# ---- design 1 ----
Fig. 1: design 1, met3 routing
(6 px per um)
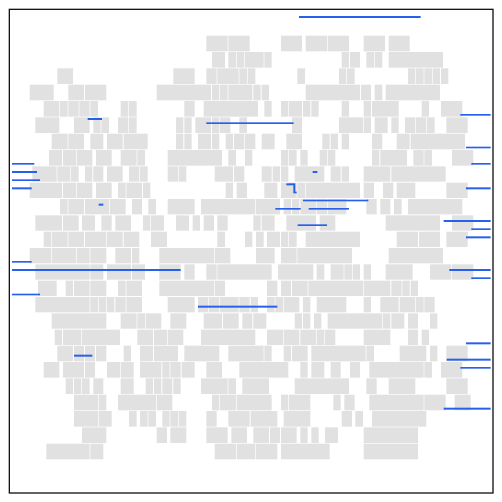

--- config.mk ---
export PLATFORM = sky130hd
export DESIGN_NAME = blackjack_deal_ctrl
export DESIGN_NICKNAME = d
export VERILOG_FILES = /design/src/rtl/blackjack_deal_ctrl.sv
export SDC_FILE = /design/constraint.sdc
export NUM_CORES = 1
export LEC_CHECK = 0
export ABC_AREA = 1
export CELL_PAD_IN_SITES_DETAIL_PLACEMENT = 0
export CELL_PAD_IN_SITES_GLOBAL_PLACEMENT = 1
export CORE_MARGIN = 3
export CORE_UTILIZATION = 40
export CTS_BUF_LIST = sky130_fd_sc_hd__clkbuf_8
export DETAILED_ROUTE_END_ITERATION = 10
export GPL_TIMING_DRIVEN = 1
export HOLD_SLACK_MARGIN = 0.06
export PLACE_DENSITY = 0.86
export SLEW_MARGIN = 20
export SYNTH_ARGS = -nofsm -noshare
export SYNTH_HDL_FRONTEND = slang
export SYNTH_SLANG_ARGS = --single-unit
export TNS_END_PERCENT = 10
--- constraint.sdc ---
create_clock -name clk -period 3.25 [get_ports clk]
set_clock_uncertainty 0.05 [all_clocks]
set_input_delay 0.8125 -clock clk [delete_from_list [all_inputs] [get_ports clk]]
set_output_delay 0.8125 -clock clk [all_outputs]
set_load 0.01 [all_outputs]
--- src/rtl/blackjack_deal_ctrl.sv ---
// Blackjack round controller: deals from an external shuffled deck store, runs the
// player and dealer turns and resolves the hand. Soft-ace scoring: BLACKJACK_SOFT_ACE_EN.
module blackjack_deal_ctrl #(
    parameter int DECK_SIZE    = 52,
    parameter int DEALER_STAND = 16
) (
    input  logic       clk,
    input  logic       rst_n,
    input  logic       start,
    input  logic       new_deck,
    input  logic       hit,
    input  logic       stand,
    output logic [5:0] card_addr,
    input  logic [5:0] card_data,
    output logic [4:0] player_total,
    output logic [4:0] dealer_total,
    output logic       player_turn,
    output logic       busy,
    output logic       done,
    output logic [1:0] result,
    output logic       deck_err
);

    typedef enum logic [2:0] {
        IDLE,
        DEAL,
        PLAYER,
        PFETCH,
        DEALER,
        RESOLVE,
        DONE
    } state_t;

    state_t     state, state_n;
    logic       phase, phase_n;
    logic [5:0] ptr, ptr_n;
    logic [1:0] deal_cnt, deal_cnt_n;
    logic [4:0] p_hard, d_hard;
    logic [1:0] result_n;
    logic       deck_err_n;
    logic       clr_hands, p_load, d_load;

    logic [3:0] card_mod;
    logic [4:0] card_val;
    logic [4:0] p_sum, d_sum, p_sum_rep;
    logic       deck_empty;

    assign card_mod   = 4'(card_data % 6'd13);
    assign card_val   = (card_mod >= 4'd9) ? 5'd10 : {1'b0, card_mod} + 5'd1;
    assign p_sum      = p_hard + card_val;
    assign d_sum      = d_hard + card_val;
    assign deck_empty = (ptr == 6'(DECK_SIZE));

`ifdef BLACKJACK_SOFT_ACE_EN
    logic p_ace, d_ace, card_ace;

    assign card_ace = (card_mod == 4'd0);

    // One ace per hand may count 11 whenever that keeps the hand at or below 21.
    function automatic logic [4:0] score(input logic [4:0] hard, input logic ace);
        return (ace && hard <= 5'd11) ? hard + 5'd10 : hard;
    endfunction

    always_ff @(posedge clk or negedge rst_n) begin
        if (!rst_n) begin
            p_ace <= 1'b0;
            d_ace <= 1'b0;
        end else if (clr_hands) begin
            p_ace <= 1'b0;
            d_ace <= 1'b0;
        end else begin
            if (p_load && card_ace) p_ace <= 1'b1;
            if (d_load && card_ace) d_ace <= 1'b1;
        end
    end

    assign player_total = score(p_hard, p_ace);
    assign dealer_total = score(d_hard, d_ace);
    assign p_sum_rep    = score(p_sum, p_ace | card_ace);
`else
    assign player_total = p_hard;
    assign dealer_total = d_hard;
    assign p_sum_rep    = p_sum;
`endif

    always_ff @(posedge clk or negedge rst_n) begin
        if (!rst_n) begin
            state    <= IDLE;
            phase    <= 1'b0;
            ptr      <= '0;
            deal_cnt <= '0;
            p_hard   <= '0;
            d_hard   <= '0;
            result   <= 2'b00;
            deck_err <= 1'b0;
        end else begin
            state    <= state_n;
            phase    <= phase_n;
            ptr      <= ptr_n;
            deal_cnt <= deal_cnt_n;
            result   <= result_n;
            deck_err <= deck_err_n;
            if (clr_hands) begin
                p_hard <= '0;
                d_hard <= '0;
            end else begin
                if (p_load) p_hard <= p_sum;
                if (d_load) d_hard <= d_sum;
            end
        end
    end

    // Every fetch is phase 0 (address out) then phase 1 (data back, latch and advance).
    always_comb begin
        state_n    = state;
        phase_n    = phase;
        ptr_n      = ptr;
        deal_cnt_n = deal_cnt;
        result_n   = result;
        deck_err_n = deck_err;
        clr_hands  = 1'b0;
        p_load     = 1'b0;
        d_load     = 1'b0;
        unique case (state)
            IDLE, DONE: begin
                if (new_deck) ptr_n = '0;
                if (start) begin
                    clr_hands  = 1'b1;
                    result_n   = 2'b00;
                    deck_err_n = 1'b0;
                    deal_cnt_n = '0;
                    phase_n    = 1'b0;
                    state_n    = DEAL;
                end
            end
            DEAL: begin
                if (!phase) begin
                    if (deck_empty) begin
                        deck_err_n = 1'b1;
                        result_n   = 2'b00;
                        state_n    = DONE;
                    end else begin
                        phase_n = 1'b1;
                    end
                end else begin
                    phase_n    = 1'b0;
                    ptr_n      = ptr + 6'd1;
                    deal_cnt_n = deal_cnt + 2'd1;
                    p_load     = ~deal_cnt[1];
                    d_load     = deal_cnt[1];
                    if (deal_cnt == 2'd3) state_n = PLAYER;
                end
            end
            PLAYER: begin
                if (stand) state_n = DEALER;
                else if (hit) state_n = PFETCH;
            end
            PFETCH: begin
                if (!phase) begin
                    if (deck_empty) begin
                        deck_err_n = 1'b1;
                        result_n   = 2'b00;
                        state_n    = DONE;
                    end else begin
                        phase_n = 1'b1;
                    end
                end else begin
                    phase_n = 1'b0;
                    ptr_n   = ptr + 6'd1;
                    p_load  = 1'b1;
                    state_n = (p_sum_rep > 5'd21) ? RESOLVE : PLAYER;
                end
            end
            DEALER: begin
                if (!phase) begin
                    if (dealer_total >= 5'(DEALER_STAND)) begin
                        state_n = RESOLVE;
                    end else if (deck_empty) begin
                        deck_err_n = 1'b1;
                        result_n   = 2'b00;
                        state_n    = DONE;
                    end else begin
                        phase_n = 1'b1;
                    end
                end else begin
                    phase_n = 1'b0;
                    ptr_n   = ptr + 6'd1;
                    d_load  = 1'b1;
                end
            end
            RESOLVE: begin
                if (player_total > 5'd21)            result_n = 2'b10;
                else if (dealer_total > 5'd21)       result_n = 2'b01;
                else if (player_total > dealer_total) result_n = 2'b01;
                else if (dealer_total > player_total) result_n = 2'b10;
                else                                 result_n = 2'b11;
                state_n = DONE;
            end
            default: state_n = IDLE;
        endcase
    end

    assign card_addr   = ptr;
    assign busy        = (state != IDLE) && (state != DONE);
    assign done        = (state == DONE);
    assign player_turn = (state == PLAYER);

endmodule

# ---- design 2 ----
==> src/rtl/atmega_eep_arb.sv <==
// atmega_eep_arb
//   Arbiter and bulk sequencer for the ATmega EEPROM external port.
//   Two clients share the port:
//   - a single-byte host requester (debugger/ISP)
//   - a bulk engine that either dumps the whole array to a byte stream or
//     restores it from one
//   The AVR core is parked through hold_req/hold_ack before the port is
//   driven, and is released again once nothing is eligible.
//
// Parameters
//   EEP_SIZE : EEPROM size in bytes (legal addresses 0..EEP_SIZE-1)
//   CNT_W    : bulk address counter width, 2^CNT_W >= EEP_SIZE
//
// Optional feature macro
//   EEP_ARB_CRC_EN : when defined, bulk_crc carries a CRC-8 (poly 0x07,
//                    init 0x00) over every bulk byte transferred. When
//                    undefined, bulk_crc is tied to 0x00.
//
// Ports
//   clk, rst                       clock, synchronous active-high reset
//   host_req/we/addr/wdata         host request (held until host_ack)
//   host_rdata/ack/err             host completion (one-cycle ack pulse)
//   bulk_start/dir                 bulk job start pulse, 0=dump 1=restore
//   bulk_busy/done/crc             bulk job status
//   dump_data/valid/ready          dump output stream
//   load_data/valid/ready          restore input stream (ready = consume pulse)
//   hold_req/hold_ack              core park handshake
//   ext_eep_*                      EEPROM port
module atmega_eep_arb #(
  parameter int EEP_SIZE = 512,
  parameter int CNT_W    = 10
) (
  input  logic        clk,
  input  logic        rst,
  input  logic        host_req,
  input  logic        host_we,
  input  logic [16:0] host_addr,
  input  logic [7:0]  host_wdata,
  output logic [7:0]  host_rdata,
  output logic        host_ack,
  output logic        host_err,
  input  logic        bulk_start,
  input  logic        bulk_dir,
  output logic        bulk_busy,
  output logic        bulk_done,
  output logic [7:0]  bulk_crc,
  output logic [7:0]  dump_data,
  output logic        dump_valid,
  input  logic        dump_ready,
  input  logic [7:0]  load_data,
  input  logic        load_valid,
  output logic        load_ready,
  output logic        hold_req,
  input  logic        hold_ack,
  output logic [16:0] ext_eep_addr,
  output logic [7:0]  ext_eep_data_in,
  output logic        ext_eep_data_wr,
  output logic        ext_eep_data_rd,
  output logic        ext_eep_data_en,
  input  logic [7:0]  ext_eep_data_out
);

  typedef enum logic [2:0] {
    S_IDLE, S_HOLD, S_GRANT, S_RD1, S_RD2, S_WR, S_REL
  } state_t;

  state_t           state, state_nxt;

  logic             job_dir;        // direction latched at bulk_start
  logic [CNT_W-1:0] bulk_cnt;       // next bulk address to issue
  logic             last_issued;    // final bulk address already granted
  logic             serve_bulk;     // current port access belongs to bulk
  logic             last_was_bulk;  // round-robin memory; 1 after reset so host wins first

  logic             host_elig, dump_elig, load_elig, bulk_elig, host_oor;
  logic             pick_host, pick_bulk, sink_take;

  // A host whose ack is on the wire this cycle is still holding host_req
  // for the old transaction, so it must not be granted again.
  assign host_elig = host_req && !host_ack;
  assign dump_elig = bulk_busy && !job_dir && !last_issued && (!dump_valid || dump_ready);
  assign load_elig = bulk_busy && job_dir && !last_issued && load_valid;
  assign bulk_elig = dump_elig || load_elig;
  assign host_oor  = host_addr >= 17'(EEP_SIZE);

  assign pick_host = host_elig && (!bulk_elig || last_was_bulk);
  assign pick_bulk = bulk_elig && !pick_host;
  assign sink_take = dump_valid && dump_ready;

  always_ff @(posedge clk) begin
    if (rst) state <= S_IDLE;
    else     state <= state_nxt;
  end

  always_comb begin
    state_nxt       = state;
    hold_req        = 1'b0;
    ext_eep_data_en = 1'b0;
    ext_eep_data_rd = 1'b0;
    ext_eep_data_wr = 1'b0;
    case (state)
      S_IDLE: begin
        if ((host_elig || bulk_elig) && !hold_ack) state_nxt = S_HOLD;
      end
      S_HOLD: begin
        hold_req = 1'b1;
        if (hold_ack) state_nxt = S_GRANT;
      end
      S_GRANT: begin
        hold_req        = 1'b1;
        ext_eep_data_en = 1'b1;
        if (pick_host) begin
          // Out-of-range host requests are answered from GRANT without
          // touching the port.
          if (host_oor)     state_nxt = S_GRANT;
          else if (host_we) state_nxt = S_WR;
          else              state_nxt = S_RD1;
        end else if (pick_bulk) begin
          state_nxt = job_dir ? S_WR : S_RD1;
        end else begin
          state_nxt = S_REL;
        end
      end
      S_RD1: begin
        hold_req        = 1'b1;
        ext_eep_data_en = 1'b1;
        ext_eep_data_rd = 1'b1;
        state_nxt       = S_RD2;
      end
      S_RD2: begin
        hold_req        = 1'b1;
        ext_eep_data_en = 1'b1;
        ext_eep_data_rd = 1'b1;
        state_nxt       = S_GRANT;
      end
      S_WR: begin
        hold_req        = 1'b1;
        ext_eep_data_en = 1'b1;
        ext_eep_data_wr = 1'b1;
        state_nxt       = S_GRANT;
      end
      S_REL: begin
        state_nxt = S_IDLE;
      end
      default: state_nxt = S_IDLE;
    endcase
  end

  always_ff @(posedge clk) begin
    if (rst) begin
      host_rdata      <= 8'h00;
      host_ack        <= 1'b0;
      host_err        <= 1'b0;
      bulk_busy       <= 1'b0;
      bulk_done       <= 1'b0;
      dump_data       <= 8'h00;
      dump_valid      <= 1'b0;
      load_ready      <= 1'b0;
      ext_eep_addr    <= 17'h0;
      ext_eep_data_in <= 8'h00;
      job_dir         <= 1'b0;
      bulk_cnt        <= '0;
      last_issued     <= 1'b0;
      serve_bulk      <= 1'b0;
      last_was_bulk   <= 1'b1;
    end else begin
      host_ack   <= 1'b0;
      host_err   <= 1'b0;
      load_ready <= 1'b0;
      bulk_done  <= 1'b0;

      if (bulk_start && !bulk_busy) begin
        bulk_busy   <= 1'b1;
        job_dir     <= bulk_dir;
        bulk_cnt    <= '0;
        last_issued <= 1'b0;
      end

      // Only one dump byte is ever outstanding, so the sink taking a byte
      // after the final address was issued means the job is complete.
      if (sink_take) begin
        dump_valid <= 1'b0;
        if (last_issued) begin
          bulk_busy <= 1'b0;
          bulk_done <= 1'b1;
        end
      end

      case (state)
        S_GRANT: begin
          if (pick_host) begin
            last_was_bulk <= 1'b0;
            serve_bulk    <= 1'b0;
            if (host_oor) begin
              host_ack   <= 1'b1;
              host_err   <= 1'b1;
              host_rdata <= 8'h00;
            end else begin
              ext_eep_addr    <= host_addr;
              ext_eep_data_in <= host_wdata;
            end
          end else if (pick_bulk) begin
            last_was_bulk   <= 1'b1;
            serve_bulk      <= 1'b1;
            ext_eep_addr    <= 17'(bulk_cnt);
            ext_eep_data_in <= load_data;
            bulk_cnt        <= bulk_cnt + 1'b1;
            if (bulk_cnt == CNT_W'(EEP_SIZE - 1)) last_issued <= 1'b1;
            // The load byte is latched here; load_ready is seen during WR
            // so the source advances before the next GRANT samples it.
            if (job_dir) load_ready <= 1'b1;
          end
        end
        S_RD2: begin
          if (serve_bulk) begin
            dump_data  <= ext_eep_data_out;
            dump_valid <= 1'b1;
          end else begin
            host_rdata <= ext_eep_data_out;
            host_ack   <= 1'b1;
          end
        end
        S_WR: begin
          if (serve_bulk) begin
            if (last_issued) begin
              bulk_busy <= 1'b0;
              bulk_done <= 1'b1;
            end
          end else begin
            host_ack <= 1'b1;
          end
        end
        default: ;
      endcase
    end
  end

`ifdef EEP_ARB_CRC_EN
  logic [7:0] crc;

  function automatic logic [7:0] crc8_step(input logic [7:0] c, input logic [7:0] d);
    logic [7:0] r;
    r = c ^ d;
    for (int i = 0; i < 8; i++) begin
      r = r[7] ? ((r << 1) ^ 8'h07) : (r << 1);
    end
    return r;
  endfunction

  always_ff @(posedge clk) begin
    if (rst) begin
      crc <= 8'h00;
    end else if (bulk_start && !bulk_busy) begin
      crc <= 8'h00;
    end else if (state == S_WR && serve_bulk) begin
      crc <= crc8_step(crc, ext_eep_data_in);
    end else if (sink_take) begin
      crc <= crc8_step(crc, dump_data);
    end
  end

  assign bulk_crc = crc;
`else
  assign bulk_crc = 8'h00;
`endif

endmodule

==> config.mk <==
export PLATFORM = sky130hd
export DESIGN_NAME = atmega_eep_arb
export DESIGN_NICKNAME = d
export VERILOG_FILES = /design/src/rtl/atmega_eep_arb.sv
export SDC_FILE = /design/constraint.sdc
export NUM_CORES = 1
export LEC_CHECK = 0
export CELL_PAD_IN_SITES_DETAIL_PLACEMENT = 1
export CELL_PAD_IN_SITES_GLOBAL_PLACEMENT = 2
export CORE_ASPECT_RATIO = 1.5
export CORE_UTILIZATION = 26
export CTS_CLUSTER_DIAMETER = 50
export DETAILED_ROUTE_END_ITERATION = 10
export MAX_ROUTING_LAYER = met4
export PLACE_DENSITY = 0.92
export SLEW_MARGIN = 10
export SYNTH_ARGS = -nofsm -noshare
export SYNTH_HDL_FRONTEND = slang
export SYNTH_SLANG_ARGS = --single-unit
==> constraint.sdc <==
create_clock -name clk -period 2.14 [get_ports clk]
set_input_delay 0.214 -clock clk [delete_from_list [all_inputs] [get_ports clk]]
set_output_delay 0.214 -clock clk [all_outputs]
set_load 0.01 [all_outputs]
Fig. 2: design 1, track usage over the die
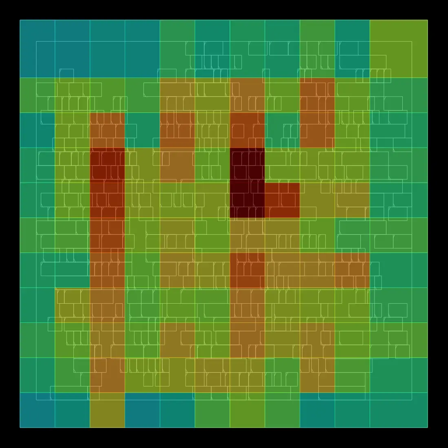
GRT Overall Usage: 18.3%
fin util: 63.8%

Notes on Fig. 1 above:
main direction = horizontal
longest straight run = 27.8 um
sum of routed wire length over all layers: 5.81 mm
met3 GRT Util: 1.91%
routed vias: 2358

==> flow_summary.html, design 1 <==
<!-- implementation run metrics -->
<table>
<tr><th>Metric</th><th>Value</th></tr>
<tr><th colspan="2">STA</th></tr>
<tr><td>Setup slack of the critical path after layout</td><td>-0.707 ns</td></tr>
<tr><td>Setup-failing EPs final</td><td>11</td></tr>
<tr><th colspan="2">Yosys</th></tr>
<tr><td>Cell taking the most area after synthesis</td><td>sky130_fd_sc_hd__dfrtp_1</td></tr>
<tr><td>Synth flops</td><td>25</td></tr>
<tr><td>Cell area after synthesis</td><td>2210 sq um</td></tr>
<tr><td>Primary flip-flop cell chosen by synthesis mapping</td><td>sky130_fd_sc_hd__dfrtp_1</td></tr>
<tr><td>Synthesized chip area reported by yosys</td><td>2210 sq um</td></tr>
<tr><th colspan="2">Outcome</th></tr>
<tr><td>Violations in the final reports</td><td>setup timing</td></tr>
<tr><td>Run status</td><td>finished with violations</td></tr>
<tr><th colspan="2">GRT</th></tr>
<tr><td>Number of global-route vias before repair</td><td>2215</td></tr>
<tr><th colspan="2">Worst setup path</th></tr>
<tr><td>Critical path's most frequent cell</td><td>sky130_fd_sc_hd__nand2_2</td></tr>
<tr><th colspan="2">Clock network</th></tr>
<tr><td>Number of buffers added for setup after CTS</td><td>10</td></tr>
<tr><td>Source-to-sink clock delay at the later pin of the worst-skew pair</td><td>0.27 ns</td></tr>
<tr><td>Number of gates resized after cts</td><td>36</td></tr>
<tr><th colspan="2">Power</th></tr>
<tr><td>Combinational power</td><td>1570 uW</td></tr>
<tr><td>Biggest consumer</td><td>combinational cells</td></tr>
<tr><th colspan="2">Place</th></tr>
<tr><td>Global placer's final weighted congestion</td><td>0.874</td></tr>
<tr><th colspan="2">Layout</th></tr>
<tr><td>Synthesis-to-layout area growth</td><td>51.0%</td></tr>
<tr><th colspan="2">Die</th></tr>
<tr><td>Number of standard-cell rows in the floorplan</td><td>26</td></tr>
</table>
## design 1: state kept, by name, indices dropped and copies added, names as in the netlist
register and flops:
phase 1, player_total 5, dealer_total 5, deal_cnt 2, result 2, deck_err 1, state 3, card_addr 6
## design 1: metal layers
layer	global-route usage, %	up-vias
li1	-	1233
met1	23.9	1079
met2	32.6	40
met3	1.91	6
met4	3.89	0
met5	0	-
## design 1: cell families after synthesis
family / synth area share (%)
flip-flops: 28.3
AND/OR/NAND/NOR: 31.5
AND-OR/OR-AND: 15.0
XOR/XNOR: 1.98
buffers and inverters: 10.1
adder cells (fa/ha/maj): 13.1
## design 1: metrics by stage
step / total power (uW) / util, % / instance area (sq um) / hold WS, ns / TNS (ns)
global route: 2530 / 63.8 / 3340 / 0.481 / -8.03
floorplan: 1410 / - / 2290 / 0.415 / -4.94
finish: 2300 / 63.8 / 3340 / 0.445 / -5.43
detailed placement: 1930 / 56.8 / 2980 / 0.432 / -14.83
CTS: 2170 / 59.7 / 3130 / 0.451 / -5.30
global placement: 1900 / 56.8 / 2980 / 0.426 / -13.79
Fig. 3: design 2, met3 routing
(3 px per um)
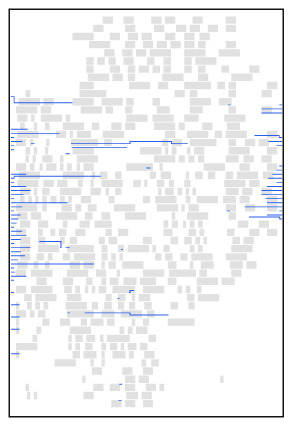
main direction = horizontal
share of all routed wire = 4.1%
longest straight run = 28.7 um
nets with wire on the layer = 66

==> flow_summary.html, design 2 <==
<!-- implementation run metrics -->
<table>
<tr><th>Metric</th><th>Value</th></tr>
<tr><th colspan="2">Clock network</th></tr>
<tr><td>Root buffer cell</td><td>sky130_fd_sc_hd__clkbuf_16</td></tr>
<tr><td>Number of buffers added for setup after CTS</td><td>0</td></tr>
<tr><th colspan="2">Routing</th></tr>
<tr><td>Count of routing violations after the opening detailed-route iteration</td><td>83</td></tr>
<tr><th colspan="2">Power</th></tr>
<tr><td>Peak supply drop</td><td>0.000367 V</td></tr>
<tr><td>Combinational power</td><td>435 uW</td></tr>
<tr><th colspan="2">Yosys</th></tr>
<tr><td>Cell area after synthesis</td><td>3080 sq um</td></tr>
<tr><td>Sequential fraction of the synthesis area</td><td>41.6%</td></tr>
<tr><th colspan="2">STA</th></tr>
<tr><td>Setup slack of the critical path after layout</td><td>0.170 ns</td></tr>
<tr><td>Setup-failing EPs final</td><td>0</td></tr>
<tr><th colspan="2">Worst setup path</th></tr>
<tr><td>Logic depth of the worst register-to-register path</td><td>4</td></tr>
<tr><td>Crit path capture</td><td>host_rdata[5]</td></tr>
<tr><th colspan="2">Layout</th></tr>
<tr><td>Area of the multi-input gates</td><td>1630 sq um</td></tr>
<tr><th colspan="2">Outcome</th></tr>
<tr><td>Run status</td><td>finished, final reports clean</td></tr>
<tr><th colspan="2">Place</th></tr>
<tr><td>Post-DP Area</td><td>4280 sq um</td></tr>
<tr><th colspan="2">Run</th></tr>
<tr><td>Total of max-cap violations</td><td>0</td></tr>
</table>
## design 2: layer usage
metal	track usage, %	wire, um	part of all wire (%)	up-vias
met1	18.2	4120	41	1451
li1	-	-	-	1426
met5	-	0	0	-
met3	3.54	407	4.1	13
met4	6.97	191	1.9	0
met2	30.8	5310	53	80
## design 2: layout by cell type, fill, tap and decap left out, types with 8 or more instances in the layout
master | synthesis | final
sky130_fd_sc_hd__dfxtp_1 | 64 | 63
sky130_fd_sc_hd__nor3b_1 | 11 | 10
sky130_fd_sc_hd__clkbuf_16 | 0 | 9
sky130_fd_sc_hd__a211oi_1 | 38 | 38
sky130_fd_sc_hd__mux2i_1 | 22 | 22
sky130_fd_sc_hd__buf_4 | 10 | 11
sky130_fd_sc_hd__a21oi_1 | 27 | 27
sky130_fd_sc_hd__o21ai_0 | 12 | 12
sky130_fd_sc_hd__conb_1 | 1 | 8
sky130_fd_sc_hd__clkdlybuf4s50_1 | 0 | 99
sky130_fd_sc_hd__nand2_1 | 32 | 32
sky130_fd_sc_hd__a211oi_2 | 9 | 9
sky130_fd_sc_hd__nor2_1 | 11 | 11

==> screenshots <==
Local utilization.
picture 1
(4 px per um) 8 x 8 tiles, from dark blue (low) to red (high), 0 to 100% covered.
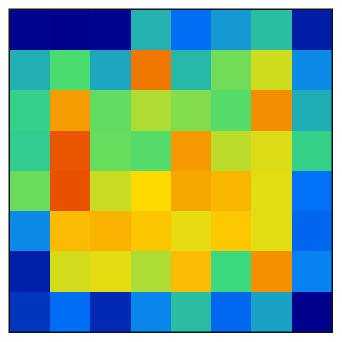
picture 2
(3 px per um) 9 x 14 tiles, from dark blue (low) to red (high), 0 to 100% covered.
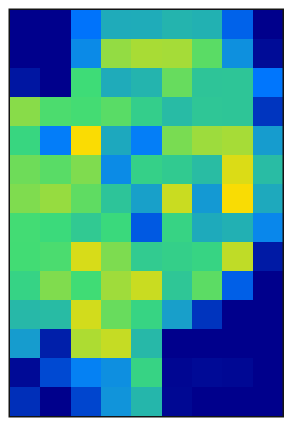
Picture 2 is design 2.
Picture 1 is design 1.
The one with the highest utilization is picture 1.


# ---- design 3 ----
Fig. 4: design 3, clock wires, drivers and flops
(3 px per um)
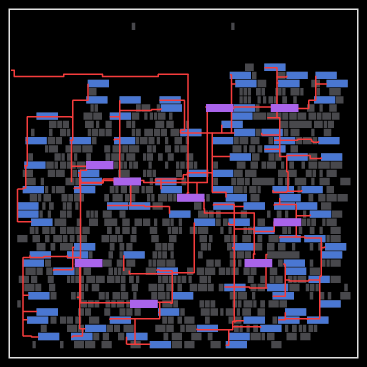

[src/rtl/password_pkg.sv]
`default_nettype none
// ============================================================================
// password_pkg : shared state encoding and default code for the lock blocks
// Revision     : 1.0
// ============================================================================
package password_pkg;

  localparam int DIGIT_W_DEF  = 4;
  localparam int N_DIGITS_DEF = 3;
  localparam logic [N_DIGITS_DEF*DIGIT_W_DEF-1:0] DEFAULT_CODE_DEF = 12'h371;

  typedef enum logic [2:0] {
    ST_IDLE   = 3'd0,
    ST_ENTER1 = 3'd1,
    ST_ENTER2 = 3'd2,
    ST_COMMIT = 3'd3,
    ST_ERROR  = 3'd4
  } state_t;

endpackage
`default_nettype wire

[src/rtl/onehot_press_det.sv]
`default_nettype none
// ============================================================================
// onehot_press_det : rising-edge one-hot switch press detector and encoder
// Revision         : 1.0
// ============================================================================
module onehot_press_det
  import password_pkg::*;
#(
  parameter int SW_W    = 10,
  parameter int DIGIT_W = DIGIT_W_DEF
) (
  input  logic               clk,
  input  logic               rst,
  input  logic [SW_W-1:0]    switches,
  output logic               press,
  output logic [DIGIT_W-1:0] digit
);

  logic [SW_W-1:0] sw_q;
  logic [SW_W-1:0] w_rise;

  always_ff @(posedge clk) begin
    if (!rst) begin
      sw_q <= '0;
    end else begin
      sw_q <= switches;
    end
  end

  assign w_rise = switches & ~sw_q;
  // Exactly one rising bit: non-zero and a power of two.
  assign press  = (w_rise != '0) && ((w_rise & (w_rise - SW_W'(1))) == '0);

  always_comb begin
    digit = '0;
    for (int i = 0; i < SW_W; i++) begin
      if (w_rise[i]) digit = DIGIT_W'(i);
    end
  end

endmodule
`default_nettype wire

[src/rtl/password_enroll.sv]
`default_nettype none
// ============================================================================
// password_enroll : enters a new code twice and commits it when both match
// Revision        : 1.0
// ============================================================================
module password_enroll
  import password_pkg::*;
#(
  parameter int SW_W        = 10,
  parameter int DIGIT_W     = DIGIT_W_DEF,
  parameter int N_DIGITS    = N_DIGITS_DEF,
  parameter logic [N_DIGITS*DIGIT_W-1:0] DEFAULT_CODE = DEFAULT_CODE_DEF,
  parameter int TIMEOUT_CYC = 50_000_000,
  parameter int ERR_HOLD    = 25_000_000
) (
  input  logic                        clk,
  input  logic                        rst,
  input  logic [SW_W-1:0]             switches,
  input  logic                        prog_req,
  input  logic                        unlocked,
  output logic [N_DIGITS*DIGIT_W-1:0] code,
  output logic                        code_updated,
  output logic                        busy,
  output logic                        err,
  output logic [1:0]                  digit_cnt,
  output logic [DIGIT_W-1:0]          disp_digit,
  output logic [SW_W-1:0]             led_out
);

  localparam int CNT_MAX = (TIMEOUT_CYC > ERR_HOLD) ? TIMEOUT_CYC : ERR_HOLD;
  localparam int CNT_W   = $clog2(CNT_MAX + 1);
  localparam int STR_W   = $clog2(ERR_HOLD + 1);
  localparam logic [1:0] LAST_IDX = 2'(N_DIGITS - 1);

  state_t                            state_q, state_d;
  logic [1:0]                        idx_q, idx_d;
  logic [N_DIGITS-1:0][DIGIT_W-1:0]  digits_q, digits_d;
  logic                              match_q, match_d;
  logic [CNT_W-1:0]                  timer_q, timer_d;
  logic [N_DIGITS*DIGIT_W-1:0]       code_q, code_d;
  logic                              upd_q, upd_d;
  logic [DIGIT_W-1:0]                disp_q, disp_d;
  logic [STR_W-1:0]                  stretch_q, stretch_d;
  logic                              req_q;

  logic                              w_press;
  logic [DIGIT_W-1:0]                w_digit;
  logic                              w_req_rise;
  logic                              w_match;

  onehot_press_det #(
    .SW_W    (SW_W),
    .DIGIT_W (DIGIT_W)
  ) u_press_det (
    .clk      (clk),
    .rst      (rst),
    .switches (switches),
    .press    (w_press),
    .digit    (w_digit)
  );

  assign w_req_rise = prog_req & ~req_q;
  assign w_match    = match_q && (digits_q[idx_q] == w_digit);

  always_ff @(posedge clk) begin
    if (!rst) begin
      state_q   <= ST_IDLE;
      idx_q     <= '0;
      digits_q  <= '0;
      match_q   <= 1'b0;
      timer_q   <= '0;
      code_q    <= DEFAULT_CODE;
      upd_q     <= 1'b0;
      disp_q    <= '0;
      stretch_q <= '0;
      req_q     <= 1'b0;
    end else begin
      state_q   <= state_d;
      idx_q     <= idx_d;
      digits_q  <= digits_d;
      match_q   <= match_d;
      timer_q   <= timer_d;
      code_q    <= code_d;
      upd_q     <= upd_d;
      disp_q    <= disp_d;
      stretch_q <= stretch_d;
      req_q     <= prog_req;
    end
  end

  always_comb begin
    state_d   = state_q;
    idx_d     = idx_q;
    digits_d  = digits_q;
    match_d   = match_q;
    timer_d   = timer_q;
    code_d    = code_q;
    upd_d     = 1'b0;
    disp_d    = disp_q;
    stretch_d = (stretch_q != '0) ? stretch_q - STR_W'(1) : '0;

    case (state_q)
      ST_IDLE: begin
        if (w_req_rise && unlocked) begin
          state_d  = ST_ENTER1;
          idx_d    = '0;
          digits_d = '0;
          timer_d  = '0;
          disp_d   = '0;
        end
      end

      ST_ENTER1, ST_ENTER2: begin
        // Lock loss and a repeated request abort even when a press coincides.
        if (!unlocked || w_req_rise) begin
          state_d = ST_ERROR;
          idx_d   = '0;
          timer_d = '0;
        end else if (w_press) begin
          timer_d = '0;
          if (state_q == ST_ENTER1) begin
            digits_d[idx_q] = w_digit;
            disp_d          = w_digit;
            if (idx_q == LAST_IDX) begin
              state_d = ST_ENTER2;
              idx_d   = '0;
              match_d = 1'b1;
            end else begin
              idx_d = idx_q + 2'd1;
            end
          end else begin
            match_d = w_match;
            if (idx_q == LAST_IDX) begin
              state_d = w_match ? ST_COMMIT : ST_ERROR;
              idx_d   = '0;
            end else begin
              idx_d = idx_q + 2'd1;
            end
          end
        end else if (timer_q == CNT_W'(TIMEOUT_CYC - 1)) begin
          state_d = ST_ERROR;
          idx_d   = '0;
          timer_d = '0;
        end else begin
          timer_d = timer_q + CNT_W'(1);
        end
      end

      ST_COMMIT: begin
        code_d    = digits_q;
        upd_d     = 1'b1;
        stretch_d = STR_W'(ERR_HOLD);
        state_d   = ST_IDLE;
      end

      ST_ERROR: begin
        if (timer_q == CNT_W'(ERR_HOLD - 1)) begin
          state_d = ST_IDLE;
          timer_d = '0;
        end else begin
          timer_d = timer_q + CNT_W'(1);
        end
      end

      default: begin
        state_d = ST_IDLE;
        idx_d   = '0;
        timer_d = '0;
      end
    endcase
  end

  assign code         = code_q;
  assign code_updated = upd_q;
  assign busy         = (state_q == ST_ENTER1) || (state_q == ST_ENTER2) ||
                        (state_q == ST_COMMIT);
  assign err          = (state_q == ST_ERROR);
  assign digit_cnt    = idx_q;
  assign disp_digit   = disp_q;
  assign led_out      = {{(SW_W-4){1'b0}}, (stretch_q != '0), err,
                         (state_q == ST_ENTER2), (state_q == ST_ENTER1)};

endmodule
`default_nettype wire

[config.mk]
export PLATFORM = sky130hd
export DESIGN_NAME = password_enroll
export DESIGN_NICKNAME = d
export VERILOG_FILES = /design/src/rtl/password_pkg.sv /design/src/rtl/onehot_press_det.sv /design/src/rtl/password_enroll.sv
export SDC_FILE = /design/constraint.sdc
export NUM_CORES = 1
export LEC_CHECK = 0
export CORE_MARGIN = 2
export CORE_UTILIZATION = 40
export DETAILED_ROUTE_END_ITERATION = 8
export PLACE_DENSITY = 0.66
export SKIP_CTS_REPAIR_TIMING = 1
export SLEW_MARGIN = 20
export SYNTH_ARGS = -nofsm -noshare
export SYNTH_HDL_FRONTEND = slang
export SYNTH_SLANG_ARGS = --single-unit
[constraint.sdc]
create_clock -name clk -period 3.1 [get_ports clk]
set_input_delay 0.62 -clock clk [delete_from_list [all_inputs] [get_ports clk]]
set_output_delay 0.62 -clock clk [all_outputs]
set_load 0.03 [all_outputs]
# ---- design 4 ----
--- config.mk ---
export PLATFORM = sky130hd
export DESIGN_NAME = reduce_gate_sweep_flat
export DESIGN_NICKNAME = d
export VERILOG_FILES = /design/src/rtl/reduce_gate_sweep_if.sv /design/src/rtl/reduce_gate_sweep.sv /design/src/flat_wrapper.sv
export SDC_FILE = /design/constraint.sdc
export NUM_CORES = 1
export LEC_CHECK = 0
export CAP_MARGIN = 20
export CORE_MARGIN = 3
export CORE_UTILIZATION = 50
export DETAILED_ROUTE_END_ITERATION = 10
export MAX_ROUTING_LAYER = met4
export PLACE_DENSITY = 0.75
export SLEW_MARGIN = 20
export SYNTH_ARGS = -nofsm -noshare
export SYNTH_HDL_FRONTEND = slang
export SYNTH_SLANG_ARGS = --single-unit
--- constraint.sdc ---
create_clock -name clk -period 2.9 [get_ports clk]
set_clock_uncertainty 0.15 [all_clocks]
set_input_delay 0.58 -clock clk [delete_from_list [all_inputs] [get_ports clk]]
set_output_delay 0.58 -clock clk [all_outputs]
set_load 0.005 [all_outputs]
--- src/rtl/reduce_gate_sweep_if.sv ---
// rtl/reduce_gate_sweep_if.sv - handshake and sweep-control bundle for reduce_gate_sweep
interface reduce_gate_sweep_if #(
    parameter int N = 4
);
    logic [2:0]   op;
    logic         in_valid;
    logic         in_ready;
    logic [N-1:0] in_data;
    logic         out_valid;
    logic         out_ready;
    logic         out_data;
    logic [N-1:0] out_pattern;
    logic         sweep_start;
    logic         sweep_busy;
    logic         sweep_done;
    logic [N:0]   ones_count;

    // Upstream/downstream side: drives inputs, observes results
    modport master (
        output op, in_valid, in_data, out_ready, sweep_start,
        input  in_ready, out_valid, out_data, out_pattern,
               sweep_busy, sweep_done, ones_count
    );

    // Gate unit side
    modport slave (
        input  op, in_valid, in_data, out_ready, sweep_start,
        output in_ready, out_valid, out_data, out_pattern,
               sweep_busy, sweep_done, ones_count
    );
endinterface

--- src/rtl/reduce_gate_sweep.sv ---
// rtl/reduce_gate_sweep.sv - N-input reduction gate with registered output and exhaustive sweep
module reduce_gate_sweep #(
    parameter int N = 4
) (
    input  logic                clk,
    input  logic                rst_n,
    reduce_gate_sweep_if.slave  bus
);

    typedef enum logic {IDLE, SWEEP} state_t;

    state_t       state_q, state_d;
    logic [N-1:0] cnt_q, cnt_d;
    logic [2:0]   op_q, op_d;
    logic         out_valid_q, out_valid_d;
    logic         out_data_q, out_data_d;
    logic [N-1:0] out_pattern_q, out_pattern_d;
    logic         busy_q, busy_d;
    logic         done_q, done_d;
    logic [N:0]   ones_q, ones_d;

    logic         slot_free;
    logic         sweep_res;

    // Reduction over all N bits; inverted ops are the complements, reserved codes give 0
    function automatic logic gate_f(input logic [2:0] o, input logic [N-1:0] d);
        case (o)
            3'b000:  gate_f = &d;
            3'b001:  gate_f = |d;
            3'b010:  gate_f = ^d;
            3'b011:  gate_f = ~&d;
            3'b100:  gate_f = ~|d;
            3'b101:  gate_f = ~^d;
            default: gate_f = 1'b0;
        endcase
    endfunction

    assign slot_free    = !out_valid_q || bus.out_ready;
    assign sweep_res    = gate_f(op_q, cnt_q);
    assign bus.in_ready = (state_q == IDLE) && slot_free && !bus.sweep_start;

    // Next-state: normal-mode accepts, sweep start, and one pattern per free slot while sweeping
    always_comb begin
        state_d       = state_q;
        cnt_d         = cnt_q;
        op_d          = op_q;
        out_valid_d   = out_valid_q;
        out_data_d    = out_data_q;
        out_pattern_d = out_pattern_q;
        busy_d        = busy_q;
        done_d        = 1'b0;
        ones_d        = ones_q;

        // A consumed result empties the slot unless something is loaded below
        if (bus.out_ready) begin
            out_valid_d = 1'b0;
        end

        case (state_q)
            IDLE: begin
                if (bus.sweep_start) begin
                    state_d = SWEEP;
                    op_d    = bus.op;
                    cnt_d   = '0;
                    ones_d  = '0;
                    busy_d  = 1'b1;
                end else if (bus.in_valid && bus.in_ready) begin
                    out_valid_d   = 1'b1;
                    out_data_d    = gate_f(bus.op, bus.in_data);
                    out_pattern_d = bus.in_data;
                end
            end
            SWEEP: begin
                if (slot_free) begin
                    out_valid_d   = 1'b1;
                    out_data_d    = sweep_res;
                    out_pattern_d = cnt_q;
                    ones_d        = ones_q + {{N{1'b0}}, sweep_res};
                    if (cnt_q == {N{1'b1}}) begin
                        // Last pattern loaded: single pass only, counter is left as is
                        state_d = IDLE;
                        busy_d  = 1'b0;
                        done_d  = 1'b1;
                    end else begin
                        cnt_d = cnt_q + {{(N-1){1'b0}}, 1'b1};
                    end
                end
            end
            default: state_d = IDLE;
        endcase
    end

    // State and output registers; reset abandons any sweep in progress
    always_ff @(posedge clk or negedge rst_n) begin
        if (!rst_n) begin
            state_q       <= IDLE;
            cnt_q         <= '0;
            op_q          <= 3'b000;
            out_valid_q   <= 1'b0;
            out_data_q    <= 1'b0;
            out_pattern_q <= '0;
            busy_q        <= 1'b0;
            done_q        <= 1'b0;
            ones_q        <= '0;
        end else begin
            state_q       <= state_d;
            cnt_q         <= cnt_d;
            op_q          <= op_d;
            out_valid_q   <= out_valid_d;
            out_data_q    <= out_data_d;
            out_pattern_q <= out_pattern_d;
            busy_q        <= busy_d;
            done_q        <= done_d;
            ones_q        <= ones_d;
        end
    end

    assign bus.out_valid   = out_valid_q;
    assign bus.out_data    = out_data_q;
    assign bus.out_pattern = out_pattern_q;
    assign bus.sweep_busy  = busy_q;
    assign bus.sweep_done  = done_q;
    assign bus.ones_count  = ones_q;

endmodule

--- src/flat_wrapper.sv ---
// flat-port wrapper written by rule: the top's interface ports become plain ports
module reduce_gate_sweep_flat 
#(
    parameter int N = 4
)
  (clk, rst_n, bus_op, bus_in_valid, bus_in_data, bus_out_ready, bus_sweep_start, bus_in_ready, bus_out_valid, bus_out_data, bus_out_pattern, bus_sweep_busy, bus_sweep_done, bus_ones_count);
  reduce_gate_sweep_if #(.N(N)) bus_i ();
  input  logic clk;
  input  logic rst_n;
  input wire logic [$bits(bus_i.op)-1:0] bus_op;
  input wire logic [$bits(bus_i.in_valid)-1:0] bus_in_valid;
  input wire logic [$bits(bus_i.in_data)-1:0] bus_in_data;
  input wire logic [$bits(bus_i.out_ready)-1:0] bus_out_ready;
  input wire logic [$bits(bus_i.sweep_start)-1:0] bus_sweep_start;
  output wire logic [$bits(bus_i.in_ready)-1:0] bus_in_ready;
  output wire logic [$bits(bus_i.out_valid)-1:0] bus_out_valid;
  output wire logic [$bits(bus_i.out_data)-1:0] bus_out_data;
  output wire logic [$bits(bus_i.out_pattern)-1:0] bus_out_pattern;
  output wire logic [$bits(bus_i.sweep_busy)-1:0] bus_sweep_busy;
  output wire logic [$bits(bus_i.sweep_done)-1:0] bus_sweep_done;
  output wire logic [$bits(bus_i.ones_count)-1:0] bus_ones_count;
  assign bus_i.op = bus_op;
  assign bus_i.in_valid = bus_in_valid;
  assign bus_i.in_data = bus_in_data;
  assign bus_i.out_ready = bus_out_ready;
  assign bus_i.sweep_start = bus_sweep_start;
  assign bus_in_ready = bus_i.in_ready;
  assign bus_out_valid = bus_i.out_valid;
  assign bus_out_data = bus_i.out_data;
  assign bus_out_pattern = bus_i.out_pattern;
  assign bus_sweep_busy = bus_i.sweep_busy;
  assign bus_sweep_done = bus_i.sweep_done;
  assign bus_ones_count = bus_i.ones_count;
  reduce_gate_sweep #(.N(N)) u_core (.clk(clk), .rst_n(rst_n), .bus(bus_i));
endmodule

## Gallery

Local utilization.
panel A
(3 px per um) 12 x 12 tiles, from dark blue (low) to red (high), 0 to 100% covered.
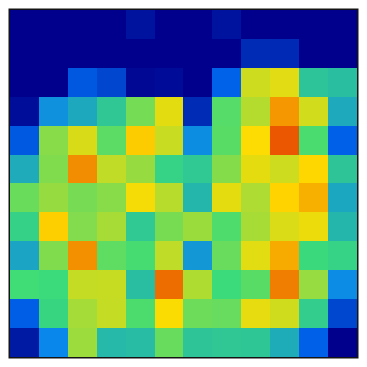
panel B
(6 px per um) 11 x 11 tiles, from dark blue (low) to red (high), 0 to 100% covered.
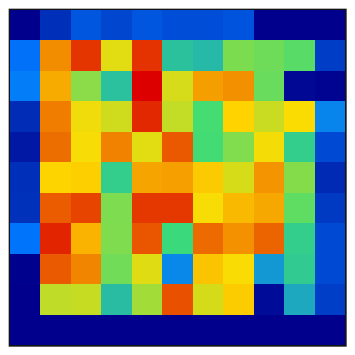
- panel A = design 3
- panel B = design 4
Of these, highest utilization: panel B
Of these, largest die: panel A

Key to panel A:
nearly empty tiles = 17%
mean over tiles = 43%
emptiest ninth of the die = top left
tiles over 75% full = 8.3%
fullest tile = 90%

Fig. 5: design 3, wires at chosen ports, followed through buffers
(2 px per um)
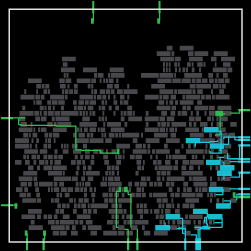
green -> led_out  # direction output, end cells 10, buffers 4, wire 176 um
cyan -> code  # direction output, end cells 12, buffers 12, wire 217 um

Notes on Fig. 4 above:
blue -> flip-flops  # count 97
purple -> clock-net drivers  # count 9
red -> clock wires  # length 1250 um
flops lie = spread over the die
routed clock nets = 10

==> flow_summary.html, design 3 <==
<!-- implementation run metrics -->
<table>
<tr><th>Metric</th><th>Value</th></tr>
<tr><th colspan="2">Layout</th></tr>
<tr><td>Flip-flop count of the largest register, all copies and words added</td><td>26</td></tr>
<tr><td>Area of the multi-input gates</td><td>2810 sq um</td></tr>
<tr><td>Registers with the most flip-flops</td><td>timer_q (26), stretch_q (25)</td></tr>
<tr><th colspan="2">Worst setup path</th></tr>
<tr><td>Longest individual stage delay on the worst path</td><td>0.55 ns</td></tr>
<tr><td>Cell at the slowest stage of the critical path</td><td>sky130_fd_sc_hd__or4_4</td></tr>
<tr><th colspan="2">Power</th></tr>
<tr><td>Biggest consumer</td><td>sequential cells</td></tr>
<tr><td>Clock group power</td><td>1140 uW</td></tr>
<tr><th colspan="2">Yosys</th></tr>
<tr><td>Sequential fraction of the synthesis area</td><td>39.0%</td></tr>
<tr><td>Mean instance size in the synthesized netlist</td><td>7.96 sq um</td></tr>
<tr><td>Count of warnings emitted by yosys</td><td>0</td></tr>
<tr><th colspan="2">GRT</th></tr>
<tr><td>Met3 GRT Util</td><td>3.71%</td></tr>
<tr><th colspan="2">Outcome</th></tr>
<tr><td>Violations in the final reports</td><td>setup timing</td></tr>
<tr><td>Run status</td><td>finished with violations</td></tr>
<tr><th colspan="2">STA</th></tr>
<tr><td>Setup slack of the critical path after layout</td><td>-0.0618 ns</td></tr>
<tr><td>Setup-failing EPs final</td><td>1</td></tr>
<tr><th colspan="2">Die</th></tr>
<tr><td>Horizontal die dimension</td><td>116 um</td></tr>
<tr><th colspan="2">Clock network</th></tr>
<tr><td>Maximum number of buffers from clock root to sink</td><td>2</td></tr>
</table>
[design 3: cell usage in the layout (no fill, tap or decap), drive strengths merged, types with 14 or more instances in the layout]
cell,netlist,final
nor2,54,54
nor3,14,14
o21ai,37,37
a21oi,43,43
dfxtp,97,97
buf,14,35
nand2b,15,15
nand4,17,17
and2,17,17
o211ai,16,16
xnor2,24,24
nand3,26,26
clkdlybuf4s50,0,37
nand2,80,80
[design 3: per-stage QoR]
step	hold WS, ns	instance area, sq um	setup WS [ns]	util (%)
after global placement	0.437	5620	-0.0554	46.4
after global routing	0.470	5950	-0.174	49.1
final	0.455	5950	-0.0618	49.1
after CTS	0.456	5920	-0.458	48.9
after detailed placement	0.447	5620	-0.0723	46.4
after floorplan	0.425	5000	0.404	-
[design 3: worst max-delay path by stage]
| stage | startpoint | to | slack, ns | cells past startpoint |
|---|---|---|---|---|
| finish | stretch_q[14] | led_out[3] | -0.06 | 6 |
| global route | stretch_q[14] | led_out[3] | -0.17 | 6 |
| floorplan | stretch_q[7] | led_out[3] | 0.40 | 5 |
| detailed placement | stretch_q[14] | led_out[3] | -0.07 | 6 |
| global placement | stretch_q[14] | led_out[3] | -0.06 | 6 |
| CTS | stretch_q[14] | led_out[3] | -0.46 | 6 |
Fig. 6: design 4, wires at chosen ports, followed through buffers
(4 px per um)
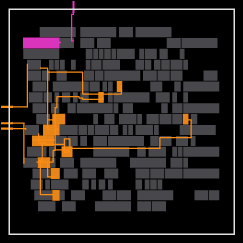
orange -> bus_op  # direction input, end cells 11, buffers 3, wire 200 um
magenta -> bus_sweep_done  # direction output, end cells 1, buffers 1, wire 9.00 um
I/O Buffers: 25
Ports: 26

==> flow_summary.html, design 4 <==
<!-- implementation run metrics -->
<table>
<tr><th>Metric</th><th>Value</th></tr>
<tr><th colspan="2">STA</th></tr>
<tr><td>Final Max Slew Viols</td><td>0</td></tr>
<tr><td>Worst max-slew margin expressed relative to the limit</td><td>72.0%</td></tr>
<tr><td>Ratio of final minimum period to clock period</td><td>94.2%</td></tr>
<tr><th colspan="2">Place</th></tr>
<tr><td>Placement-stage worst setup slack</td><td>0.182 ns</td></tr>
<tr><th colspan="2">Yosys</th></tr>
<tr><td>Synth cell types</td><td>37</td></tr>
<tr><th colspan="2">Worst setup path</th></tr>
<tr><td>Critical path's most frequent cell</td><td>sky130_fd_sc_hd__clkdlybuf4s50_1</td></tr>
<tr><td>CP required</td><td>2.17 ns</td></tr>
<tr><th colspan="2">Die</th></tr>
<tr><td>Die Y</td><td>55.9 um</td></tr>
<tr><td>Horizontal die dimension</td><td>55.9 um</td></tr>
<tr><td>Number of standard-cell rows in the floorplan</td><td>17</td></tr>
<tr><th colspan="2">Power</th></tr>
<tr><td>Biggest consumer</td><td>combinational cells</td></tr>
<tr><td>Sequential cell power</td><td>516 uW</td></tr>
<tr><th colspan="2">Outcome</th></tr>
<tr><td>Run status</td><td>finished, final reports clean</td></tr>
<tr><th colspan="2">Layout</th></tr>
<tr><td>Share of cells above drive strength 1</td><td>5.59%</td></tr>
<tr><td>Number of combinational gates with multiple inputs</td><td>96</td></tr>
<tr><th colspan="2">Clock network</th></tr>
<tr><td>Clock-pin slew of the registers on the worst-case setup and hold paths</td><td>0.11 ns</td></tr>
<tr><th colspan="2">Worst hold path</th></tr>
<tr><td>Number of cells on the worst hold path</td><td>2</td></tr>
</table>
design 4: state kept, by name, summed over array words and instances (netlist names):
signal,count
u_core.cnt_q,4
u_core.bus.out_valid,1
u_core.bus.sweep_done,1
u_core.bus.out_data,1
u_core.bus.out_pattern,4
u_core.bus.ones_count,5
u_core.state_q,1
u_core.op_q,3
u_core.bus.sweep_busy,1
design 4: worst reg2reg max path, stage by stage (launching register included):
cell and delay (ns):
sky130_fd_sc_hd__dfrtp_1 0.41, sky130_fd_sc_hd__inv_1 0.09, sky130_fd_sc_hd__ha_1 0.33, sky130_fd_sc_hd__xor2_1 0.17, sky130_fd_sc_hd__o211a_1 0.20, sky130_fd_sc_hd__o31a_1 0.31
sky130_fd_sc_hd__inv_1 0.07, sky130_fd_sc_hd__ha_1 0.15, sky130_fd_sc_hd__ha_1 0.17, sky130_fd_sc_hd__nand4_1 0.11, sky130_fd_sc_hd__xor2_1 0.16, sky130_fd_sc_hd__nor2_1 0.10
design 4: through the flow:
step,util (%),hold slack (ns),total power (uW)
finish,68.8,0.350,1290
global route,68.8,0.388,1410
CTS,68.8,0.356,1300
detailed placement,67.6,0.326,1160
global placement,67.6,0.314,1130
floorplan,-,0.134,891

# ---- design 5 ----
### src/rtl/ripple_count_monitor.sv
// ----------------------------------------------------------------------------
// ripple_count_monitor
//
// Samples a free-running ripple counter that is asynchronous to clk, filters
// out samples taken while its bits are still settling, and extends the count
// to EXT_W bits by counting wraps of the narrow input in a high field. Also
// provides an overflow flag for the wrap count and a match interrupt.
//
// Ports:
//   clk        : single clock, rising edge
//   rst        : asynchronous active-low reset
//   cnt_in     : ripple counter value (async, bits may be skewed)
//   clr        : synchronous clear of extended count and all flags
//   match_en   : enables match detection
//   match_val  : compare value for the extended count
//   irq_ack    : clears irq (a simultaneous new match wins)
//   ext_cnt    : {wrap count, accepted low count}
//   cnt_valid  : a baseline has been accepted since reset/clr
//   wrap_pulse : one-cycle pulse per detected wrap of cnt_in
//   ovf        : sticky, set when the wrap count rolls over
//   irq        : level interrupt on match
// ----------------------------------------------------------------------------
module ripple_count_monitor #(
    parameter int CNT_W = 4,
    parameter int EXT_W = 8
) (
    input  logic             clk,
    input  logic             rst,
    input  logic [CNT_W-1:0] cnt_in,
    input  logic             clr,
    input  logic             match_en,
    input  logic [EXT_W-1:0] match_val,
    input  logic             irq_ack,
    output logic [EXT_W-1:0] ext_cnt,
    output logic             cnt_valid,
    output logic             wrap_pulse,
    output logic             ovf,
    output logic             irq
);

    localparam int HI_W = EXT_W - CNT_W;
    localparam logic [HI_W-1:0] HI_ONE = HI_W'(1);

    typedef enum logic {
        IDLE  = 1'b0,
        TRACK = 1'b1
    } state_t;

    // Synchronizer / settle-filter pipeline
    logic [CNT_W-1:0] s1_q, s2_q, s3_q;
    // Marks which stages hold a real post-reset sample, so the all-zero
    // reset contents of s2/s3 are never mistaken for a stable input.
    logic [2:0]       fill_q;
    logic             accept;

    state_t           state_q, state_d;
    logic [CNT_W-1:0] lo_q, lo_d;
    logic [HI_W-1:0]  hi_q, hi_d;
    logic             wrap_q, wrap_d;
    logic             ovf_q, ovf_d;
    logic             irq_q, irq_d;
    logic [EXT_W-1:0] ext_next;
    logic             irq_set;

    always_ff @(posedge clk or negedge rst) begin
        if (!rst) begin
            s1_q   <= '0;
            s2_q   <= '0;
            s3_q   <= '0;
            fill_q <= '0;
        end else begin
            s1_q   <= cnt_in;
            s2_q   <= s1_q;
            s3_q   <= s2_q;
            fill_q <= {fill_q[1:0], 1'b1};
        end
    end

    // Two consecutive equal synchronized samples mean the counter was settled.
    assign accept = fill_q[2] && (s2_q == s3_q);

    always_ff @(posedge clk or negedge rst) begin
        if (!rst) begin
            state_q <= IDLE;
            lo_q    <= '0;
            hi_q    <= '0;
            wrap_q  <= 1'b0;
            ovf_q   <= 1'b0;
            irq_q   <= 1'b0;
        end else begin
            state_q <= state_d;
            lo_q    <= lo_d;
            hi_q    <= hi_d;
            wrap_q  <= wrap_d;
            ovf_q   <= ovf_d;
            irq_q   <= irq_d;
        end
    end

    always_comb begin
        state_d  = state_q;
        lo_d     = lo_q;
        hi_d     = hi_q;
        wrap_d   = 1'b0;
        ovf_d    = ovf_q;
        irq_d    = irq_q;
        ext_next = {hi_q, lo_q};
        irq_set  = 1'b0;

        if (clr) begin
            // clr beats any accept on the same edge; the pipeline keeps
            // running so the pending value is re-evaluated next edge.
            state_d = IDLE;
            lo_d    = '0;
            hi_d    = '0;
            ovf_d   = 1'b0;
            irq_d   = 1'b0;
        end else begin
            case (state_q)
                IDLE: begin
                    if (accept) begin
                        lo_d    = s2_q;
                        state_d = TRACK;
                    end
                end
                TRACK: begin
                    if (accept && (s2_q != lo_q)) begin
                        lo_d = s2_q;
                        // Input advances by less than half the range between
                        // accepts, so a smaller value can only be a wrap.
                        if (s2_q < lo_q) begin
                            hi_d   = hi_q + HI_ONE;
                            wrap_d = 1'b1;
                            if (&hi_q) begin
                                ovf_d = 1'b1;
                            end
                        end
                    end
                end
                default: state_d = IDLE;
            endcase

            // Only a real change of ext_cnt may raise irq; a new match has
            // priority over an acknowledge on the same edge.
            ext_next = {hi_d, lo_d};
            irq_set  = match_en && (ext_next != ext_cnt) && (ext_next == match_val);
            irq_d    = irq_set || (irq_q && !irq_ack);
        end
    end

    assign ext_cnt    = {hi_q, lo_q};
    assign cnt_valid  = (state_q == TRACK);
    assign wrap_pulse = wrap_q;
    assign ovf        = ovf_q;
    assign irq        = irq_q;

endmodule

### config.mk
export PLATFORM = sky130hd
export DESIGN_NAME = ripple_count_monitor
export DESIGN_NICKNAME = d
export VERILOG_FILES = /design/src/rtl/ripple_count_monitor.sv
export SDC_FILE = /design/constraint.sdc
export NUM_CORES = 1
export LEC_CHECK = 0
export CAP_MARGIN = 0
export CORE_ASPECT_RATIO = 0.5
export CORE_MARGIN = 5
export CORE_UTILIZATION = 45
export DETAILED_ROUTE_END_ITERATION = 16
export GPL_TIMING_DRIVEN = 0
export HOLD_SLACK_MARGIN = 0.02
export PLACE_DENSITY_LB_ADDON = 0.15
export SLEW_MARGIN = 10
export SYNTH_ARGS = -nofsm -noshare
export SYNTH_HDL_FRONTEND = slang
export SYNTH_SLANG_ARGS = --single-unit
### constraint.sdc
create_clock -name clk -period 1.9 [get_ports clk]
set_input_delay 0.285 -clock clk [delete_from_list [all_inputs] [get_ports clk]]
set_output_delay 0.285 -clock clk [all_outputs]
set_load 0.1 [all_outputs]
# ---- design 6 ----
[src/rtl/execute_stage.sv]
// execute_stage: ID/EX consumer. Captures a decoded instruction on a rising
// i_dec_ins_ready, runs the ALU, holds the result in EX/MEM until
// i_mem_ack, then pulses o_flush so the decoder can release ID/EX.
module execute_stage #(
    parameter int XLEN  = 32,
    parameter int OP_W  = 5,
    parameter int CNT_W = 16
) (
    input  logic             clk,
    input  logic             rst,
    input  logic [XLEN-1:0]  i_operand1,
    input  logic [XLEN-1:0]  i_operand2,
    input  logic [OP_W-1:0]  i_ALUop,
    input  logic             i_mem_read,
    input  logic             i_mem_write,
    input  logic [4:0]       i_rd,
    input  logic             i_dec_ins_ready,
    input  logic             i_mem_ack,
    output logic             o_flush,
    output logic [XLEN-1:0]  o_result,
    output logic [XLEN-1:0]  o_store_data,
    output logic [4:0]       o_rd,
    output logic             o_mem_read,
    output logic             o_mem_write,
    output logic             o_reg_write,
    output logic             o_ex_valid,
    output logic             o_illegal,
    output logic [CNT_W-1:0] o_ex_count
);

    localparam logic [OP_W-1:0] OP_ADD   = OP_W'(0);
    localparam logic [OP_W-1:0] OP_SUB   = OP_W'(1);
    localparam logic [OP_W-1:0] OP_XOR   = OP_W'(2);
    localparam logic [OP_W-1:0] OP_OR    = OP_W'(3);
    localparam logic [OP_W-1:0] OP_AND   = OP_W'(4);
    localparam logic [OP_W-1:0] OP_SLL   = OP_W'(5);
    localparam logic [OP_W-1:0] OP_SRL   = OP_W'(6);
    localparam logic [OP_W-1:0] OP_SRA   = OP_W'(7);
    localparam logic [OP_W-1:0] OP_SLT   = OP_W'(8);
    localparam logic [OP_W-1:0] OP_SLTU  = OP_W'(9);
    localparam logic [OP_W-1:0] OP_ADDI  = OP_W'(10);
    localparam logic [OP_W-1:0] OP_XORI  = OP_W'(11);
    localparam logic [OP_W-1:0] OP_ORI   = OP_W'(12);
    localparam logic [OP_W-1:0] OP_ANDI  = OP_W'(13);
    localparam logic [OP_W-1:0] OP_SLLI  = OP_W'(14);
    localparam logic [OP_W-1:0] OP_SRLI  = OP_W'(15);
    localparam logic [OP_W-1:0] OP_SRAI  = OP_W'(16);
    localparam logic [OP_W-1:0] OP_SLTI  = OP_W'(17);
    localparam logic [OP_W-1:0] OP_SLTIU = OP_W'(18);
    localparam logic [OP_W-1:0] OP_SW    = OP_W'(20);

    typedef enum logic [2:0] {
        S_IDLE,
        S_CAPTURE,
        S_EXEC,
        S_HOLD,
        S_FLUSH
    } state_t;

    state_t r_state;
    state_t w_next;

    logic             r_prev;
    logic             w_rise;

    logic [XLEN-1:0]  r_op1;
    logic [XLEN-1:0]  r_op2;
    logic [OP_W-1:0]  r_op;
    logic             r_mr;
    logic             r_mw;
    logic [4:0]       r_rd_l;

    logic [XLEN-1:0]  r_result;
    logic [XLEN-1:0]  r_store_data;
    logic [4:0]       r_rd;
    logic             r_mem_read;
    logic             r_mem_write;
    logic             r_reg_write;
    logic             r_ex_valid;
    logic             r_illegal;
    logic [CNT_W-1:0] r_count;

    logic [XLEN-1:0]  w_imm;
    logic [XLEN-1:0]  w_b;
    logic [4:0]       w_sh;
    logic [XLEN-1:0]  w_alu;
    logic [XLEN-1:0]  w_store;
    logic             w_legal;
    logic             w_reg_write;

    assign w_rise = i_dec_ins_ready & ~r_prev;

    // State register
    always_ff @(posedge clk) begin
        if (rst) begin
            r_state <= S_IDLE;
        end else begin
            r_state <= w_next;
        end
    end

    // Next-state logic; a rise outside IDLE is simply dropped
    always_comb begin
        w_next = r_state;
        case (r_state)
            S_IDLE:    if (w_rise) w_next = S_CAPTURE;
            S_CAPTURE: w_next = S_EXEC;
            S_EXEC:    w_next = S_HOLD;
            S_HOLD:    if (i_mem_ack) w_next = S_FLUSH;
            S_FLUSH:   w_next = S_IDLE;
            default:   w_next = S_IDLE;
        endcase
    end

    // ALU on the latched ID/EX values; immediate ops reuse the register-op datapath with sext12 B
    always_comb begin
        w_imm   = {{(XLEN-12){r_op2[11]}}, r_op2[11:0]};
        w_b     = r_op2;
        w_alu   = '0;
        w_store = '0;
        w_legal = 1'b1;
        if (r_op >= OP_ADDI && r_op <= OP_SLTIU) begin
            w_b = w_imm;
        end
        w_sh = w_b[4:0];
        case (r_op)
            OP_ADD,  OP_ADDI:  w_alu = r_op1 + w_b;
            OP_SUB:            w_alu = r_op1 - w_b;
            OP_XOR,  OP_XORI:  w_alu = r_op1 ^ w_b;
            OP_OR,   OP_ORI:   w_alu = r_op1 | w_b;
            OP_AND,  OP_ANDI:  w_alu = r_op1 & w_b;
            OP_SLL,  OP_SLLI:  w_alu = r_op1 << w_sh;
            OP_SRL,  OP_SRLI:  w_alu = r_op1 >> w_sh;
            OP_SRA,  OP_SRAI:  w_alu = XLEN'($signed(r_op1) >>> w_sh);
            OP_SLT,  OP_SLTI:  w_alu = {{(XLEN-1){1'b0}}, ($signed(r_op1) < $signed(w_b))};
            OP_SLTU, OP_SLTIU: w_alu = {{(XLEN-1){1'b0}}, (r_op1 < w_b)};
            OP_SW:             w_store = r_op2;
            default:           w_legal = 1'b0;
        endcase
        w_reg_write = w_legal & ~r_mw & (r_rd_l != 5'd0);
    end

    // Edge detect, ID/EX capture, EX/MEM load and retire counter
    always_ff @(posedge clk) begin
        if (rst) begin
            r_prev       <= 1'b0;
            r_op1        <= '0;
            r_op2        <= '0;
            r_op         <= '0;
            r_mr         <= 1'b0;
            r_mw         <= 1'b0;
            r_rd_l       <= '0;
            r_result     <= '0;
            r_store_data <= '0;
            r_rd         <= '0;
            r_mem_read   <= 1'b0;
            r_mem_write  <= 1'b0;
            r_reg_write  <= 1'b0;
            r_ex_valid   <= 1'b0;
            r_illegal    <= 1'b0;
            r_count      <= '0;
        end else begin
            r_prev <= i_dec_ins_ready;
            case (r_state)
                S_CAPTURE: begin
                    r_op1     <= i_operand1;
                    r_op2     <= i_operand2;
                    r_op      <= i_ALUop;
                    r_mr      <= i_mem_read;
                    r_mw      <= i_mem_write;
                    r_rd_l    <= i_rd;
                    r_illegal <= 1'b0;
                end
                S_EXEC: begin
                    r_result     <= w_alu;
                    r_store_data <= w_store;
                    r_rd         <= r_rd_l;
                    r_mem_read   <= r_mr;
                    r_mem_write  <= r_mw;
                    r_reg_write  <= w_reg_write;
                    r_illegal    <= ~w_legal;
                    r_ex_valid   <= 1'b1;
                end
                S_HOLD: begin
                    if (i_mem_ack) begin
                        r_ex_valid <= 1'b0;
                        r_count    <= r_count + CNT_W'(1);
                    end
                end
                default: ;
            endcase
        end
    end

    assign o_flush      = (r_state == S_FLUSH);
    assign o_result     = r_result;
    assign o_store_data = r_store_data;
    assign o_rd         = r_rd;
    assign o_mem_read   = r_mem_read;
    assign o_mem_write  = r_mem_write;
    assign o_reg_write  = r_reg_write;
    assign o_ex_valid   = r_ex_valid;
    assign o_illegal    = r_illegal;
    assign o_ex_count   = r_count;

endmodule

[config.mk]
export PLATFORM = sky130hd
export DESIGN_NAME = execute_stage
export DESIGN_NICKNAME = d
export VERILOG_FILES = /design/src/rtl/execute_stage.sv
export SDC_FILE = /design/constraint.sdc
export NUM_CORES = 1
export LEC_CHECK = 0
export CAP_MARGIN = 20
export CORE_ASPECT_RATIO = 0.7
export CORE_MARGIN = 2
export CORE_UTILIZATION = 40
export CTS_CLUSTER_SIZE = 20
export DETAILED_ROUTE_END_ITERATION = 12
export PLACE_DENSITY = 0.64
export REMOVE_ABC_BUFFERS = 1
export SLEW_MARGIN = 20
export SYNTH_ARGS = -nofsm -noshare
export SYNTH_HDL_FRONTEND = slang
export SYNTH_SLANG_ARGS = --single-unit
[constraint.sdc]
create_clock -name clk -period 8.31 [get_ports clk]
set_input_delay 1.2465 -clock clk [delete_from_list [all_inputs] [get_ports clk]]
set_output_delay 1.2465 -clock clk [all_outputs]
set_load 0.05 [all_outputs]
# ---- design 7 ----
File: src/rtl/ast_word_packer.sv
// rtl/ast_word_packer.sv - packs narrow Avalon-ST words into wide beats with timeout/flush
module ast_word_packer #(
    parameter int AST_SYMBOLS = 1,
    parameter int BYTE_W      = 8,
    parameter int PACK_CNT    = 4,
    parameter int TIMEOUT     = 16
) (
    input  logic                                         clk_i,
    input  logic                                         rst_n_i,
    input  logic [AST_SYMBOLS*BYTE_W-1:0]                ast_sink_data_i,
    input  logic                                         ast_sink_valid_i,
    output logic                                         ast_sink_ready_o,
    input  logic                                         flush_i,
    output logic [PACK_CNT*AST_SYMBOLS*BYTE_W-1:0]       ast_source_data_o,
    output logic [$clog2(PACK_CNT+1)-1:0]                ast_source_cnt_o,
    output logic                                         ast_source_valid_o,
    input  logic                                         ast_source_ready_i
);
    localparam int IN_W   = AST_SYMBOLS * BYTE_W;
    localparam int OUT_W  = PACK_CNT * IN_W;
    localparam int CNT_W  = $clog2(PACK_CNT + 1);
    localparam int IDLE_W = (TIMEOUT > 0) ? $clog2(TIMEOUT + 1) : 1;
    localparam logic [CNT_W-1:0]  FULL     = CNT_W'(PACK_CNT);
    localparam logic [IDLE_W-1:0] IDLE_MAX = IDLE_W'(TIMEOUT);

    logic [IN_W-1:0]   slot_q [PACK_CNT];
    logic [IN_W-1:0]   slot_d [PACK_CNT];
    logic [CNT_W-1:0]  fill_q, fill_d;
    logic [IDLE_W-1:0] idle_q, idle_d;
    logic              flush_pend_q, flush_pend_d;
    logic [OUT_W-1:0]  out_data_q, out_data_d;
    logic [CNT_W-1:0]  out_cnt_q, out_cnt_d;
    logic              out_valid_q, out_valid_d;

    logic              out_free;
    logic              accept;
    logic              timeout_hit;
    logic              xfer_req;
    logic              xfer;
    logic [OUT_W-1:0]  packed_beat;

    // Handshake decode; ready is held low while reset is asserted.
    assign out_free         = !out_valid_q || ast_source_ready_i;
    assign ast_sink_ready_o = rst_n_i && ((fill_q < FULL) || out_free);
    assign accept           = ast_sink_valid_i && ast_sink_ready_o;
    assign timeout_hit      = (TIMEOUT != 0) && (idle_q == IDLE_MAX);
    assign xfer_req         = (fill_q != '0) &&
                              ((fill_q == FULL) || timeout_hit || flush_pend_q);
    assign xfer             = xfer_req && out_free;

    assign ast_source_data_o  = out_data_q;
    assign ast_source_cnt_o   = out_cnt_q;
    assign ast_source_valid_o = out_valid_q;

    // Gather filled slots into a beat, zeroing slots beyond the fill count.
    always_comb begin
        packed_beat = '0;
        for (int i = 0; i < PACK_CNT; i++) begin
            if (CNT_W'(i) < fill_q) begin
                packed_beat[i*IN_W +: IN_W] = slot_q[i];
            end
        end
    end

    // Next-state for accumulator, idle timer, flush request and output register.
    always_comb begin
        for (int i = 0; i < PACK_CNT; i++) begin
            slot_d[i] = slot_q[i];
        end
        fill_d       = fill_q;
        idle_d       = idle_q;
        flush_pend_d = flush_pend_q;
        out_data_d   = out_data_q;
        out_cnt_d    = out_cnt_q;
        out_valid_d  = out_valid_q;

        if (xfer) begin
            out_data_d  = packed_beat;
            out_cnt_d   = fill_q;
            out_valid_d = 1'b1;
            if (accept) begin
                slot_d[0] = ast_sink_data_i;
                fill_d    = CNT_W'(1);
            end else begin
                fill_d = '0;
            end
        end else begin
            if (out_valid_q && ast_source_ready_i) begin
                out_valid_d = 1'b0;
            end
            if (accept) begin
                for (int i = 0; i < PACK_CNT; i++) begin
                    if (fill_q == CNT_W'(i)) begin
                        slot_d[i] = ast_sink_data_i;
                    end
                end
                fill_d = fill_q + 1'b1;
            end
        end

        // Idle timer restarts on any activity and only runs while words wait.
        if (accept || xfer || (fill_q == '0)) begin
            idle_d = '0;
        end else if (idle_q != IDLE_MAX) begin
            idle_d = idle_q + 1'b1;
        end

        // A new flush always wins so words accepted alongside a transfer still get out.
        if (flush_i) begin
            flush_pend_d = 1'b1;
        end else if (xfer || (fill_q == '0)) begin
            flush_pend_d = 1'b0;
        end
    end

    // State registers with asynchronous clear; pending words are dropped on reset.
    always_ff @(posedge clk_i or negedge rst_n_i) begin
        if (!rst_n_i) begin
            for (int i = 0; i < PACK_CNT; i++) begin
                slot_q[i] <= '0;
            end
            fill_q       <= '0;
            idle_q       <= '0;
            flush_pend_q <= 1'b0;
            out_data_q   <= '0;
            out_cnt_q    <= '0;
            out_valid_q  <= 1'b0;
        end else begin
            for (int i = 0; i < PACK_CNT; i++) begin
                slot_q[i] <= slot_d[i];
            end
            fill_q       <= fill_d;
            idle_q       <= idle_d;
            flush_pend_q <= flush_pend_d;
            out_data_q   <= out_data_d;
            out_cnt_q    <= out_cnt_d;
            out_valid_q  <= out_valid_d;
        end
    end
endmodule

File: config.mk
export PLATFORM = sky130hd
export DESIGN_NAME = ast_word_packer
export DESIGN_NICKNAME = d
export VERILOG_FILES = /design/src/rtl/ast_word_packer.sv
export SDC_FILE = /design/constraint.sdc
export NUM_CORES = 1
export LEC_CHECK = 0
export ABC_AREA = 1
export CORE_MARGIN = 10
export CORE_UTILIZATION = 53
export CTS_CLUSTER_SIZE = 28
export DETAILED_ROUTE_END_ITERATION = 12
export MAX_ROUTING_LAYER = met4
export PLACE_DENSITY = 0.8
export SETUP_SLACK_MARGIN = 0.5
export SLEW_MARGIN = 20
export SYNTH_ARGS = -nofsm -noshare
export SYNTH_HDL_FRONTEND = slang
export SYNTH_SLANG_ARGS = --single-unit
File: constraint.sdc
create_clock -name clk_i -period 1.9 [get_ports clk_i]
set_input_delay 0.475 -clock clk_i [delete_from_list [all_inputs] [get_ports clk_i]]
set_output_delay 0.475 -clock clk_i [all_outputs]
set_load 0.02 [all_outputs]

==> screenshots <==
Clock wires, drivers and flops.
shot_01.png
(6 px per um)
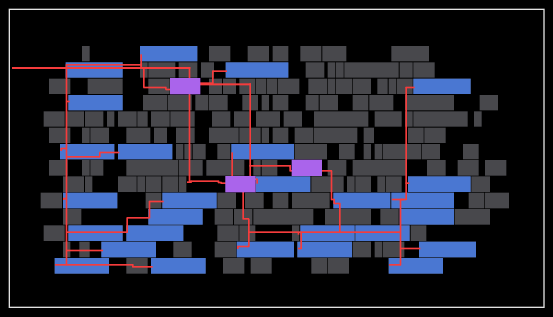
shot_02.png
(4 px per um)
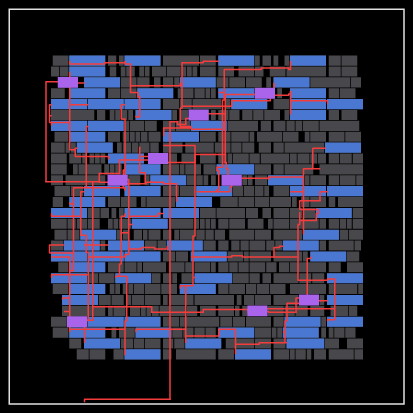
shot_03.png
(1.5 px per um)
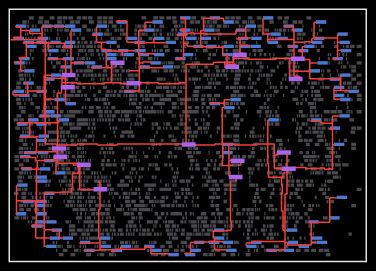
shot_03.png: design 6
shot_01.png: design 5
shot_02.png: design 7

Fig. 7: design 5, met3 routing
(6 px per um)
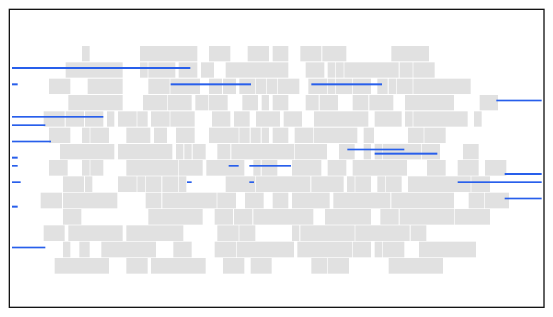
wire length on this layer = 150 um
longest straight run = 29.4 um
main direction = horizontal
nets with wire on the layer = 19

==> flow_summary.html, design 5 <==
<!-- implementation run metrics -->
<table>
<tr><th>Metric</th><th>Value</th></tr>
<tr><th colspan="2">Layout</th></tr>
<tr><td>Combinational share of cell area</td><td>38.7%</td></tr>
<tr><td>Number of sequential cells in the layout</td><td>27</td></tr>
<tr><td>Final-stage net count</td><td>201</td></tr>
<tr><td>Leading cell kind</td><td>logic gates</td></tr>
<tr><th colspan="2">Power</th></tr>
<tr><td>Power spent charging and discharging nets</td><td>290 uW</td></tr>
<tr><th colspan="2">STA</th></tr>
<tr><td>Worst max-slew margin expressed relative to the limit</td><td>36.2%</td></tr>
<tr><td>Setup-failing EPs final</td><td>5</td></tr>
<tr><td>Setup slack of the critical path after layout</td><td>-0.311 ns</td></tr>
<tr><th colspan="2">Worst setup path</th></tr>
<tr><td>Data arrival time of the worst path</td><td>2.40 ns</td></tr>
<tr><td>R2R setup slack</td><td>-0.31 ns</td></tr>
<tr><td>Cell family with the largest share of critical-path delay</td><td>AND-OR/OR-AND gates</td></tr>
<tr><td>CP required</td><td>2.09 ns</td></tr>
<tr><th colspan="2">Routing</th></tr>
<tr><td>Ratio of routed vias to standard cells</td><td>5.05</td></tr>
<tr><th colspan="2">Outcome</th></tr>
<tr><td>Violations in the final reports</td><td>setup timing</td></tr>
<tr><td>Run status</td><td>finished with violations</td></tr>
<tr><th colspan="2">Worst hold path</th></tr>
<tr><td>Worst Hold Class</td><td>input pin to asynchronous set/reset pin</td></tr>
<tr><th colspan="2">Clock network</th></tr>
<tr><td>Maximum level of the CTS H-tree</td><td>1</td></tr>
<tr><th colspan="2">GRT</th></tr>
<tr><td>Initial antenna violation count</td><td>0</td></tr>
</table>
## design 5: flip-flops by register name, summed over array words and instances (netlist names)
signal / flops
fill_q: 3
ovf: 1
s2_q: 4
lo_q: 4
irq: 1
s3_q: 4
wrap_pulse: 1
s1_q: 4
cnt_valid: 1
hi_q: 4
## design 5: stage by stage
step	std cells	TNS, ns	util [%]	hold slack (ns)
6_report	218	-0.686	71.3	0.00444
5_1_grt	218	-1.36	71.3	0.0586
4_1_cts	209	-0.362	66.8	0.357
3_5_place_dp	192	-0.503	61.5	0.336
3_3_place_gp	192	-0.366	61.5	0.332
2_1_floorplan	124	-0.347	-	-0.0106
## design 5: layer usage
layer  track usage (%)  vias up  routed length (um)
met5                 0        -                   0
met4              4.52        0                  35
met3              4.55        5                 150
met2              22.8       26                1630
met1              23.2      531                1540
li1                  -      539                   -
## design 5: power groups by stage
stage	logic (uW)	clock network [uW]	registers [uW]
floorplan	80.0	0	638
global placement	163	0	625
detailed placement	166	0	626
CTS	180	337	613
global route	220	353	615
finish	205	320	612
## design 5: repair_timing
| action | 4_1_cts | 5_1_grt |
|---|---|---|
| gates resized | 24 | 14 |
| buffers inserted | 13 | 9 |
| pin swaps | 5 | 8 |
| setup endpoints to repair | 17 | 10 |
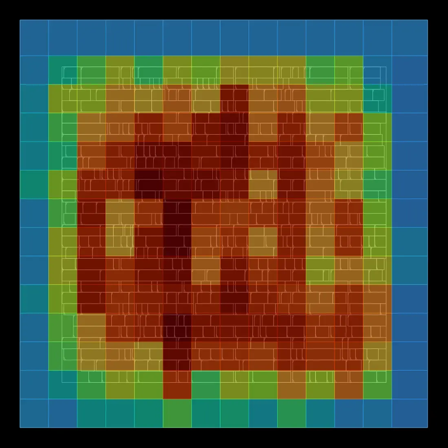
Fig. 8. Track usage over the die (design 7).
busiest layer in global routing: met2
met3 GRT Util: 5.99%
GR Util met1: 25.5%

Fig. 9: design 7, wires at chosen ports, followed through buffers
(3 px per um)
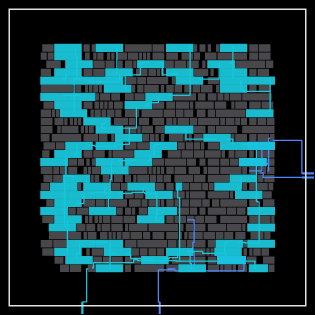
blue -> ast_source_cnt_o  # direction output, end cells 3, buffers 3, wire 132 um
cyan -> rst_n_i  # direction input, end cells 79, buffers 2, wire 559 um
Ports: 50
I/O Buffers: 49

==> flow_summary.html, design 7 <==
<!-- implementation run metrics -->
<table>
<tr><th>Metric</th><th>Value</th></tr>
<tr><th colspan="2">Outcome</th></tr>
<tr><td>Run status</td><td>finished, final reports clean</td></tr>
<tr><th colspan="2">Worst setup path</th></tr>
<tr><td>Critical path's most frequent cell</td><td>sky130_fd_sc_hd__nand3_4</td></tr>
<tr><td>R2R setup slack</td><td>0.05 ns</td></tr>
<tr><td>Critical path capture point type</td><td>flop</td></tr>
<tr><th colspan="2">Clock network</th></tr>
<tr><td>CTS tree</td><td>built</td></tr>
<tr><td>Maximum level of the CTS H-tree</td><td>3</td></tr>
<tr><th colspan="2">Place</th></tr>
<tr><td>Post-DP Area</td><td>3830 sq um</td></tr>
<tr><th colspan="2">Layout</th></tr>
<tr><td>Fraction of standard cell area that is sequential</td><td>34.1%</td></tr>
<tr><td>Area taken by flip-flops and latches</td><td>1930 sq um</td></tr>
<tr><td># diodes</td><td>0</td></tr>
<tr><td>Fraction of cell area in non-clock buffers</td><td>24.8%</td></tr>
<tr><th colspan="2">Power</th></tr>
<tr><td>Overall power</td><td>10800 uW</td></tr>
<tr><th colspan="2">Routing</th></tr>
<tr><td>Antenna-violating nets left</td><td>0</td></tr>
<tr><td>DRC violation count after routing</td><td>0</td></tr>
<tr><th colspan="2">Yosys</th></tr>
<tr><td>Synthesized chip area reported by yosys</td><td>3250 sq um</td></tr>
<tr><th colspan="2">GRT</th></tr>
<tr><td>Initial antenna violation count</td><td>0</td></tr>
<tr><td>Largest net degree at the start of global routing</td><td>78</td></tr>
</table>
-- design 7: synth_stat cells (all sizes together) --
cell,instances
a21oi,2
buf,11
clkbuf,1
dfrtp,77
ha,5
inv,24
nand2,135
nand3,9
nand3b,2
nand4,1
nor2,7
nor3,1
o21ai,61
o21bai,1
xnor2,1
xor2,2
-- design 7: what timing repair did --
item	4_1_cts	5_1_grt
gates cloned	14	1
endpoints found under the setup margin	114	112
pin swaps	19	30
buffers inserted	26	34
gates resized	265	184
-- design 7: sequential cells by signal, indices dropped and copies added, names as in the netlist --
| name | count |
|---|---|
| fill_q | 3 |
| flush_pend_q | 1 |
| slot_q | 32 |
| idle_q | 5 |
| ast_source_cnt_o | 3 |
| ast_source_data_o | 32 |
| ast_source_valid_o | 1 |
-- design 7: power by group through the flow --
stage / registers (uW) / clock network, uW / logic, uW
2_1_floorplan: 2850 / 0 / 1420
3_3_place_gp: 2600 / 0 / 2450
3_5_place_dp: 2630 / 0 / 2530
4_1_cts: 2620 / 1550 / 4340
5_1_grt: 2850 / 1670 / 6460
6_report: 2850 / 1630 / 6280
Fig. 10: design 6, wires at chosen ports, followed through buffers
(1 px per um)
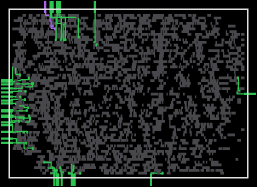
green -> i_operand1  # direction input, end cells 32, buffers 32, wire 676 um
purple -> i_dec_ins_ready  # direction input, end cells 2, buffers 1, wire 29.3 um

Fig. 11: design 6, track usage over the die
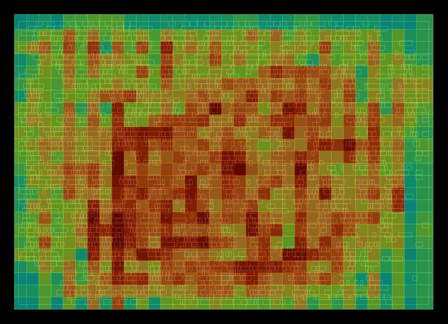
busiest layer in global routing: met1
met2 usage in global routing: 44.3%
met3 GRT Util: 15.4%

==> flow_summary.html, design 6 <==
<!-- implementation run metrics -->
<table>
<tr><th>Metric</th><th>Value</th></tr>
<tr><th colspan="2">Outcome</th></tr>
<tr><td>Run status</td><td>finished, final reports clean</td></tr>
<tr><th colspan="2">Worst hold path</th></tr>
<tr><td>Endpoint, Worst Hold</td><td>o_mem_read</td></tr>
<tr><th colspan="2">Layout</th></tr>
<tr><td>Commonest non-fill, non-tap cells in the layout</td><td>sky130_fd_sc_hd__nand2_1, sky130_fd_sc_hd__a21oi_1, sky130_fd_sc_hd__nor2_1</td></tr>
<tr><th colspan="2">Clock network</th></tr>
<tr><td>Number of buffers created by CTS</td><td>17</td></tr>
<tr><th colspan="2">Routing</th></tr>
<tr><td>Count of routing violations after the opening detailed-route iteration</td><td>2097</td></tr>
<tr><th colspan="2">STA</th></tr>
<tr><td>Final Max Slew Viols</td><td>0</td></tr>
<tr><td>Ratio of final minimum period to clock period</td><td>64.7%</td></tr>
<tr><th colspan="2">Power</th></tr>
<tr><td>Clk pwr share</td><td>28.9%</td></tr>
<tr><td>Sequential cell power</td><td>917 uW</td></tr>
<tr><td>Peak supply drop</td><td>0.000142 V</td></tr>
<tr><th colspan="2">Worst setup path</th></tr>
<tr><td>Crit path capture</td><td>o_result[31]</td></tr>
<tr><td>Data arrival time of the worst path</td><td>5.74 ns</td></tr>
<tr><th colspan="2">Die</th></tr>
<tr><td>Ports</td><td>171</td></tr>
<tr><th colspan="2">Yosys</th></tr>
<tr><td>Number of instances in the synthesized netlist</td><td>2128</td></tr>
</table>
==> design 6: stage by stage <==
step           setup WS (ns)  total power [uW]
3_5_place_dp            3.21              2050
5_1_grt                 2.62              3060
2_1_floorplan           2.75              1620
6_report                2.94              2930
3_3_place_gp            3.26              2050
4_1_cts                 3.17              2900
==> design 6: cell families (layout without fill, tap and decap cells) <==
family,count (synthesis),after routing,share of synthesized area [%]
AND-OR/OR-AND,700,700,30.5
flip-flops,170,170,22.4
multiplexers,98,98,8.44
buffers and inverters,274,346,7.23
adder cells (fa/ha/maj),106,106,8.82
AND/OR/NAND/NOR,747,747,20.7
XOR/XNOR,33,33,1.90
other,0,1,0
==> design 6: routing by layer <==
layer | GRT usage, % | wire length (um) | vias up
met5 | 0 | 24 | -
met4 | 11.1 | 2140 | 4
met3 | 15.4 | 9640 | 141
met2 | 44.3 | 26300 | 950
met1 | 47.5 | 30600 | 8209
li1 | - | - | 7775
==> design 6: area by class of cell <==
class / count / share of cell area, %
antenna: 1 / 0.0141
clock buffer: 17 / 2.39
clock inverter: 15 / 1.08
inverter: 100 / 2.11
multi-input combinational: 1684 / 60.4
sequential: 170 / 19.2
tap: 488 / 3.43
timing repair buffer: 214 / 11.4

# ---- design 8 ----
Fig. 12: design 8, wires at chosen ports, followed through buffers
(4 px per um)
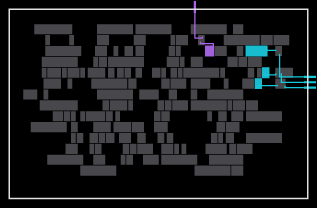

===== src/rtl/vga_controller_pkg.sv =====
// Shared 640x480 VGA timing constants, counter width and a window-decode helper.
package vga_controller_pkg;

    localparam int unsigned H_SYNC  = 96;
    localparam int unsigned H_BACK  = 48;
    localparam int unsigned H_DISP  = 640;
    localparam int unsigned H_FRONT = 16;

    localparam int unsigned V_SYNC  = 2;
    localparam int unsigned V_BACK  = 29;
    localparam int unsigned V_DISP  = 480;
    localparam int unsigned V_FRONT = 10;

    localparam int unsigned H_TOTAL = H_SYNC + H_BACK + H_DISP + H_FRONT;
    localparam int unsigned V_TOTAL = V_SYNC + V_BACK + V_DISP + V_FRONT;

    localparam int unsigned CNT_W = 10;

    typedef logic [CNT_W-1:0] cnt_t;

    // Half-open window test: lo <= v < hi.
    function automatic logic in_window(input cnt_t v, input cnt_t lo, input cnt_t hi);
        return (v >= lo) && (v < hi);
    endfunction

endpackage


===== src/rtl/vga_timing_counter.sv =====
// Pixel-enable divider plus horizontal/vertical position counters.
module vga_timing_counter #(
    parameter int unsigned H_SYNC  = vga_controller_pkg::H_SYNC,
    parameter int unsigned H_BACK  = vga_controller_pkg::H_BACK,
    parameter int unsigned H_DISP  = vga_controller_pkg::H_DISP,
    parameter int unsigned H_FRONT = vga_controller_pkg::H_FRONT,
    parameter int unsigned V_SYNC  = vga_controller_pkg::V_SYNC,
    parameter int unsigned V_BACK  = vga_controller_pkg::V_BACK,
    parameter int unsigned V_DISP  = vga_controller_pkg::V_DISP,
    parameter int unsigned V_FRONT = vga_controller_pkg::V_FRONT
) (
    input  logic                     clk,
    input  logic                     rst,
    output vga_controller_pkg::cnt_t x,
    output vga_controller_pkg::cnt_t y,
    output logic                     visible
);
    import vga_controller_pkg::*;

    localparam cnt_t X_LAST    = cnt_t'(H_SYNC + H_BACK + H_DISP + H_FRONT - 1);
    localparam cnt_t Y_LAST    = cnt_t'(V_SYNC + V_BACK + V_DISP + V_FRONT - 1);
    localparam cnt_t X_DISP_LO = cnt_t'(H_SYNC + H_BACK);
    localparam cnt_t X_DISP_HI = cnt_t'(H_SYNC + H_BACK + H_DISP);
    localparam cnt_t Y_DISP_LO = cnt_t'(V_SYNC + V_BACK);
    localparam cnt_t Y_DISP_HI = cnt_t'(V_SYNC + V_BACK + V_DISP);

    logic pix_en_q, pix_en_d;
    cnt_t x_q, x_d;
    cnt_t y_q, y_d;

    // pix_en resets high so the very first edge after release advances x.
    always_comb begin
        pix_en_d = ~pix_en_q;
        x_d      = x_q;
        y_d      = y_q;
        if (pix_en_q) begin
            if (x_q == X_LAST) begin
                x_d = '0;
                y_d = (y_q == Y_LAST) ? '0 : y_q + 1'b1;
            end else begin
                x_d = x_q + 1'b1;
            end
        end
    end

    always_ff @(posedge clk or posedge rst) begin
        if (rst) begin
            pix_en_q <= 1'b1;
            x_q      <= '0;
            y_q      <= '0;
        end else begin
            pix_en_q <= pix_en_d;
            x_q      <= x_d;
            y_q      <= y_d;
        end
    end

    assign x       = x_q;
    assign y       = y_q;
    assign visible = in_window(x_q, X_DISP_LO, X_DISP_HI)
                  && in_window(y_q, Y_DISP_LO, Y_DISP_HI);

endmodule


===== src/rtl/vga_controller.sv =====
// 640x480 VGA driver: sync pulses and a column-band colour test pattern.
module vga_controller #(
    parameter int unsigned H_SYNC  = vga_controller_pkg::H_SYNC,
    parameter int unsigned H_BACK  = vga_controller_pkg::H_BACK,
    parameter int unsigned H_DISP  = vga_controller_pkg::H_DISP,
    parameter int unsigned H_FRONT = vga_controller_pkg::H_FRONT,
    parameter int unsigned V_SYNC  = vga_controller_pkg::V_SYNC,
    parameter int unsigned V_BACK  = vga_controller_pkg::V_BACK,
    parameter int unsigned V_DISP  = vga_controller_pkg::V_DISP,
    parameter int unsigned V_FRONT = vga_controller_pkg::V_FRONT
) (
    input  logic       clk,
    input  logic       rst,
    output logic [2:0] color,
    output logic       vSync,
    output logic       hSync
);
    import vga_controller_pkg::*;

    localparam cnt_t X_SYNC_END = cnt_t'(H_SYNC);
    localparam cnt_t X_DISP_LO  = cnt_t'(H_SYNC + H_BACK);
    localparam cnt_t Y_SYNC_END = cnt_t'(V_SYNC);
    localparam cnt_t Y_DISP_LO  = cnt_t'(V_SYNC + V_BACK);
    localparam cnt_t Y_DISP_HI  = cnt_t'(V_SYNC + V_BACK + V_DISP);

    cnt_t x;
    cnt_t y;
    logic visible;
    logic line_active;
    cnt_t col_off;

    vga_timing_counter #(
        .H_SYNC  (H_SYNC),
        .H_BACK  (H_BACK),
        .H_DISP  (H_DISP),
        .H_FRONT (H_FRONT),
        .V_SYNC  (V_SYNC),
        .V_BACK  (V_BACK),
        .V_DISP  (V_DISP),
        .V_FRONT (V_FRONT)
    ) u_timing (
        .clk     (clk),
        .rst     (rst),
        .x       (x),
        .y       (y),
        .visible (visible)
    );

    // hSync only pulses on display lines; colour bands are 64 pixels wide.
    always_comb begin
        line_active = in_window(y, Y_DISP_LO, Y_DISP_HI);
        col_off     = x - X_DISP_LO;
        vSync       = ~in_window(y, '0, Y_SYNC_END);
        hSync       = ~(line_active && in_window(x, '0, X_SYNC_END));
        color       = visible ? 3'(col_off >> 6) : '0;
    end

endmodule


===== config.mk =====
export PLATFORM = sky130hd
export DESIGN_NAME = vga_controller
export DESIGN_NICKNAME = d
export VERILOG_FILES = /design/src/rtl/vga_controller_pkg.sv /design/src/rtl/vga_timing_counter.sv /design/src/rtl/vga_controller.sv
export SDC_FILE = /design/constraint.sdc
export NUM_CORES = 1
export LEC_CHECK = 0
export CAP_MARGIN = 5
export CORE_ASPECT_RATIO = 0.6
export CORE_MARGIN = 3
export CORE_UTILIZATION = 45
export CTS_BUF_LIST = sky130_fd_sc_hd__clkbuf_4 sky130_fd_sc_hd__clkbuf_8
export DETAILED_ROUTE_END_ITERATION = 8
export GPL_TIMING_DRIVEN = 0
export SKIP_CTS_REPAIR_TIMING = 1
export SYNTH_ARGS = -nofsm -noshare
export SYNTH_HDL_FRONTEND = slang
export SYNTH_SLANG_ARGS = --single-unit

===== constraint.sdc =====
create_clock -name clk -period 2.5 [get_ports clk]
set_clock_uncertainty 0.1 [all_clocks]
set_input_delay 0.25 -clock clk [delete_from_list [all_inputs] [get_ports clk]]
set_output_delay 0.25 -clock clk [all_outputs]
set_load 0.03 [all_outputs]

# ---- design 9 ----
`config.mk`:
```
export PLATFORM = sky130hd
export DESIGN_NAME = sb_rx_data_decoder
export DESIGN_NICKNAME = d
export VERILOG_FILES = /design/src/rtl/sb_rx_data_decoder.sv
export SDC_FILE = /design/constraint.sdc
export NUM_CORES = 1
export LEC_CHECK = 0
export CAP_MARGIN = 0
export CORE_ASPECT_RATIO = 1.1
export CORE_MARGIN = 2
export CORE_UTILIZATION = 45
export CTS_CLUSTER_SIZE = 30
export DETAILED_ROUTE_END_ITERATION = 8
export PLACE_DENSITY = 0.87
export REMOVE_ABC_BUFFERS = 1
export SETUP_SLACK_MARGIN = 0.2
export SLEW_MARGIN = 30
export SYNTH_ARGS = -nofsm -noshare
export SYNTH_HDL_FRONTEND = slang
export SYNTH_SLANG_ARGS = --single-unit
export TNS_END_PERCENT = 30
```
`constraint.sdc`:
```
create_clock -name i_clk -period 3.95 [get_ports i_clk]
set_clock_uncertainty 0.15 [all_clocks]
set_input_delay 0.5925 -clock i_clk [delete_from_list [all_inputs] [get_ports i_clk]]
set_output_delay 0.5925 -clock i_clk [all_outputs]
set_load 0.01 [all_outputs]
```
`src/rtl/sb_rx_data_decoder.sv`:
```
// Sideband RX data decoder: pairs decoded headers with their 64-bit data word,
// extracts the packed field and checks fixed-pattern / zero-padding bits.
module sb_rx_data_decoder #(
    parameter int TIMEOUT_CYCLES = 8
) (
    input  logic        i_clk,
    input  logic        i_rst_n,
    input  logic        i_hdr_valid,
    input  logic        i_hdr_has_data,
    input  logic [3:0]  i_msg_no,
    input  logic [3:0]  i_state,
    input  logic [3:0]  i_sub_state,
    input  logic        i_rdi_msg,
    input  logic        i_tx_point_sweep_test_en,
    input  logic [1:0]  i_tx_point_sweep_test,
    input  logic        i_deser_valid,
    input  logic [63:0] i_deser_data,
    output logic        o_msg_valid,
    output logic        o_data_valid,
    output logic [15:0] o_data_bus,
    output logic [3:0]  o_msg_no,
    output logic        o_fmt_err,
    output logic        o_seq_err,
    output logic        o_timeout_err,
    output logic        o_busy
);

    typedef enum logic {ST_IDLE, ST_WAIT_DATA} state_t;

    localparam logic [7:0]  CNT_LAST   = 8'(TIMEOUT_CYCLES - 1);
    localparam logic [63:0] PT_ONES    = 64'hFFFF << 43;
    localparam logic [63:0] PT_FIELD   = (64'h1 << 59) | (64'h1 << 11) | (64'h1 << 7) |
                                         (64'h1 << 6) | 64'h1;

    state_t      state_reg, state_next;
    logic [7:0]  cnt_reg, cnt_next;

    logic [3:0]  ctx_msg_no_reg, ctx_state_reg, ctx_sub_reg;
    logic        ctx_rdi_reg, ctx_test_en_reg;
    logic [1:0]  ctx_test_reg;

    logic        msg_valid_reg, msg_valid_next;
    logic        data_valid_reg, data_valid_next;
    logic [15:0] data_bus_reg, data_bus_next;
    logic [3:0]  msg_no_reg, msg_no_next;
    logic        fmt_err_reg, fmt_err_next;
    logic        seq_err_reg, seq_err_next;
    logic        timeout_err_reg, timeout_err_next;
    logic        busy_reg, busy_next;

    // A same-cycle header always owns the word, so decode against it when present.
    logic [3:0]  dec_msg_no, dec_state, dec_sub;
    logic        dec_rdi, dec_test_en;
    logic [1:0]  dec_test;
    logic [17:0] dec_result;

    // Returns {field_valid, fmt_err, field}.
    function automatic logic [17:0] decode_word(
        input logic [3:0]  msg_no,
        input logic [3:0]  st,
        input logic [3:0]  sub,
        input logic        rdi,
        input logic        test_en,
        input logic [1:0]  test,
        input logic [63:0] d
    );
        logic [15:0] f;
        logic        v;
        logic        e;
        f = 16'h0;
        v = 1'b0;
        e = |d;
        if (rdi) begin
            v = 1'b0;
        end else if (test_en) begin
            if (msg_no == 4'd1) begin
                v = 1'b1;
                f = {11'b0, d[59], d[11], d[7], d[6], d[0]};
                e = ((d & PT_ONES) != PT_ONES) || ((d & ~(PT_ONES | PT_FIELD)) != 64'h0);
            end else if (((test == 2'd0 || test == 2'd2) && msg_no == 4'd6) ||
                         (test == 2'd3 && msg_no == 4'd9)) begin
                v = 1'b1;
                f = d[15:0];
                e = |d[63:16];
            end
        end else if (st == 4'd3 && sub == 4'd0 && msg_no != 4'd0) begin
            v = 1'b1;
            f = {5'b0, d[10:0]};
            e = |d[63:11];
        end else if (st == 4'd3 && sub == 4'd4 && msg_no == 4'd6) begin
            v = 1'b1;
            f = d[15:0];
            e = |d[63:16];
        end
        return {v, e, f};
    endfunction

    always_comb begin
        dec_msg_no  = i_hdr_valid ? i_msg_no                 : ctx_msg_no_reg;
        dec_state   = i_hdr_valid ? i_state                  : ctx_state_reg;
        dec_sub     = i_hdr_valid ? i_sub_state              : ctx_sub_reg;
        dec_rdi     = i_hdr_valid ? i_rdi_msg                : ctx_rdi_reg;
        dec_test_en = i_hdr_valid ? i_tx_point_sweep_test_en : ctx_test_en_reg;
        dec_test    = i_hdr_valid ? i_tx_point_sweep_test    : ctx_test_reg;
        dec_result  = decode_word(dec_msg_no, dec_state, dec_sub, dec_rdi,
                                  dec_test_en, dec_test, i_deser_data);
    end

    // State register
    always_ff @(posedge i_clk or negedge i_rst_n) begin
        if (!i_rst_n) begin
            state_reg <= ST_IDLE;
            cnt_reg   <= 8'd0;
        end else begin
            state_reg <= state_next;
            cnt_reg   <= cnt_next;
        end
    end

    // Next-state logic
    always_comb begin
        state_next = state_reg;
        cnt_next   = cnt_reg;
        if (i_hdr_valid) begin
            state_next = (i_hdr_has_data && !i_deser_valid) ? ST_WAIT_DATA : ST_IDLE;
            cnt_next   = 8'd0;
        end else if (state_reg == ST_WAIT_DATA) begin
            if (i_deser_valid || cnt_reg == CNT_LAST) begin
                state_next = ST_IDLE;
            end else begin
                cnt_next = cnt_reg + 8'd1;
            end
        end
    end

    // Output logic
    always_comb begin
        logic complete;
        logic with_word;
        complete         = 1'b0;
        with_word        = 1'b0;
        msg_valid_next   = 1'b0;
        data_valid_next  = 1'b0;
        fmt_err_next     = 1'b0;
        seq_err_next     = 1'b0;
        timeout_err_next = 1'b0;
        data_bus_next    = data_bus_reg;
        msg_no_next      = msg_no_reg;

        if (i_hdr_valid) begin
            seq_err_next = (state_reg == ST_WAIT_DATA);
            if (!i_hdr_has_data) begin
                complete = 1'b1;
            end else if (i_deser_valid) begin
                complete  = 1'b1;
                with_word = 1'b1;
            end
        end else if (i_deser_valid) begin
            if (state_reg == ST_IDLE) begin
                seq_err_next = 1'b1;
            end else begin
                complete  = 1'b1;
                with_word = 1'b1;
            end
        end else if (state_reg == ST_WAIT_DATA && cnt_reg == CNT_LAST) begin
            timeout_err_next = 1'b1;
        end

        if (complete) begin
            msg_valid_next = 1'b1;
            msg_no_next    = dec_msg_no;
            data_bus_next  = 16'h0;
            if (with_word) begin
                data_valid_next = dec_result[17];
                fmt_err_next    = dec_result[16];
                data_bus_next   = dec_result[17] ? dec_result[15:0] : 16'h0;
            end
        end
        busy_next = (state_next == ST_WAIT_DATA);
    end

    always_ff @(posedge i_clk or negedge i_rst_n) begin
        if (!i_rst_n) begin
            ctx_msg_no_reg  <= 4'd0;
            ctx_state_reg   <= 4'd0;
            ctx_sub_reg     <= 4'd0;
            ctx_rdi_reg     <= 1'b0;
            ctx_test_en_reg <= 1'b0;
            ctx_test_reg    <= 2'd0;
        end else if (i_hdr_valid) begin
            ctx_msg_no_reg  <= i_msg_no;
            ctx_state_reg   <= i_state;
            ctx_sub_reg     <= i_sub_state;
            ctx_rdi_reg     <= i_rdi_msg;
            ctx_test_en_reg <= i_tx_point_sweep_test_en;
            ctx_test_reg    <= i_tx_point_sweep_test;
        end
    end

    always_ff @(posedge i_clk or negedge i_rst_n) begin
        if (!i_rst_n) begin
            msg_valid_reg   <= 1'b0;
            data_valid_reg  <= 1'b0;
            data_bus_reg    <= 16'h0;
            msg_no_reg      <= 4'd0;
            fmt_err_reg     <= 1'b0;
            seq_err_reg     <= 1'b0;
            timeout_err_reg <= 1'b0;
            busy_reg        <= 1'b0;
        end else begin
            msg_valid_reg   <= msg_valid_next;
            data_valid_reg  <= data_valid_next;
            data_bus_reg    <= data_bus_next;
            msg_no_reg      <= msg_no_next;
            fmt_err_reg     <= fmt_err_next;
            seq_err_reg     <= seq_err_next;
            timeout_err_reg <= timeout_err_next;
            busy_reg        <= busy_next;
        end
    end

    assign o_msg_valid   = msg_valid_reg;
    assign o_data_valid  = data_valid_reg;
    assign o_data_bus    = data_bus_reg;
    assign o_msg_no      = msg_no_reg;
    assign o_fmt_err     = fmt_err_reg;
    assign o_seq_err     = seq_err_reg;
    assign o_timeout_err = timeout_err_reg;
    assign o_busy        = busy_reg;

endmodule

```
# ---- design 10 ----
[config.mk]
export PLATFORM = sky130hd
export DESIGN_NAME = shift_seq_ctrl
export DESIGN_NICKNAME = d
export VERILOG_FILES = /design/src/rtl/shift_seq_ctrl.sv
export SDC_FILE = /design/constraint.sdc
export NUM_CORES = 1
export LEC_CHECK = 0
export CAP_MARGIN = 20
export CORE_ASPECT_RATIO = 0.6
export CORE_MARGIN = 8
export CORE_UTILIZATION = 30
export DETAILED_ROUTE_END_ITERATION = 16
export MAX_ROUTING_LAYER = met4
export RECOVER_POWER = 50
export SLEW_MARGIN = 0
export SYNTH_ARGS = -nofsm -noshare
export SYNTH_HDL_FRONTEND = slang
export SYNTH_SLANG_ARGS = --single-unit
[constraint.sdc]
create_clock -name clk -period 4.58 [get_ports clk]
set_input_delay 1.145 -clock clk [delete_from_list [all_inputs] [get_ports clk]]
set_output_delay 1.145 -clock clk [all_outputs]
set_load 0.02 [all_outputs]
[src/rtl/shift_seq_ctrl.sv]
// Command sequencer for an 8-bit load/shift register.
// Takes one command at a time, drives the register's enable/direction/data
// for the required number of cycles, then presents the register contents
// on a response channel until the host consumes them.
//
//   state | meaning
//   IDLE  | ready for a command, register untouched
//   LOAD  | one cycle of parallel load with the latched data
//   SHIFT | shifting, one cycle per remaining count
//   RESP  | register frozen, result offered until rsp_ready
module shift_seq_ctrl #(
    parameter int WIDTH = 8,
    parameter int CNT_W = 4
) (
    input  logic             clk,
    input  logic             reset,
    input  logic             cmd_valid,
    output logic             cmd_ready,
    input  logic [1:0]       cmd_op,
    input  logic [CNT_W-1:0] cmd_count,
    input  logic [WIDTH-1:0] cmd_data,
    output logic             rsp_valid,
    input  logic             rsp_ready,
    output logic [WIDTH-1:0] rsp_data,
    output logic             busy,
    output logic             sr_enable,
    output logic [1:0]       sr_dir,
    output logic [WIDTH-1:0] sr_data,
    input  logic [WIDTH-1:0] sr_q
);

    typedef enum logic [1:0] {
        ST_IDLE  = 2'd0,
        ST_LOAD  = 2'd1,
        ST_SHIFT = 2'd2,
        ST_RESP  = 2'd3
    } state_t;

    localparam logic [1:0] OP_LOAD     = 2'b00;
    localparam logic [1:0] OP_SHL      = 2'b01;
    localparam logic [1:0] OP_LOAD_SHR = 2'b11;

    localparam logic [1:0] DIR_LOAD = 2'b11;
    localparam logic [1:0] DIR_MSB  = 2'b00;
    localparam logic [1:0] DIR_LSB  = 2'b10;

    localparam logic [CNT_W-1:0] CNT_ONE = CNT_W'(1);

    state_t           state_q, state_d;
    logic [1:0]       op_q, op_d;
    logic [CNT_W-1:0] cnt_q, cnt_d;
    logic [WIDTH-1:0] data_q, data_d;

    // State and latched command registers; reset aborts any command in flight.
    always_ff @(posedge clk or posedge reset) begin
        if (reset) begin
            state_q <= ST_IDLE;
            op_q    <= 2'b00;
            cnt_q   <= '0;
            data_q  <= '0;
        end else begin
            state_q <= state_d;
            op_q    <= op_d;
            cnt_q   <= cnt_d;
            data_q  <= data_d;
        end
    end

    // Next state and all outputs; outputs are decoded from state so reset
    // drops sr_enable immediately.
    always_comb begin
        state_d   = state_q;
        op_d      = op_q;
        cnt_d     = cnt_q;
        data_d    = data_q;
        cmd_ready = 1'b0;
        rsp_valid = 1'b0;
        rsp_data  = '0;
        busy      = 1'b1;
        sr_enable = 1'b0;
        sr_dir    = DIR_MSB;
        sr_data   = '0;

        case (state_q)
            ST_IDLE: begin
                busy      = 1'b0;
                cmd_ready = 1'b1;
                if (cmd_valid) begin
                    op_d   = cmd_op;
                    cnt_d  = cmd_count;
                    data_d = cmd_data;
                    if (cmd_op == OP_LOAD || cmd_op == OP_LOAD_SHR) begin
                        state_d = ST_LOAD;
                    end else if (cmd_count != '0) begin
                        state_d = ST_SHIFT;
                    end else begin
                        state_d = ST_RESP;
                    end
                end
            end

            ST_LOAD: begin
                sr_enable = 1'b1;
                sr_dir    = DIR_LOAD;
                sr_data   = data_q;
                // The counter still holds the command count, so it doubles
                // as the "any shifts after the load" test.
                if (op_q == OP_LOAD_SHR && cnt_q != '0) begin
                    state_d = ST_SHIFT;
                end else begin
                    state_d = ST_RESP;
                end
            end

            ST_SHIFT: begin
                sr_enable = 1'b1;
                sr_dir    = (op_q == OP_SHL) ? DIR_MSB : DIR_LSB;
                if (cnt_q <= CNT_ONE) begin
                    state_d = ST_RESP;
                end else begin
                    cnt_d = cnt_q - CNT_ONE;
                end
            end

            ST_RESP: begin
                rsp_valid = 1'b1;
                rsp_data  = sr_q;
                if (rsp_ready) begin
                    state_d = ST_IDLE;
                end
            end

            default: begin
                state_d = ST_IDLE;
            end
        endcase
    end

endmodule

# ---- design 11 ----
===== config.mk =====
export PLATFORM = sky130hd
export DESIGN_NAME = pedestrian_signal_array
export DESIGN_NICKNAME = d
export VERILOG_FILES = /design/src/rtl/pedestrian_pkg.sv /design/src/rtl/pedestrian_channel.sv /design/src/rtl/pedestrian_signal_array.sv
export SDC_FILE = /design/constraint.sdc
export NUM_CORES = 1
export LEC_CHECK = 0
export CAP_MARGIN = 40
export CELL_PAD_IN_SITES_DETAIL_PLACEMENT = 1
export CELL_PAD_IN_SITES_GLOBAL_PLACEMENT = 1
export CORE_MARGIN = 2
export CORE_UTILIZATION = 44
export DETAILED_ROUTE_END_ITERATION = 8
export PLACE_DENSITY = 0.9
export SETUP_SLACK_MARGIN = 0.02
export SKIP_LAST_GASP = 1
export SLEW_MARGIN = 10
export SYNTH_ARGS = -nofsm -noshare
export SYNTH_HDL_FRONTEND = slang
export SYNTH_SLANG_ARGS = --single-unit
export TNS_END_PERCENT = 30

===== constraint.sdc =====
create_clock -name clk -period 3.5 [get_ports clk]
set_input_delay 1.05 -clock clk [delete_from_list [all_inputs] [get_ports clk]]
set_output_delay 1.05 -clock clk [all_outputs]
set_load 0.05 [all_outputs]

===== src/rtl/pedestrian_pkg.sv =====
// Shared types and defaults for the pedestrian signal array.
package pedestrian_pkg;

    typedef enum logic [1:0] {
        DONT_WALK = 2'b00,
        WALK      = 2'b01,
        CLEARANCE = 2'b10
    } ped_state_e;

    localparam int DEF_NUM_CROSS    = 2;
    localparam int DEF_CLEAR_CYCLES = 10;
    localparam int DEF_BLINK_HALF   = 4;

    // Width of a counter holding 0..n-1, never narrower than one bit.
    function automatic int cnt_width(input int n);
        return (n > 1) ? $clog2(n) : 1;
    endfunction

endpackage


===== src/rtl/pedestrian_channel.sv =====
// One crosswalk: request latch, walk/clearance FSM, clearance timer and lamp decode.
module pedestrian_channel
    import pedestrian_pkg::*;
#(
    parameter int CLEAR_CYCLES = DEF_CLEAR_CYCLES
) (
    input  logic clk,
    input  logic rst_n,
    input  logic flash_i,
    input  logic flash_active_i,
    input  logic blink_phase_i,
    input  logic walk_button_i,
    input  logic walk_grant_i,
    output logic hand_o,
    output logic person_o,
    output logic pending_o,
    output logic clear_done_o
);

    localparam int            CW       = cnt_width(CLEAR_CYCLES);
    localparam logic [CW-1:0] CLR_LOAD = CW'(CLEAR_CYCLES - 1);

    ped_state_e    state_q, state_d;
    logic [CW-1:0] clr_cnt_q, clr_cnt_d;
    logic          req_q, req_d;
    logic          done_q, done_d;

    // NOTE: every variable gets a default before the case so no latch is inferred.
    always_comb begin
        state_d   = state_q;
        clr_cnt_d = clr_cnt_q;
        req_d     = req_q | walk_button_i;
        done_d    = 1'b0;
        if (flash_i) begin
            state_d   = DONT_WALK;
            clr_cnt_d = '0;
        end else begin
            case (state_q)
                DONT_WALK: begin
                    // Entering WALK serves the request, even one pressed this cycle.
                    if (walk_grant_i && req_q) begin
                        state_d = WALK;
                        req_d   = 1'b0;
                    end
                end
                WALK: begin
                    if (!walk_grant_i) begin
                        state_d   = CLEARANCE;
                        clr_cnt_d = CLR_LOAD;
                    end
                end
                CLEARANCE: begin
                    if (clr_cnt_q == '0) begin
                        state_d = DONT_WALK;
                        done_d  = 1'b1;
                    end else begin
                        clr_cnt_d = clr_cnt_q - CW'(1);
                    end
                end
                default: state_d = DONT_WALK;
            endcase
        end
    end

    // NOTE: sequential state uses non-blocking assignments only.
    always_ff @(posedge clk or negedge rst_n) begin
        if (!rst_n) begin
            state_q   <= DONT_WALK;
            clr_cnt_q <= '0;
            req_q     <= 1'b0;
            done_q    <= 1'b0;
        end else begin
            state_q   <= state_d;
            clr_cnt_q <= clr_cnt_d;
            req_q     <= req_d;
            done_q    <= done_d;
        end
    end

    always_comb begin
        hand_o   = 1'b1;
        person_o = 1'b0;
        case (state_q)
            DONT_WALK: hand_o = flash_active_i ? blink_phase_i : 1'b1;
            WALK: begin
                hand_o   = 1'b0;
                person_o = 1'b1;
            end
            CLEARANCE: hand_o = blink_phase_i;
            default:   hand_o = 1'b1;
        endcase
    end

    assign pending_o    = req_q;
    assign clear_done_o = done_q;

endmodule


===== src/rtl/pedestrian_signal_array.sv =====
// Array of independent pedestrian crosswalk signals sharing one blink generator.
module pedestrian_signal_array
    import pedestrian_pkg::*;
#(
    parameter int NUM_CROSS    = DEF_NUM_CROSS,
    parameter int CLEAR_CYCLES = DEF_CLEAR_CYCLES,
    parameter int BLINK_HALF   = DEF_BLINK_HALF
) (
    input  logic                 clk,
    input  logic                 resetN,
    input  logic                 flashMode,
    input  logic [NUM_CROSS-1:0] walkButton,
    input  logic [NUM_CROSS-1:0] walkGrant,
    output logic [NUM_CROSS-1:0] handLED,
    output logic [NUM_CROSS-1:0] personLED,
    output logic [NUM_CROSS-1:0] requestPending,
    output logic [NUM_CROSS-1:0] clearDone
);

    localparam int            BW         = cnt_width(BLINK_HALF);
    localparam logic [BW-1:0] BLINK_LAST = BW'(BLINK_HALF - 1);

    logic [BW-1:0] blink_cnt_q, blink_cnt_d;
    logic          blink_phase_q, blink_phase_d;
    logic          flash_q;

    always_comb begin
        blink_cnt_d   = blink_cnt_q + BW'(1);
        blink_phase_d = blink_phase_q;
        if (blink_cnt_q == BLINK_LAST) begin
            blink_cnt_d   = '0;
            blink_phase_d = ~blink_phase_q;
        end
    end

    // flash_q keeps the lamp decode off the flashMode input path.
    always_ff @(posedge clk or negedge resetN) begin
        if (!resetN) begin
            blink_cnt_q   <= '0;
            blink_phase_q <= 1'b1;
            flash_q       <= 1'b0;
        end else begin
            blink_cnt_q   <= blink_cnt_d;
            blink_phase_q <= blink_phase_d;
            flash_q       <= flashMode;
        end
    end

    for (genvar i = 0; i < NUM_CROSS; i++) begin : g_ch
        pedestrian_channel #(
            .CLEAR_CYCLES(CLEAR_CYCLES)
        ) u_ch (
            .clk           (clk),
            .rst_n         (resetN),
            .flash_i       (flashMode),
            .flash_active_i(flash_q),
            .blink_phase_i (blink_phase_q),
            .walk_button_i (walkButton[i]),
            .walk_grant_i  (walkGrant[i]),
            .hand_o        (handLED[i]),
            .person_o      (personLED[i]),
            .pending_o     (requestPending[i]),
            .clear_done_o  (clearDone[i])
        );
    end

endmodule



==> screenshots <==
Local utilization.
Plate I
(4 px per um) 7 x 8 tiles, from dark blue (low) to red (high), 0 to 100% covered.
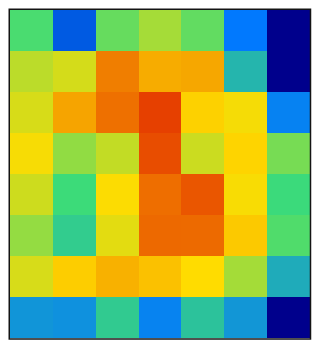
Plate II
(8 px per um) 11 x 11 tiles, from dark blue (low) to red (high), 0 to 100% covered.
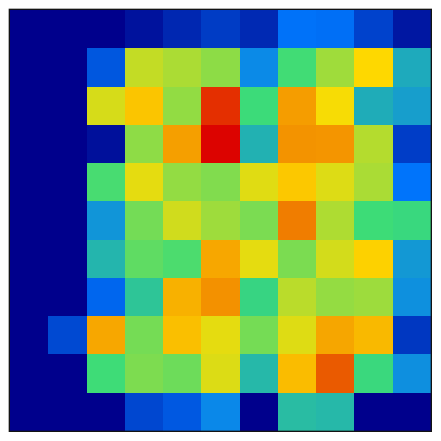
Plate III
(4 px per um) 9 x 6 tiles, from dark blue (low) to red (high), 0 to 100% covered.
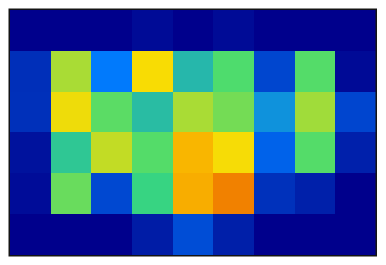
Plate IV
(4 px per um) 7 x 5 tiles, from dark blue (low) to red (high), 0 to 100% covered.
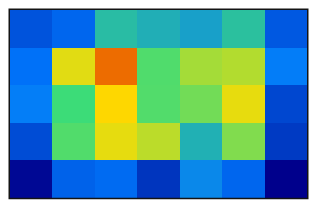
| from | picture |
|---|---|
| design 11 | Plate II |
| design 8 | Plate IV |
| design 9 | Plate I |
| design 10 | Plate III |
The one with the smallest die is Plate II.
The one with the highest utilization is Plate I.

Key to Plate IV:
nearly empty tiles = 5.7%
densest ninth of the die = middle
mean over tiles = 39%
tiles over 75% full = 5.7%
fullest tile = 88%

Fig. 13: design 8, met3 routing
(6 px per um)
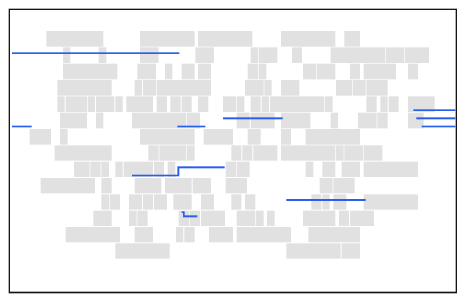
share of all routed wire = 4.0%
nets with wire on the layer = 8
main direction = horizontal
wire length on this layer = 95.2 um
longest straight run = 27.6 um

## Picture notes: Fig. 12
purple -> hSync  # direction output, end cells 1, buffers 1, wire 14.4 um
cyan -> color  # direction output, end cells 3, buffers 3, wire 38.9 um

==> flow_summary.html, design 8 <==
<!-- implementation run metrics -->
<table>
<tr><th>Metric</th><th>Value</th></tr>
<tr><th colspan="2">Outcome</th></tr>
<tr><td>Run status</td><td>finished, final reports clean</td></tr>
<tr><th colspan="2">STA</th></tr>
<tr><td>Hold Vio Cnt, Final</td><td>0</td></tr>
<tr><td>Setup slack of the critical path after layout</td><td>0.0522 ns</td></tr>
<tr><td>Worst Tran Pin Value</td><td>0.804 ns</td></tr>
<tr><td>Sum of negative setup slack</td><td>0 ns</td></tr>
<tr><th colspan="2">Yosys</th></tr>
<tr><td>Syn Nets</td><td>138</td></tr>
<tr><td>Yosys cell count</td><td>132</td></tr>
<tr><td>Most numerous cell types in the synthesized netlist</td><td>sky130_fd_sc_hd__dfrtp_1, sky130_fd_sc_hd__nand2_1, sky130_fd_sc_hd__xnor2_1</td></tr>
<tr><td>Count of warnings emitted by yosys</td><td>0</td></tr>
<tr><th colspan="2">Clock network</th></tr>
<tr><td>Number of buffers created by CTS</td><td>3</td></tr>
<tr><td>Root buffer cell</td><td>sky130_fd_sc_hd__clkbuf_8</td></tr>
<tr><th colspan="2">GRT</th></tr>
<tr><td>Initial antenna violation count</td><td>0</td></tr>
<tr><td>GR Util met1</td><td>23.4%</td></tr>
<tr><th colspan="2">Worst setup path</th></tr>
<tr><td>CP required</td><td>2.15 ns</td></tr>
<tr><td>WP depth</td><td>6</td></tr>
</table>
==> design 8: area by class of cell <==
class,instances,area (sq um)
clock buffer,3,41.3
timing repair buffer,6,52.6
buffer,7,52.6
fill,238,1160
tap,32,40.0
multi-input combinational,96,662
inverter,8,30.0
sequential,21,528
clock inverter,1,5.00
==> design 8: layout by cell type, fill, tap and decap left out, types with 3 or more instances in the layout <==
master / synthesis / final
sky130_fd_sc_hd__nand2_1: 11 / 11
sky130_fd_sc_hd__or3_1: 5 / 5
sky130_fd_sc_hd__clkbuf_1: 3 / 3
sky130_fd_sc_hd__xor2_1: 3 / 3
sky130_fd_sc_hd__nand3_1: 9 / 9
sky130_fd_sc_hd__ha_1: 4 / 4
sky130_fd_sc_hd__dfrtp_1: 20 / 19
sky130_fd_sc_hd__o21ai_0: 6 / 6
sky130_fd_sc_hd__xnor2_1: 10 / 10
sky130_fd_sc_hd__nor3_1: 6 / 6
sky130_fd_sc_hd__inv_1: 8 / 8
sky130_fd_sc_hd__a21oi_1: 4 / 4
sky130_fd_sc_hd__buf_6: 3 / 3
sky130_fd_sc_hd__nand4_1: 8 / 8
sky130_fd_sc_hd__nor2_1: 7 / 7
sky130_fd_sc_hd__clkbuf_8: 0 / 3
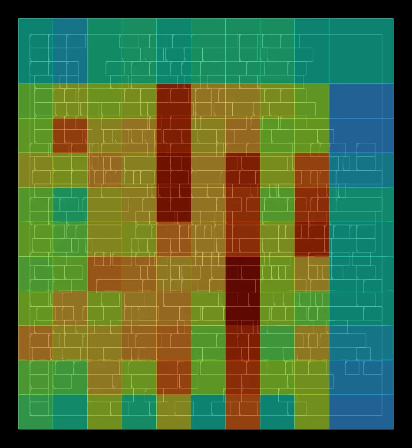
Fig. 14. Track usage over the die (design 9).
DR WL/cell: 16.1 um
GRT Overall Usage: 23.5%
met3 GRT Util: 5.52%
met2 usage in global routing: 43.2%

==> flow_summary.html, design 9 <==
<!-- implementation run metrics -->
<table>
<tr><th>Metric</th><th>Value</th></tr>
<tr><th colspan="2">Yosys</th></tr>
<tr><td>Simple-gate share of the synthesized area</td><td>20.4%</td></tr>
<tr><td>Synth cell types</td><td>45</td></tr>
<tr><td>XORs/XNORs by Area</td><td>2.46%</td></tr>
<tr><th colspan="2">Layout</th></tr>
<tr><td>Share of cells above drive strength 1</td><td>9.59%</td></tr>
<tr><th colspan="2">Worst setup path</th></tr>
<tr><td>Type of the setup path with the least slack</td><td>input pin to flop</td></tr>
<tr><td>Critical path capture point type</td><td>flop</td></tr>
<tr><td>Crit. Startpoint</td><td>i_hdr_valid</td></tr>
<tr><th colspan="2">Outcome</th></tr>
<tr><td>Run status</td><td>finished, final reports clean</td></tr>
<tr><th colspan="2">Clock network</th></tr>
<tr><td>Number of buffers added for setup after CTS</td><td>0</td></tr>
<tr><th colspan="2">Power</th></tr>
<tr><td>Peak supply drop</td><td>0.000172 V</td></tr>
<tr><td>Cell leakage power</td><td>0.00156 uW</td></tr>
<tr><th colspan="2">STA</th></tr>
<tr><td>Setup slack of the critical path after layout</td><td>1.18 ns</td></tr>
<tr><td>Setup-failing EPs final</td><td>0</td></tr>
<tr><td>RSZ-0062 raised after global routing</td><td>false</td></tr>
</table>
==> design 9: cell usage after synthesis, drive strengths merged <==
master / n
nor3: 11
o22ai: 2
o32ai: 2
a21o: 2
a41oi: 1
nand4bb: 2
nand3: 7
o21a: 2
ha: 1
xor2: 5
a21oi: 4
nand2b: 3
a22oi: 4
inv: 12
nor4: 17
nor2: 14
o21ai: 10
clkbuf: 3
nand2: 17
nor3b: 3
o31a: 1
o211ai: 1
mux2: 14
and2: 2
and3: 2
a22o: 11
nand4: 7
xnor2: 2
nand4b: 1
a211o: 1
and4: 1
dfrtp: 50
or3: 2
mux2i: 8
a311oi: 1
buf: 4
a31oi: 1
==> design 9: final cells by class <==
cell class / count / area share [%]
Inverter: 12 / 1.19
Sequential cell: 50 / 33.0
Timing Repair Buffer: 112 / 29.4
Clock inverter: 2 / 1.58
Clock buffer: 6 / 2.18
Multi-Input combinational cell: 162 / 30.2
Tap cell: 75 / 2.47
==> design 9: metal layers <==
layer	GRT usage (%)	up-vias	routed length, um
met3	5.52	21	430
met1	25.6	1123	2450
li1	-	1083	-
met4	9.11	0	206
met5	0	-	0
met2	43.2	107	3640
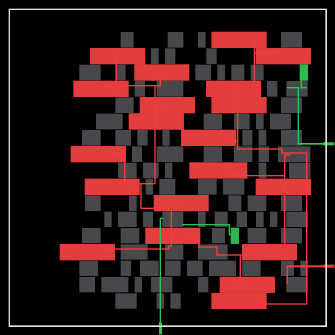
Fig. 15. Wires at chosen ports, followed through buffers (design 11).
(6 px per um)
red -> resetN  # direction input, end cells 20, buffers 2, wire 202 um
green -> walkButton  # direction input, end cells 2, buffers 2, wire 46.7 um
Ports: 15
I/O Buffers: 14

==> flow_summary.html, design 11 <==
<!-- implementation run metrics -->
<table>
<tr><th>Metric</th><th>Value</th></tr>
<tr><th colspan="2">Outcome</th></tr>
<tr><td>Run status</td><td>finished, final reports clean</td></tr>
<tr><th colspan="2">Yosys</th></tr>
<tr><td>Simple-gate share of the synthesized area</td><td>21.3%</td></tr>
<tr><td>XORs/XNORs by Area</td><td>1.69%</td></tr>
<tr><td>Prevailing logic family in the synthesized netlist</td><td>simple AND/OR/NAND/NOR gates</td></tr>
<tr><th colspan="2">Power</th></tr>
<tr><td>Part of the power in registers</td><td>50.6%</td></tr>
<tr><th colspan="2">Routing</th></tr>
<tr><td>Detailed-routing iteration count for the pre-antenna-repair pass</td><td>4</td></tr>
<tr><th colspan="2">Clock network</th></tr>
<tr><td>Number of gates resized after cts</td><td>0</td></tr>
<tr><td>Maximum number of buffers from clock root to sink</td><td>2</td></tr>
<tr><th colspan="2">Layout</th></tr>
<tr><td>Final cell count without fillers</td><td>137</td></tr>
<tr><td>Final-stage net count</td><td>122</td></tr>
<tr><th colspan="2">Worst hold path</th></tr>
<tr><td>Endpoint, Worst Hold</td><td>blink_cnt_q[0]</td></tr>
<tr><th colspan="2">STA</th></tr>
<tr><td>Worst max-slew margin expressed relative to the limit</td><td>55.2%</td></tr>
<tr><th colspan="2">Die</th></tr>
<tr><td>Number of standard-cell rows in the floorplan</td><td>17</td></tr>
<tr><th colspan="2">Worst setup path</th></tr>
<tr><td>Launching element type of the critical path</td><td>flop</td></tr>
<tr><td>Data arrival time of the worst path</td><td>1.92 ns</td></tr>
<tr><th colspan="2">GRT</th></tr>
<tr><td>GRT Overall Usage</td><td>21.4%</td></tr>
<tr><th colspan="2">Run</th></tr>
<tr><td>Total of max-cap violations</td><td>0</td></tr>
</table>
==> design 11: power groups by stage <==
stage	Combinational [uW]	Clock, uW	Sequential (uW)
floorplan	77.5	0	253
global placement	97.4	0	255
detailed placement	106	0	256
CTS	106	143	252
global route	114	150	254
finish	106	140	252
==> design 11: layer usage <==
metal	vias up	routed length, um	GRT usage, %
li1	361	-	-
met1	401	1060	25.1
met2	19	1330	36.9
met3	7	64	3.71
met4	0	59	11.1
met5	-	0	0
==> design 11: per-stage QoR <==
step | worst slack (ns) | utilization (%) | instance area [sq um] | power, uW | hold slack [ns]
final | 0.535 | 53.8 | 1190 | 498 | 0.473
after global routing | 0.428 | 53.8 | 1190 | 518 | 0.482
after CTS | 0.524 | 53.8 | 1190 | 501 | 0.478
after detailed placement | 0.883 | 52.2 | 1150 | 362 | 0.440
after global placement | 0.979 | 51.5 | 1140 | 352 | 0.415
after floorplan | 1.61 | - | 1040 | 330 | 0.403
==> design 11: final cells by class <==
class | instances | area [sq um]
Fill cell | 249 | 1020
Sequential cell | 20 | 502
Multi-Input combinational cell | 62 | 433
Timing Repair Buffer | 15 | 155
Clock buffer | 4 | 36.3
Tap cell | 28 | 35.0
Inverter | 8 | 30.0
Fig. 16: design 10, wires at chosen ports, followed through buffers
(3 px per um)
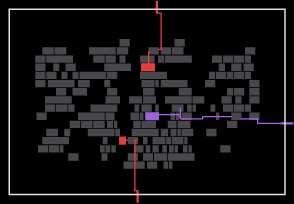
purple -> cmd_ready  # direction output, end cells 1, buffers 1, wire 44.0 um
red -> sr_dir  # direction output, end cells 2, buffers 2, wire 41.9 um
Ports: 48
I/O Buffers: 47

==> flow_summary.html, design 10 <==
<!-- implementation run metrics -->
<table>
<tr><th>Metric</th><th>Value</th></tr>
<tr><th colspan="2">Layout</th></tr>
<tr><td># diodes</td><td>0</td></tr>
<tr><td>Post-route cell area</td><td>1590 sq um</td></tr>
<tr><td>Area of the multi-input gates</td><td>581 sq um</td></tr>
<tr><th colspan="2">Worst hold path</th></tr>
<tr><td>Hold Crit Start</td><td>data_q[4]</td></tr>
<tr><th colspan="2">Clock network</th></tr>
<tr><td>Maximum level of the CTS H-tree</td><td>1</td></tr>
<tr><td>Clock-pin slew of the registers on the worst-case setup and hold paths</td><td>0.06 ns</td></tr>
<tr><th colspan="2">Yosys</th></tr>
<tr><td>Syn Nets</td><td>135</td></tr>
<tr><td>Prevailing logic family in the synthesized netlist</td><td>simple AND/OR/NAND/NOR gates</td></tr>
<tr><th colspan="2">Place</th></tr>
<tr><td>Post-DP Area</td><td>1540 sq um</td></tr>
<tr><th colspan="2">Routing</th></tr>
<tr><td>Sum of routed wire length over all layers</td><td>2.83 mm</td></tr>
<tr><th colspan="2">Worst setup path</th></tr>
<tr><td>List of cells traversed by the critical path</td><td>clkdlybuf4s50_1 &gt; and2_1 &gt; clkdlybuf4s50_1</td></tr>
<tr><th colspan="2">Power</th></tr>
<tr><td>Sequential cell power</td><td>269 uW</td></tr>
<tr><td>Power per Cell Area</td><td>659 nW/um^2</td></tr>
<tr><th colspan="2">Outcome</th></tr>
<tr><td>Run status</td><td>finished, final reports clean</td></tr>
</table>
==> design 10: layer usage <==
metal	GRT usage [%]	wire, um
met1	13.1	1420
met2	15.1	1150
met3	4.62	249
met4	1.39	9
met5	-	0
==> design 10: through the flow <==
step / hold WS (ns) / cells
finish: 0.483 / 194
global route: 0.501 / 194
floorplan: 0.456 / 100
global placement: 0.466 / 190
CTS: 0.488 / 194
detailed placement: 0.473 / 190
==> design 10: flip-flops by register name (all words and copies together) (netlist names) <==
name and flops:
op_q 2, data_q 8, state_q 2, cnt_q 4
==> design 10: cell type report <==
cell class	count	share of cell area, %
multi-input combinational	74	36.4
timing repair buffer	47	29.5
sequential	16	25.1
tap	45	3.53
clock buffer	4	3.45
inverter	8	1.96
==> design 10: cell usage in the layout (no fill, tap or decap), drive strengths merged <==
cell,n
a21oi,7
a221o,1
and2,16
clkbuf,4
clkdlybuf4s50,44
clkinvlp,1
dfrtp,16
dlygate4sd3,3
ha,9
inv,7
mux2,12
mux2i,2
nand2,3
nand2b,4
nand3,2
nor2,3
nor2b,1
nor3,1
nor3b,1
o21a,1
o21ai,5
o32ai,2
o41a,1
o41ai,1
or3,1
xnor2,1


==> gallery <==
Clock wires, drivers and flops.
(a)
(8 px per um)
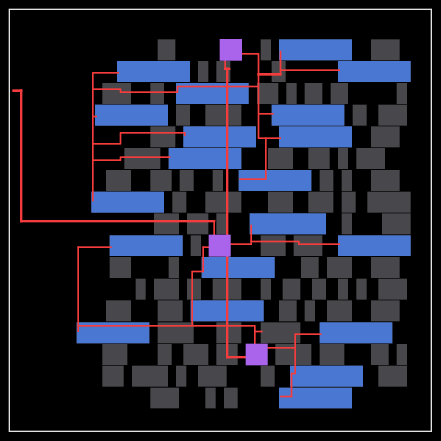
(b)
(4 px per um)
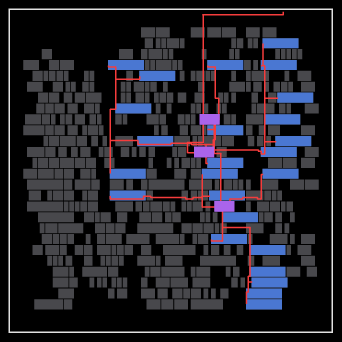
(c)
(4 px per um)
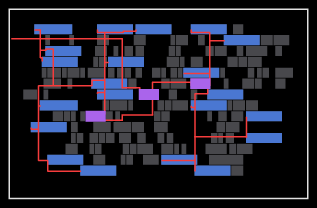
(d)
(3 px per um)
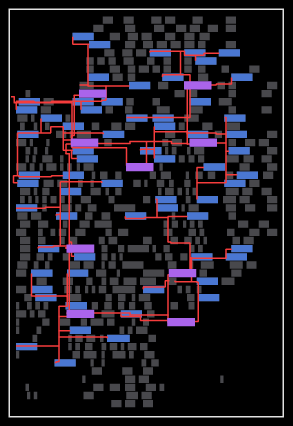
(e)
(4 px per um)
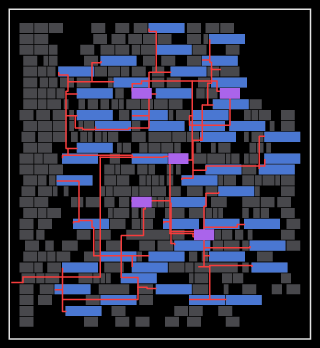
(f)
(6 px per um)
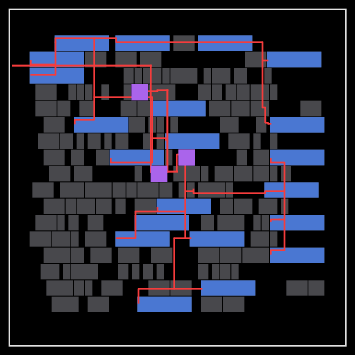
Design 11 is (a).
Design 8 is (c).
Design 9 is (e).
Design 2 is (d).
Design 1 is (b).
Design 4 is (f).
- most sequential cells: (d)
- largest die: (d)

Key to (c):
red -> clock wires  # length 275 um
purple -> clock-net drivers  # count 3
blue -> flip-flops  # count 21
flops lie = spread over the die


==> screenshots <==
Wires at chosen ports, followed through buffers.
image #1
(3 px per um)
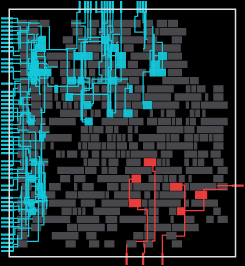
image #2
(3 px per um)
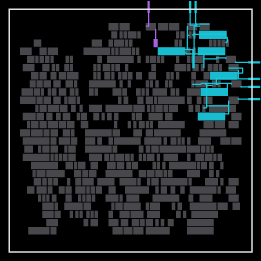
image #3
(2 px per um)
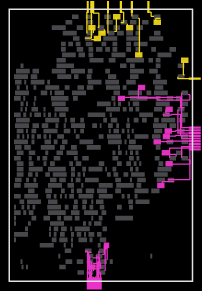
image #4
(4 px per um)
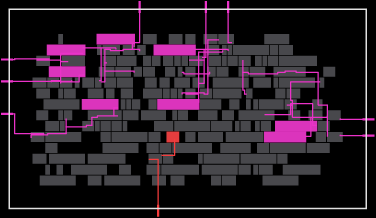
Image #1 comes from design 9.
Image #2 comes from design 1.
Image #4 comes from design 5.
Image #3 comes from design 2.

Key to image #4:
red -> match_en  # direction input, end cells 1, buffers 1, wire 21.3 um
magenta -> ext_cnt  # direction output, end cells 8, buffers 10, wire 368 um

No activity file was given, so power comes from the tool's default toggle rates.
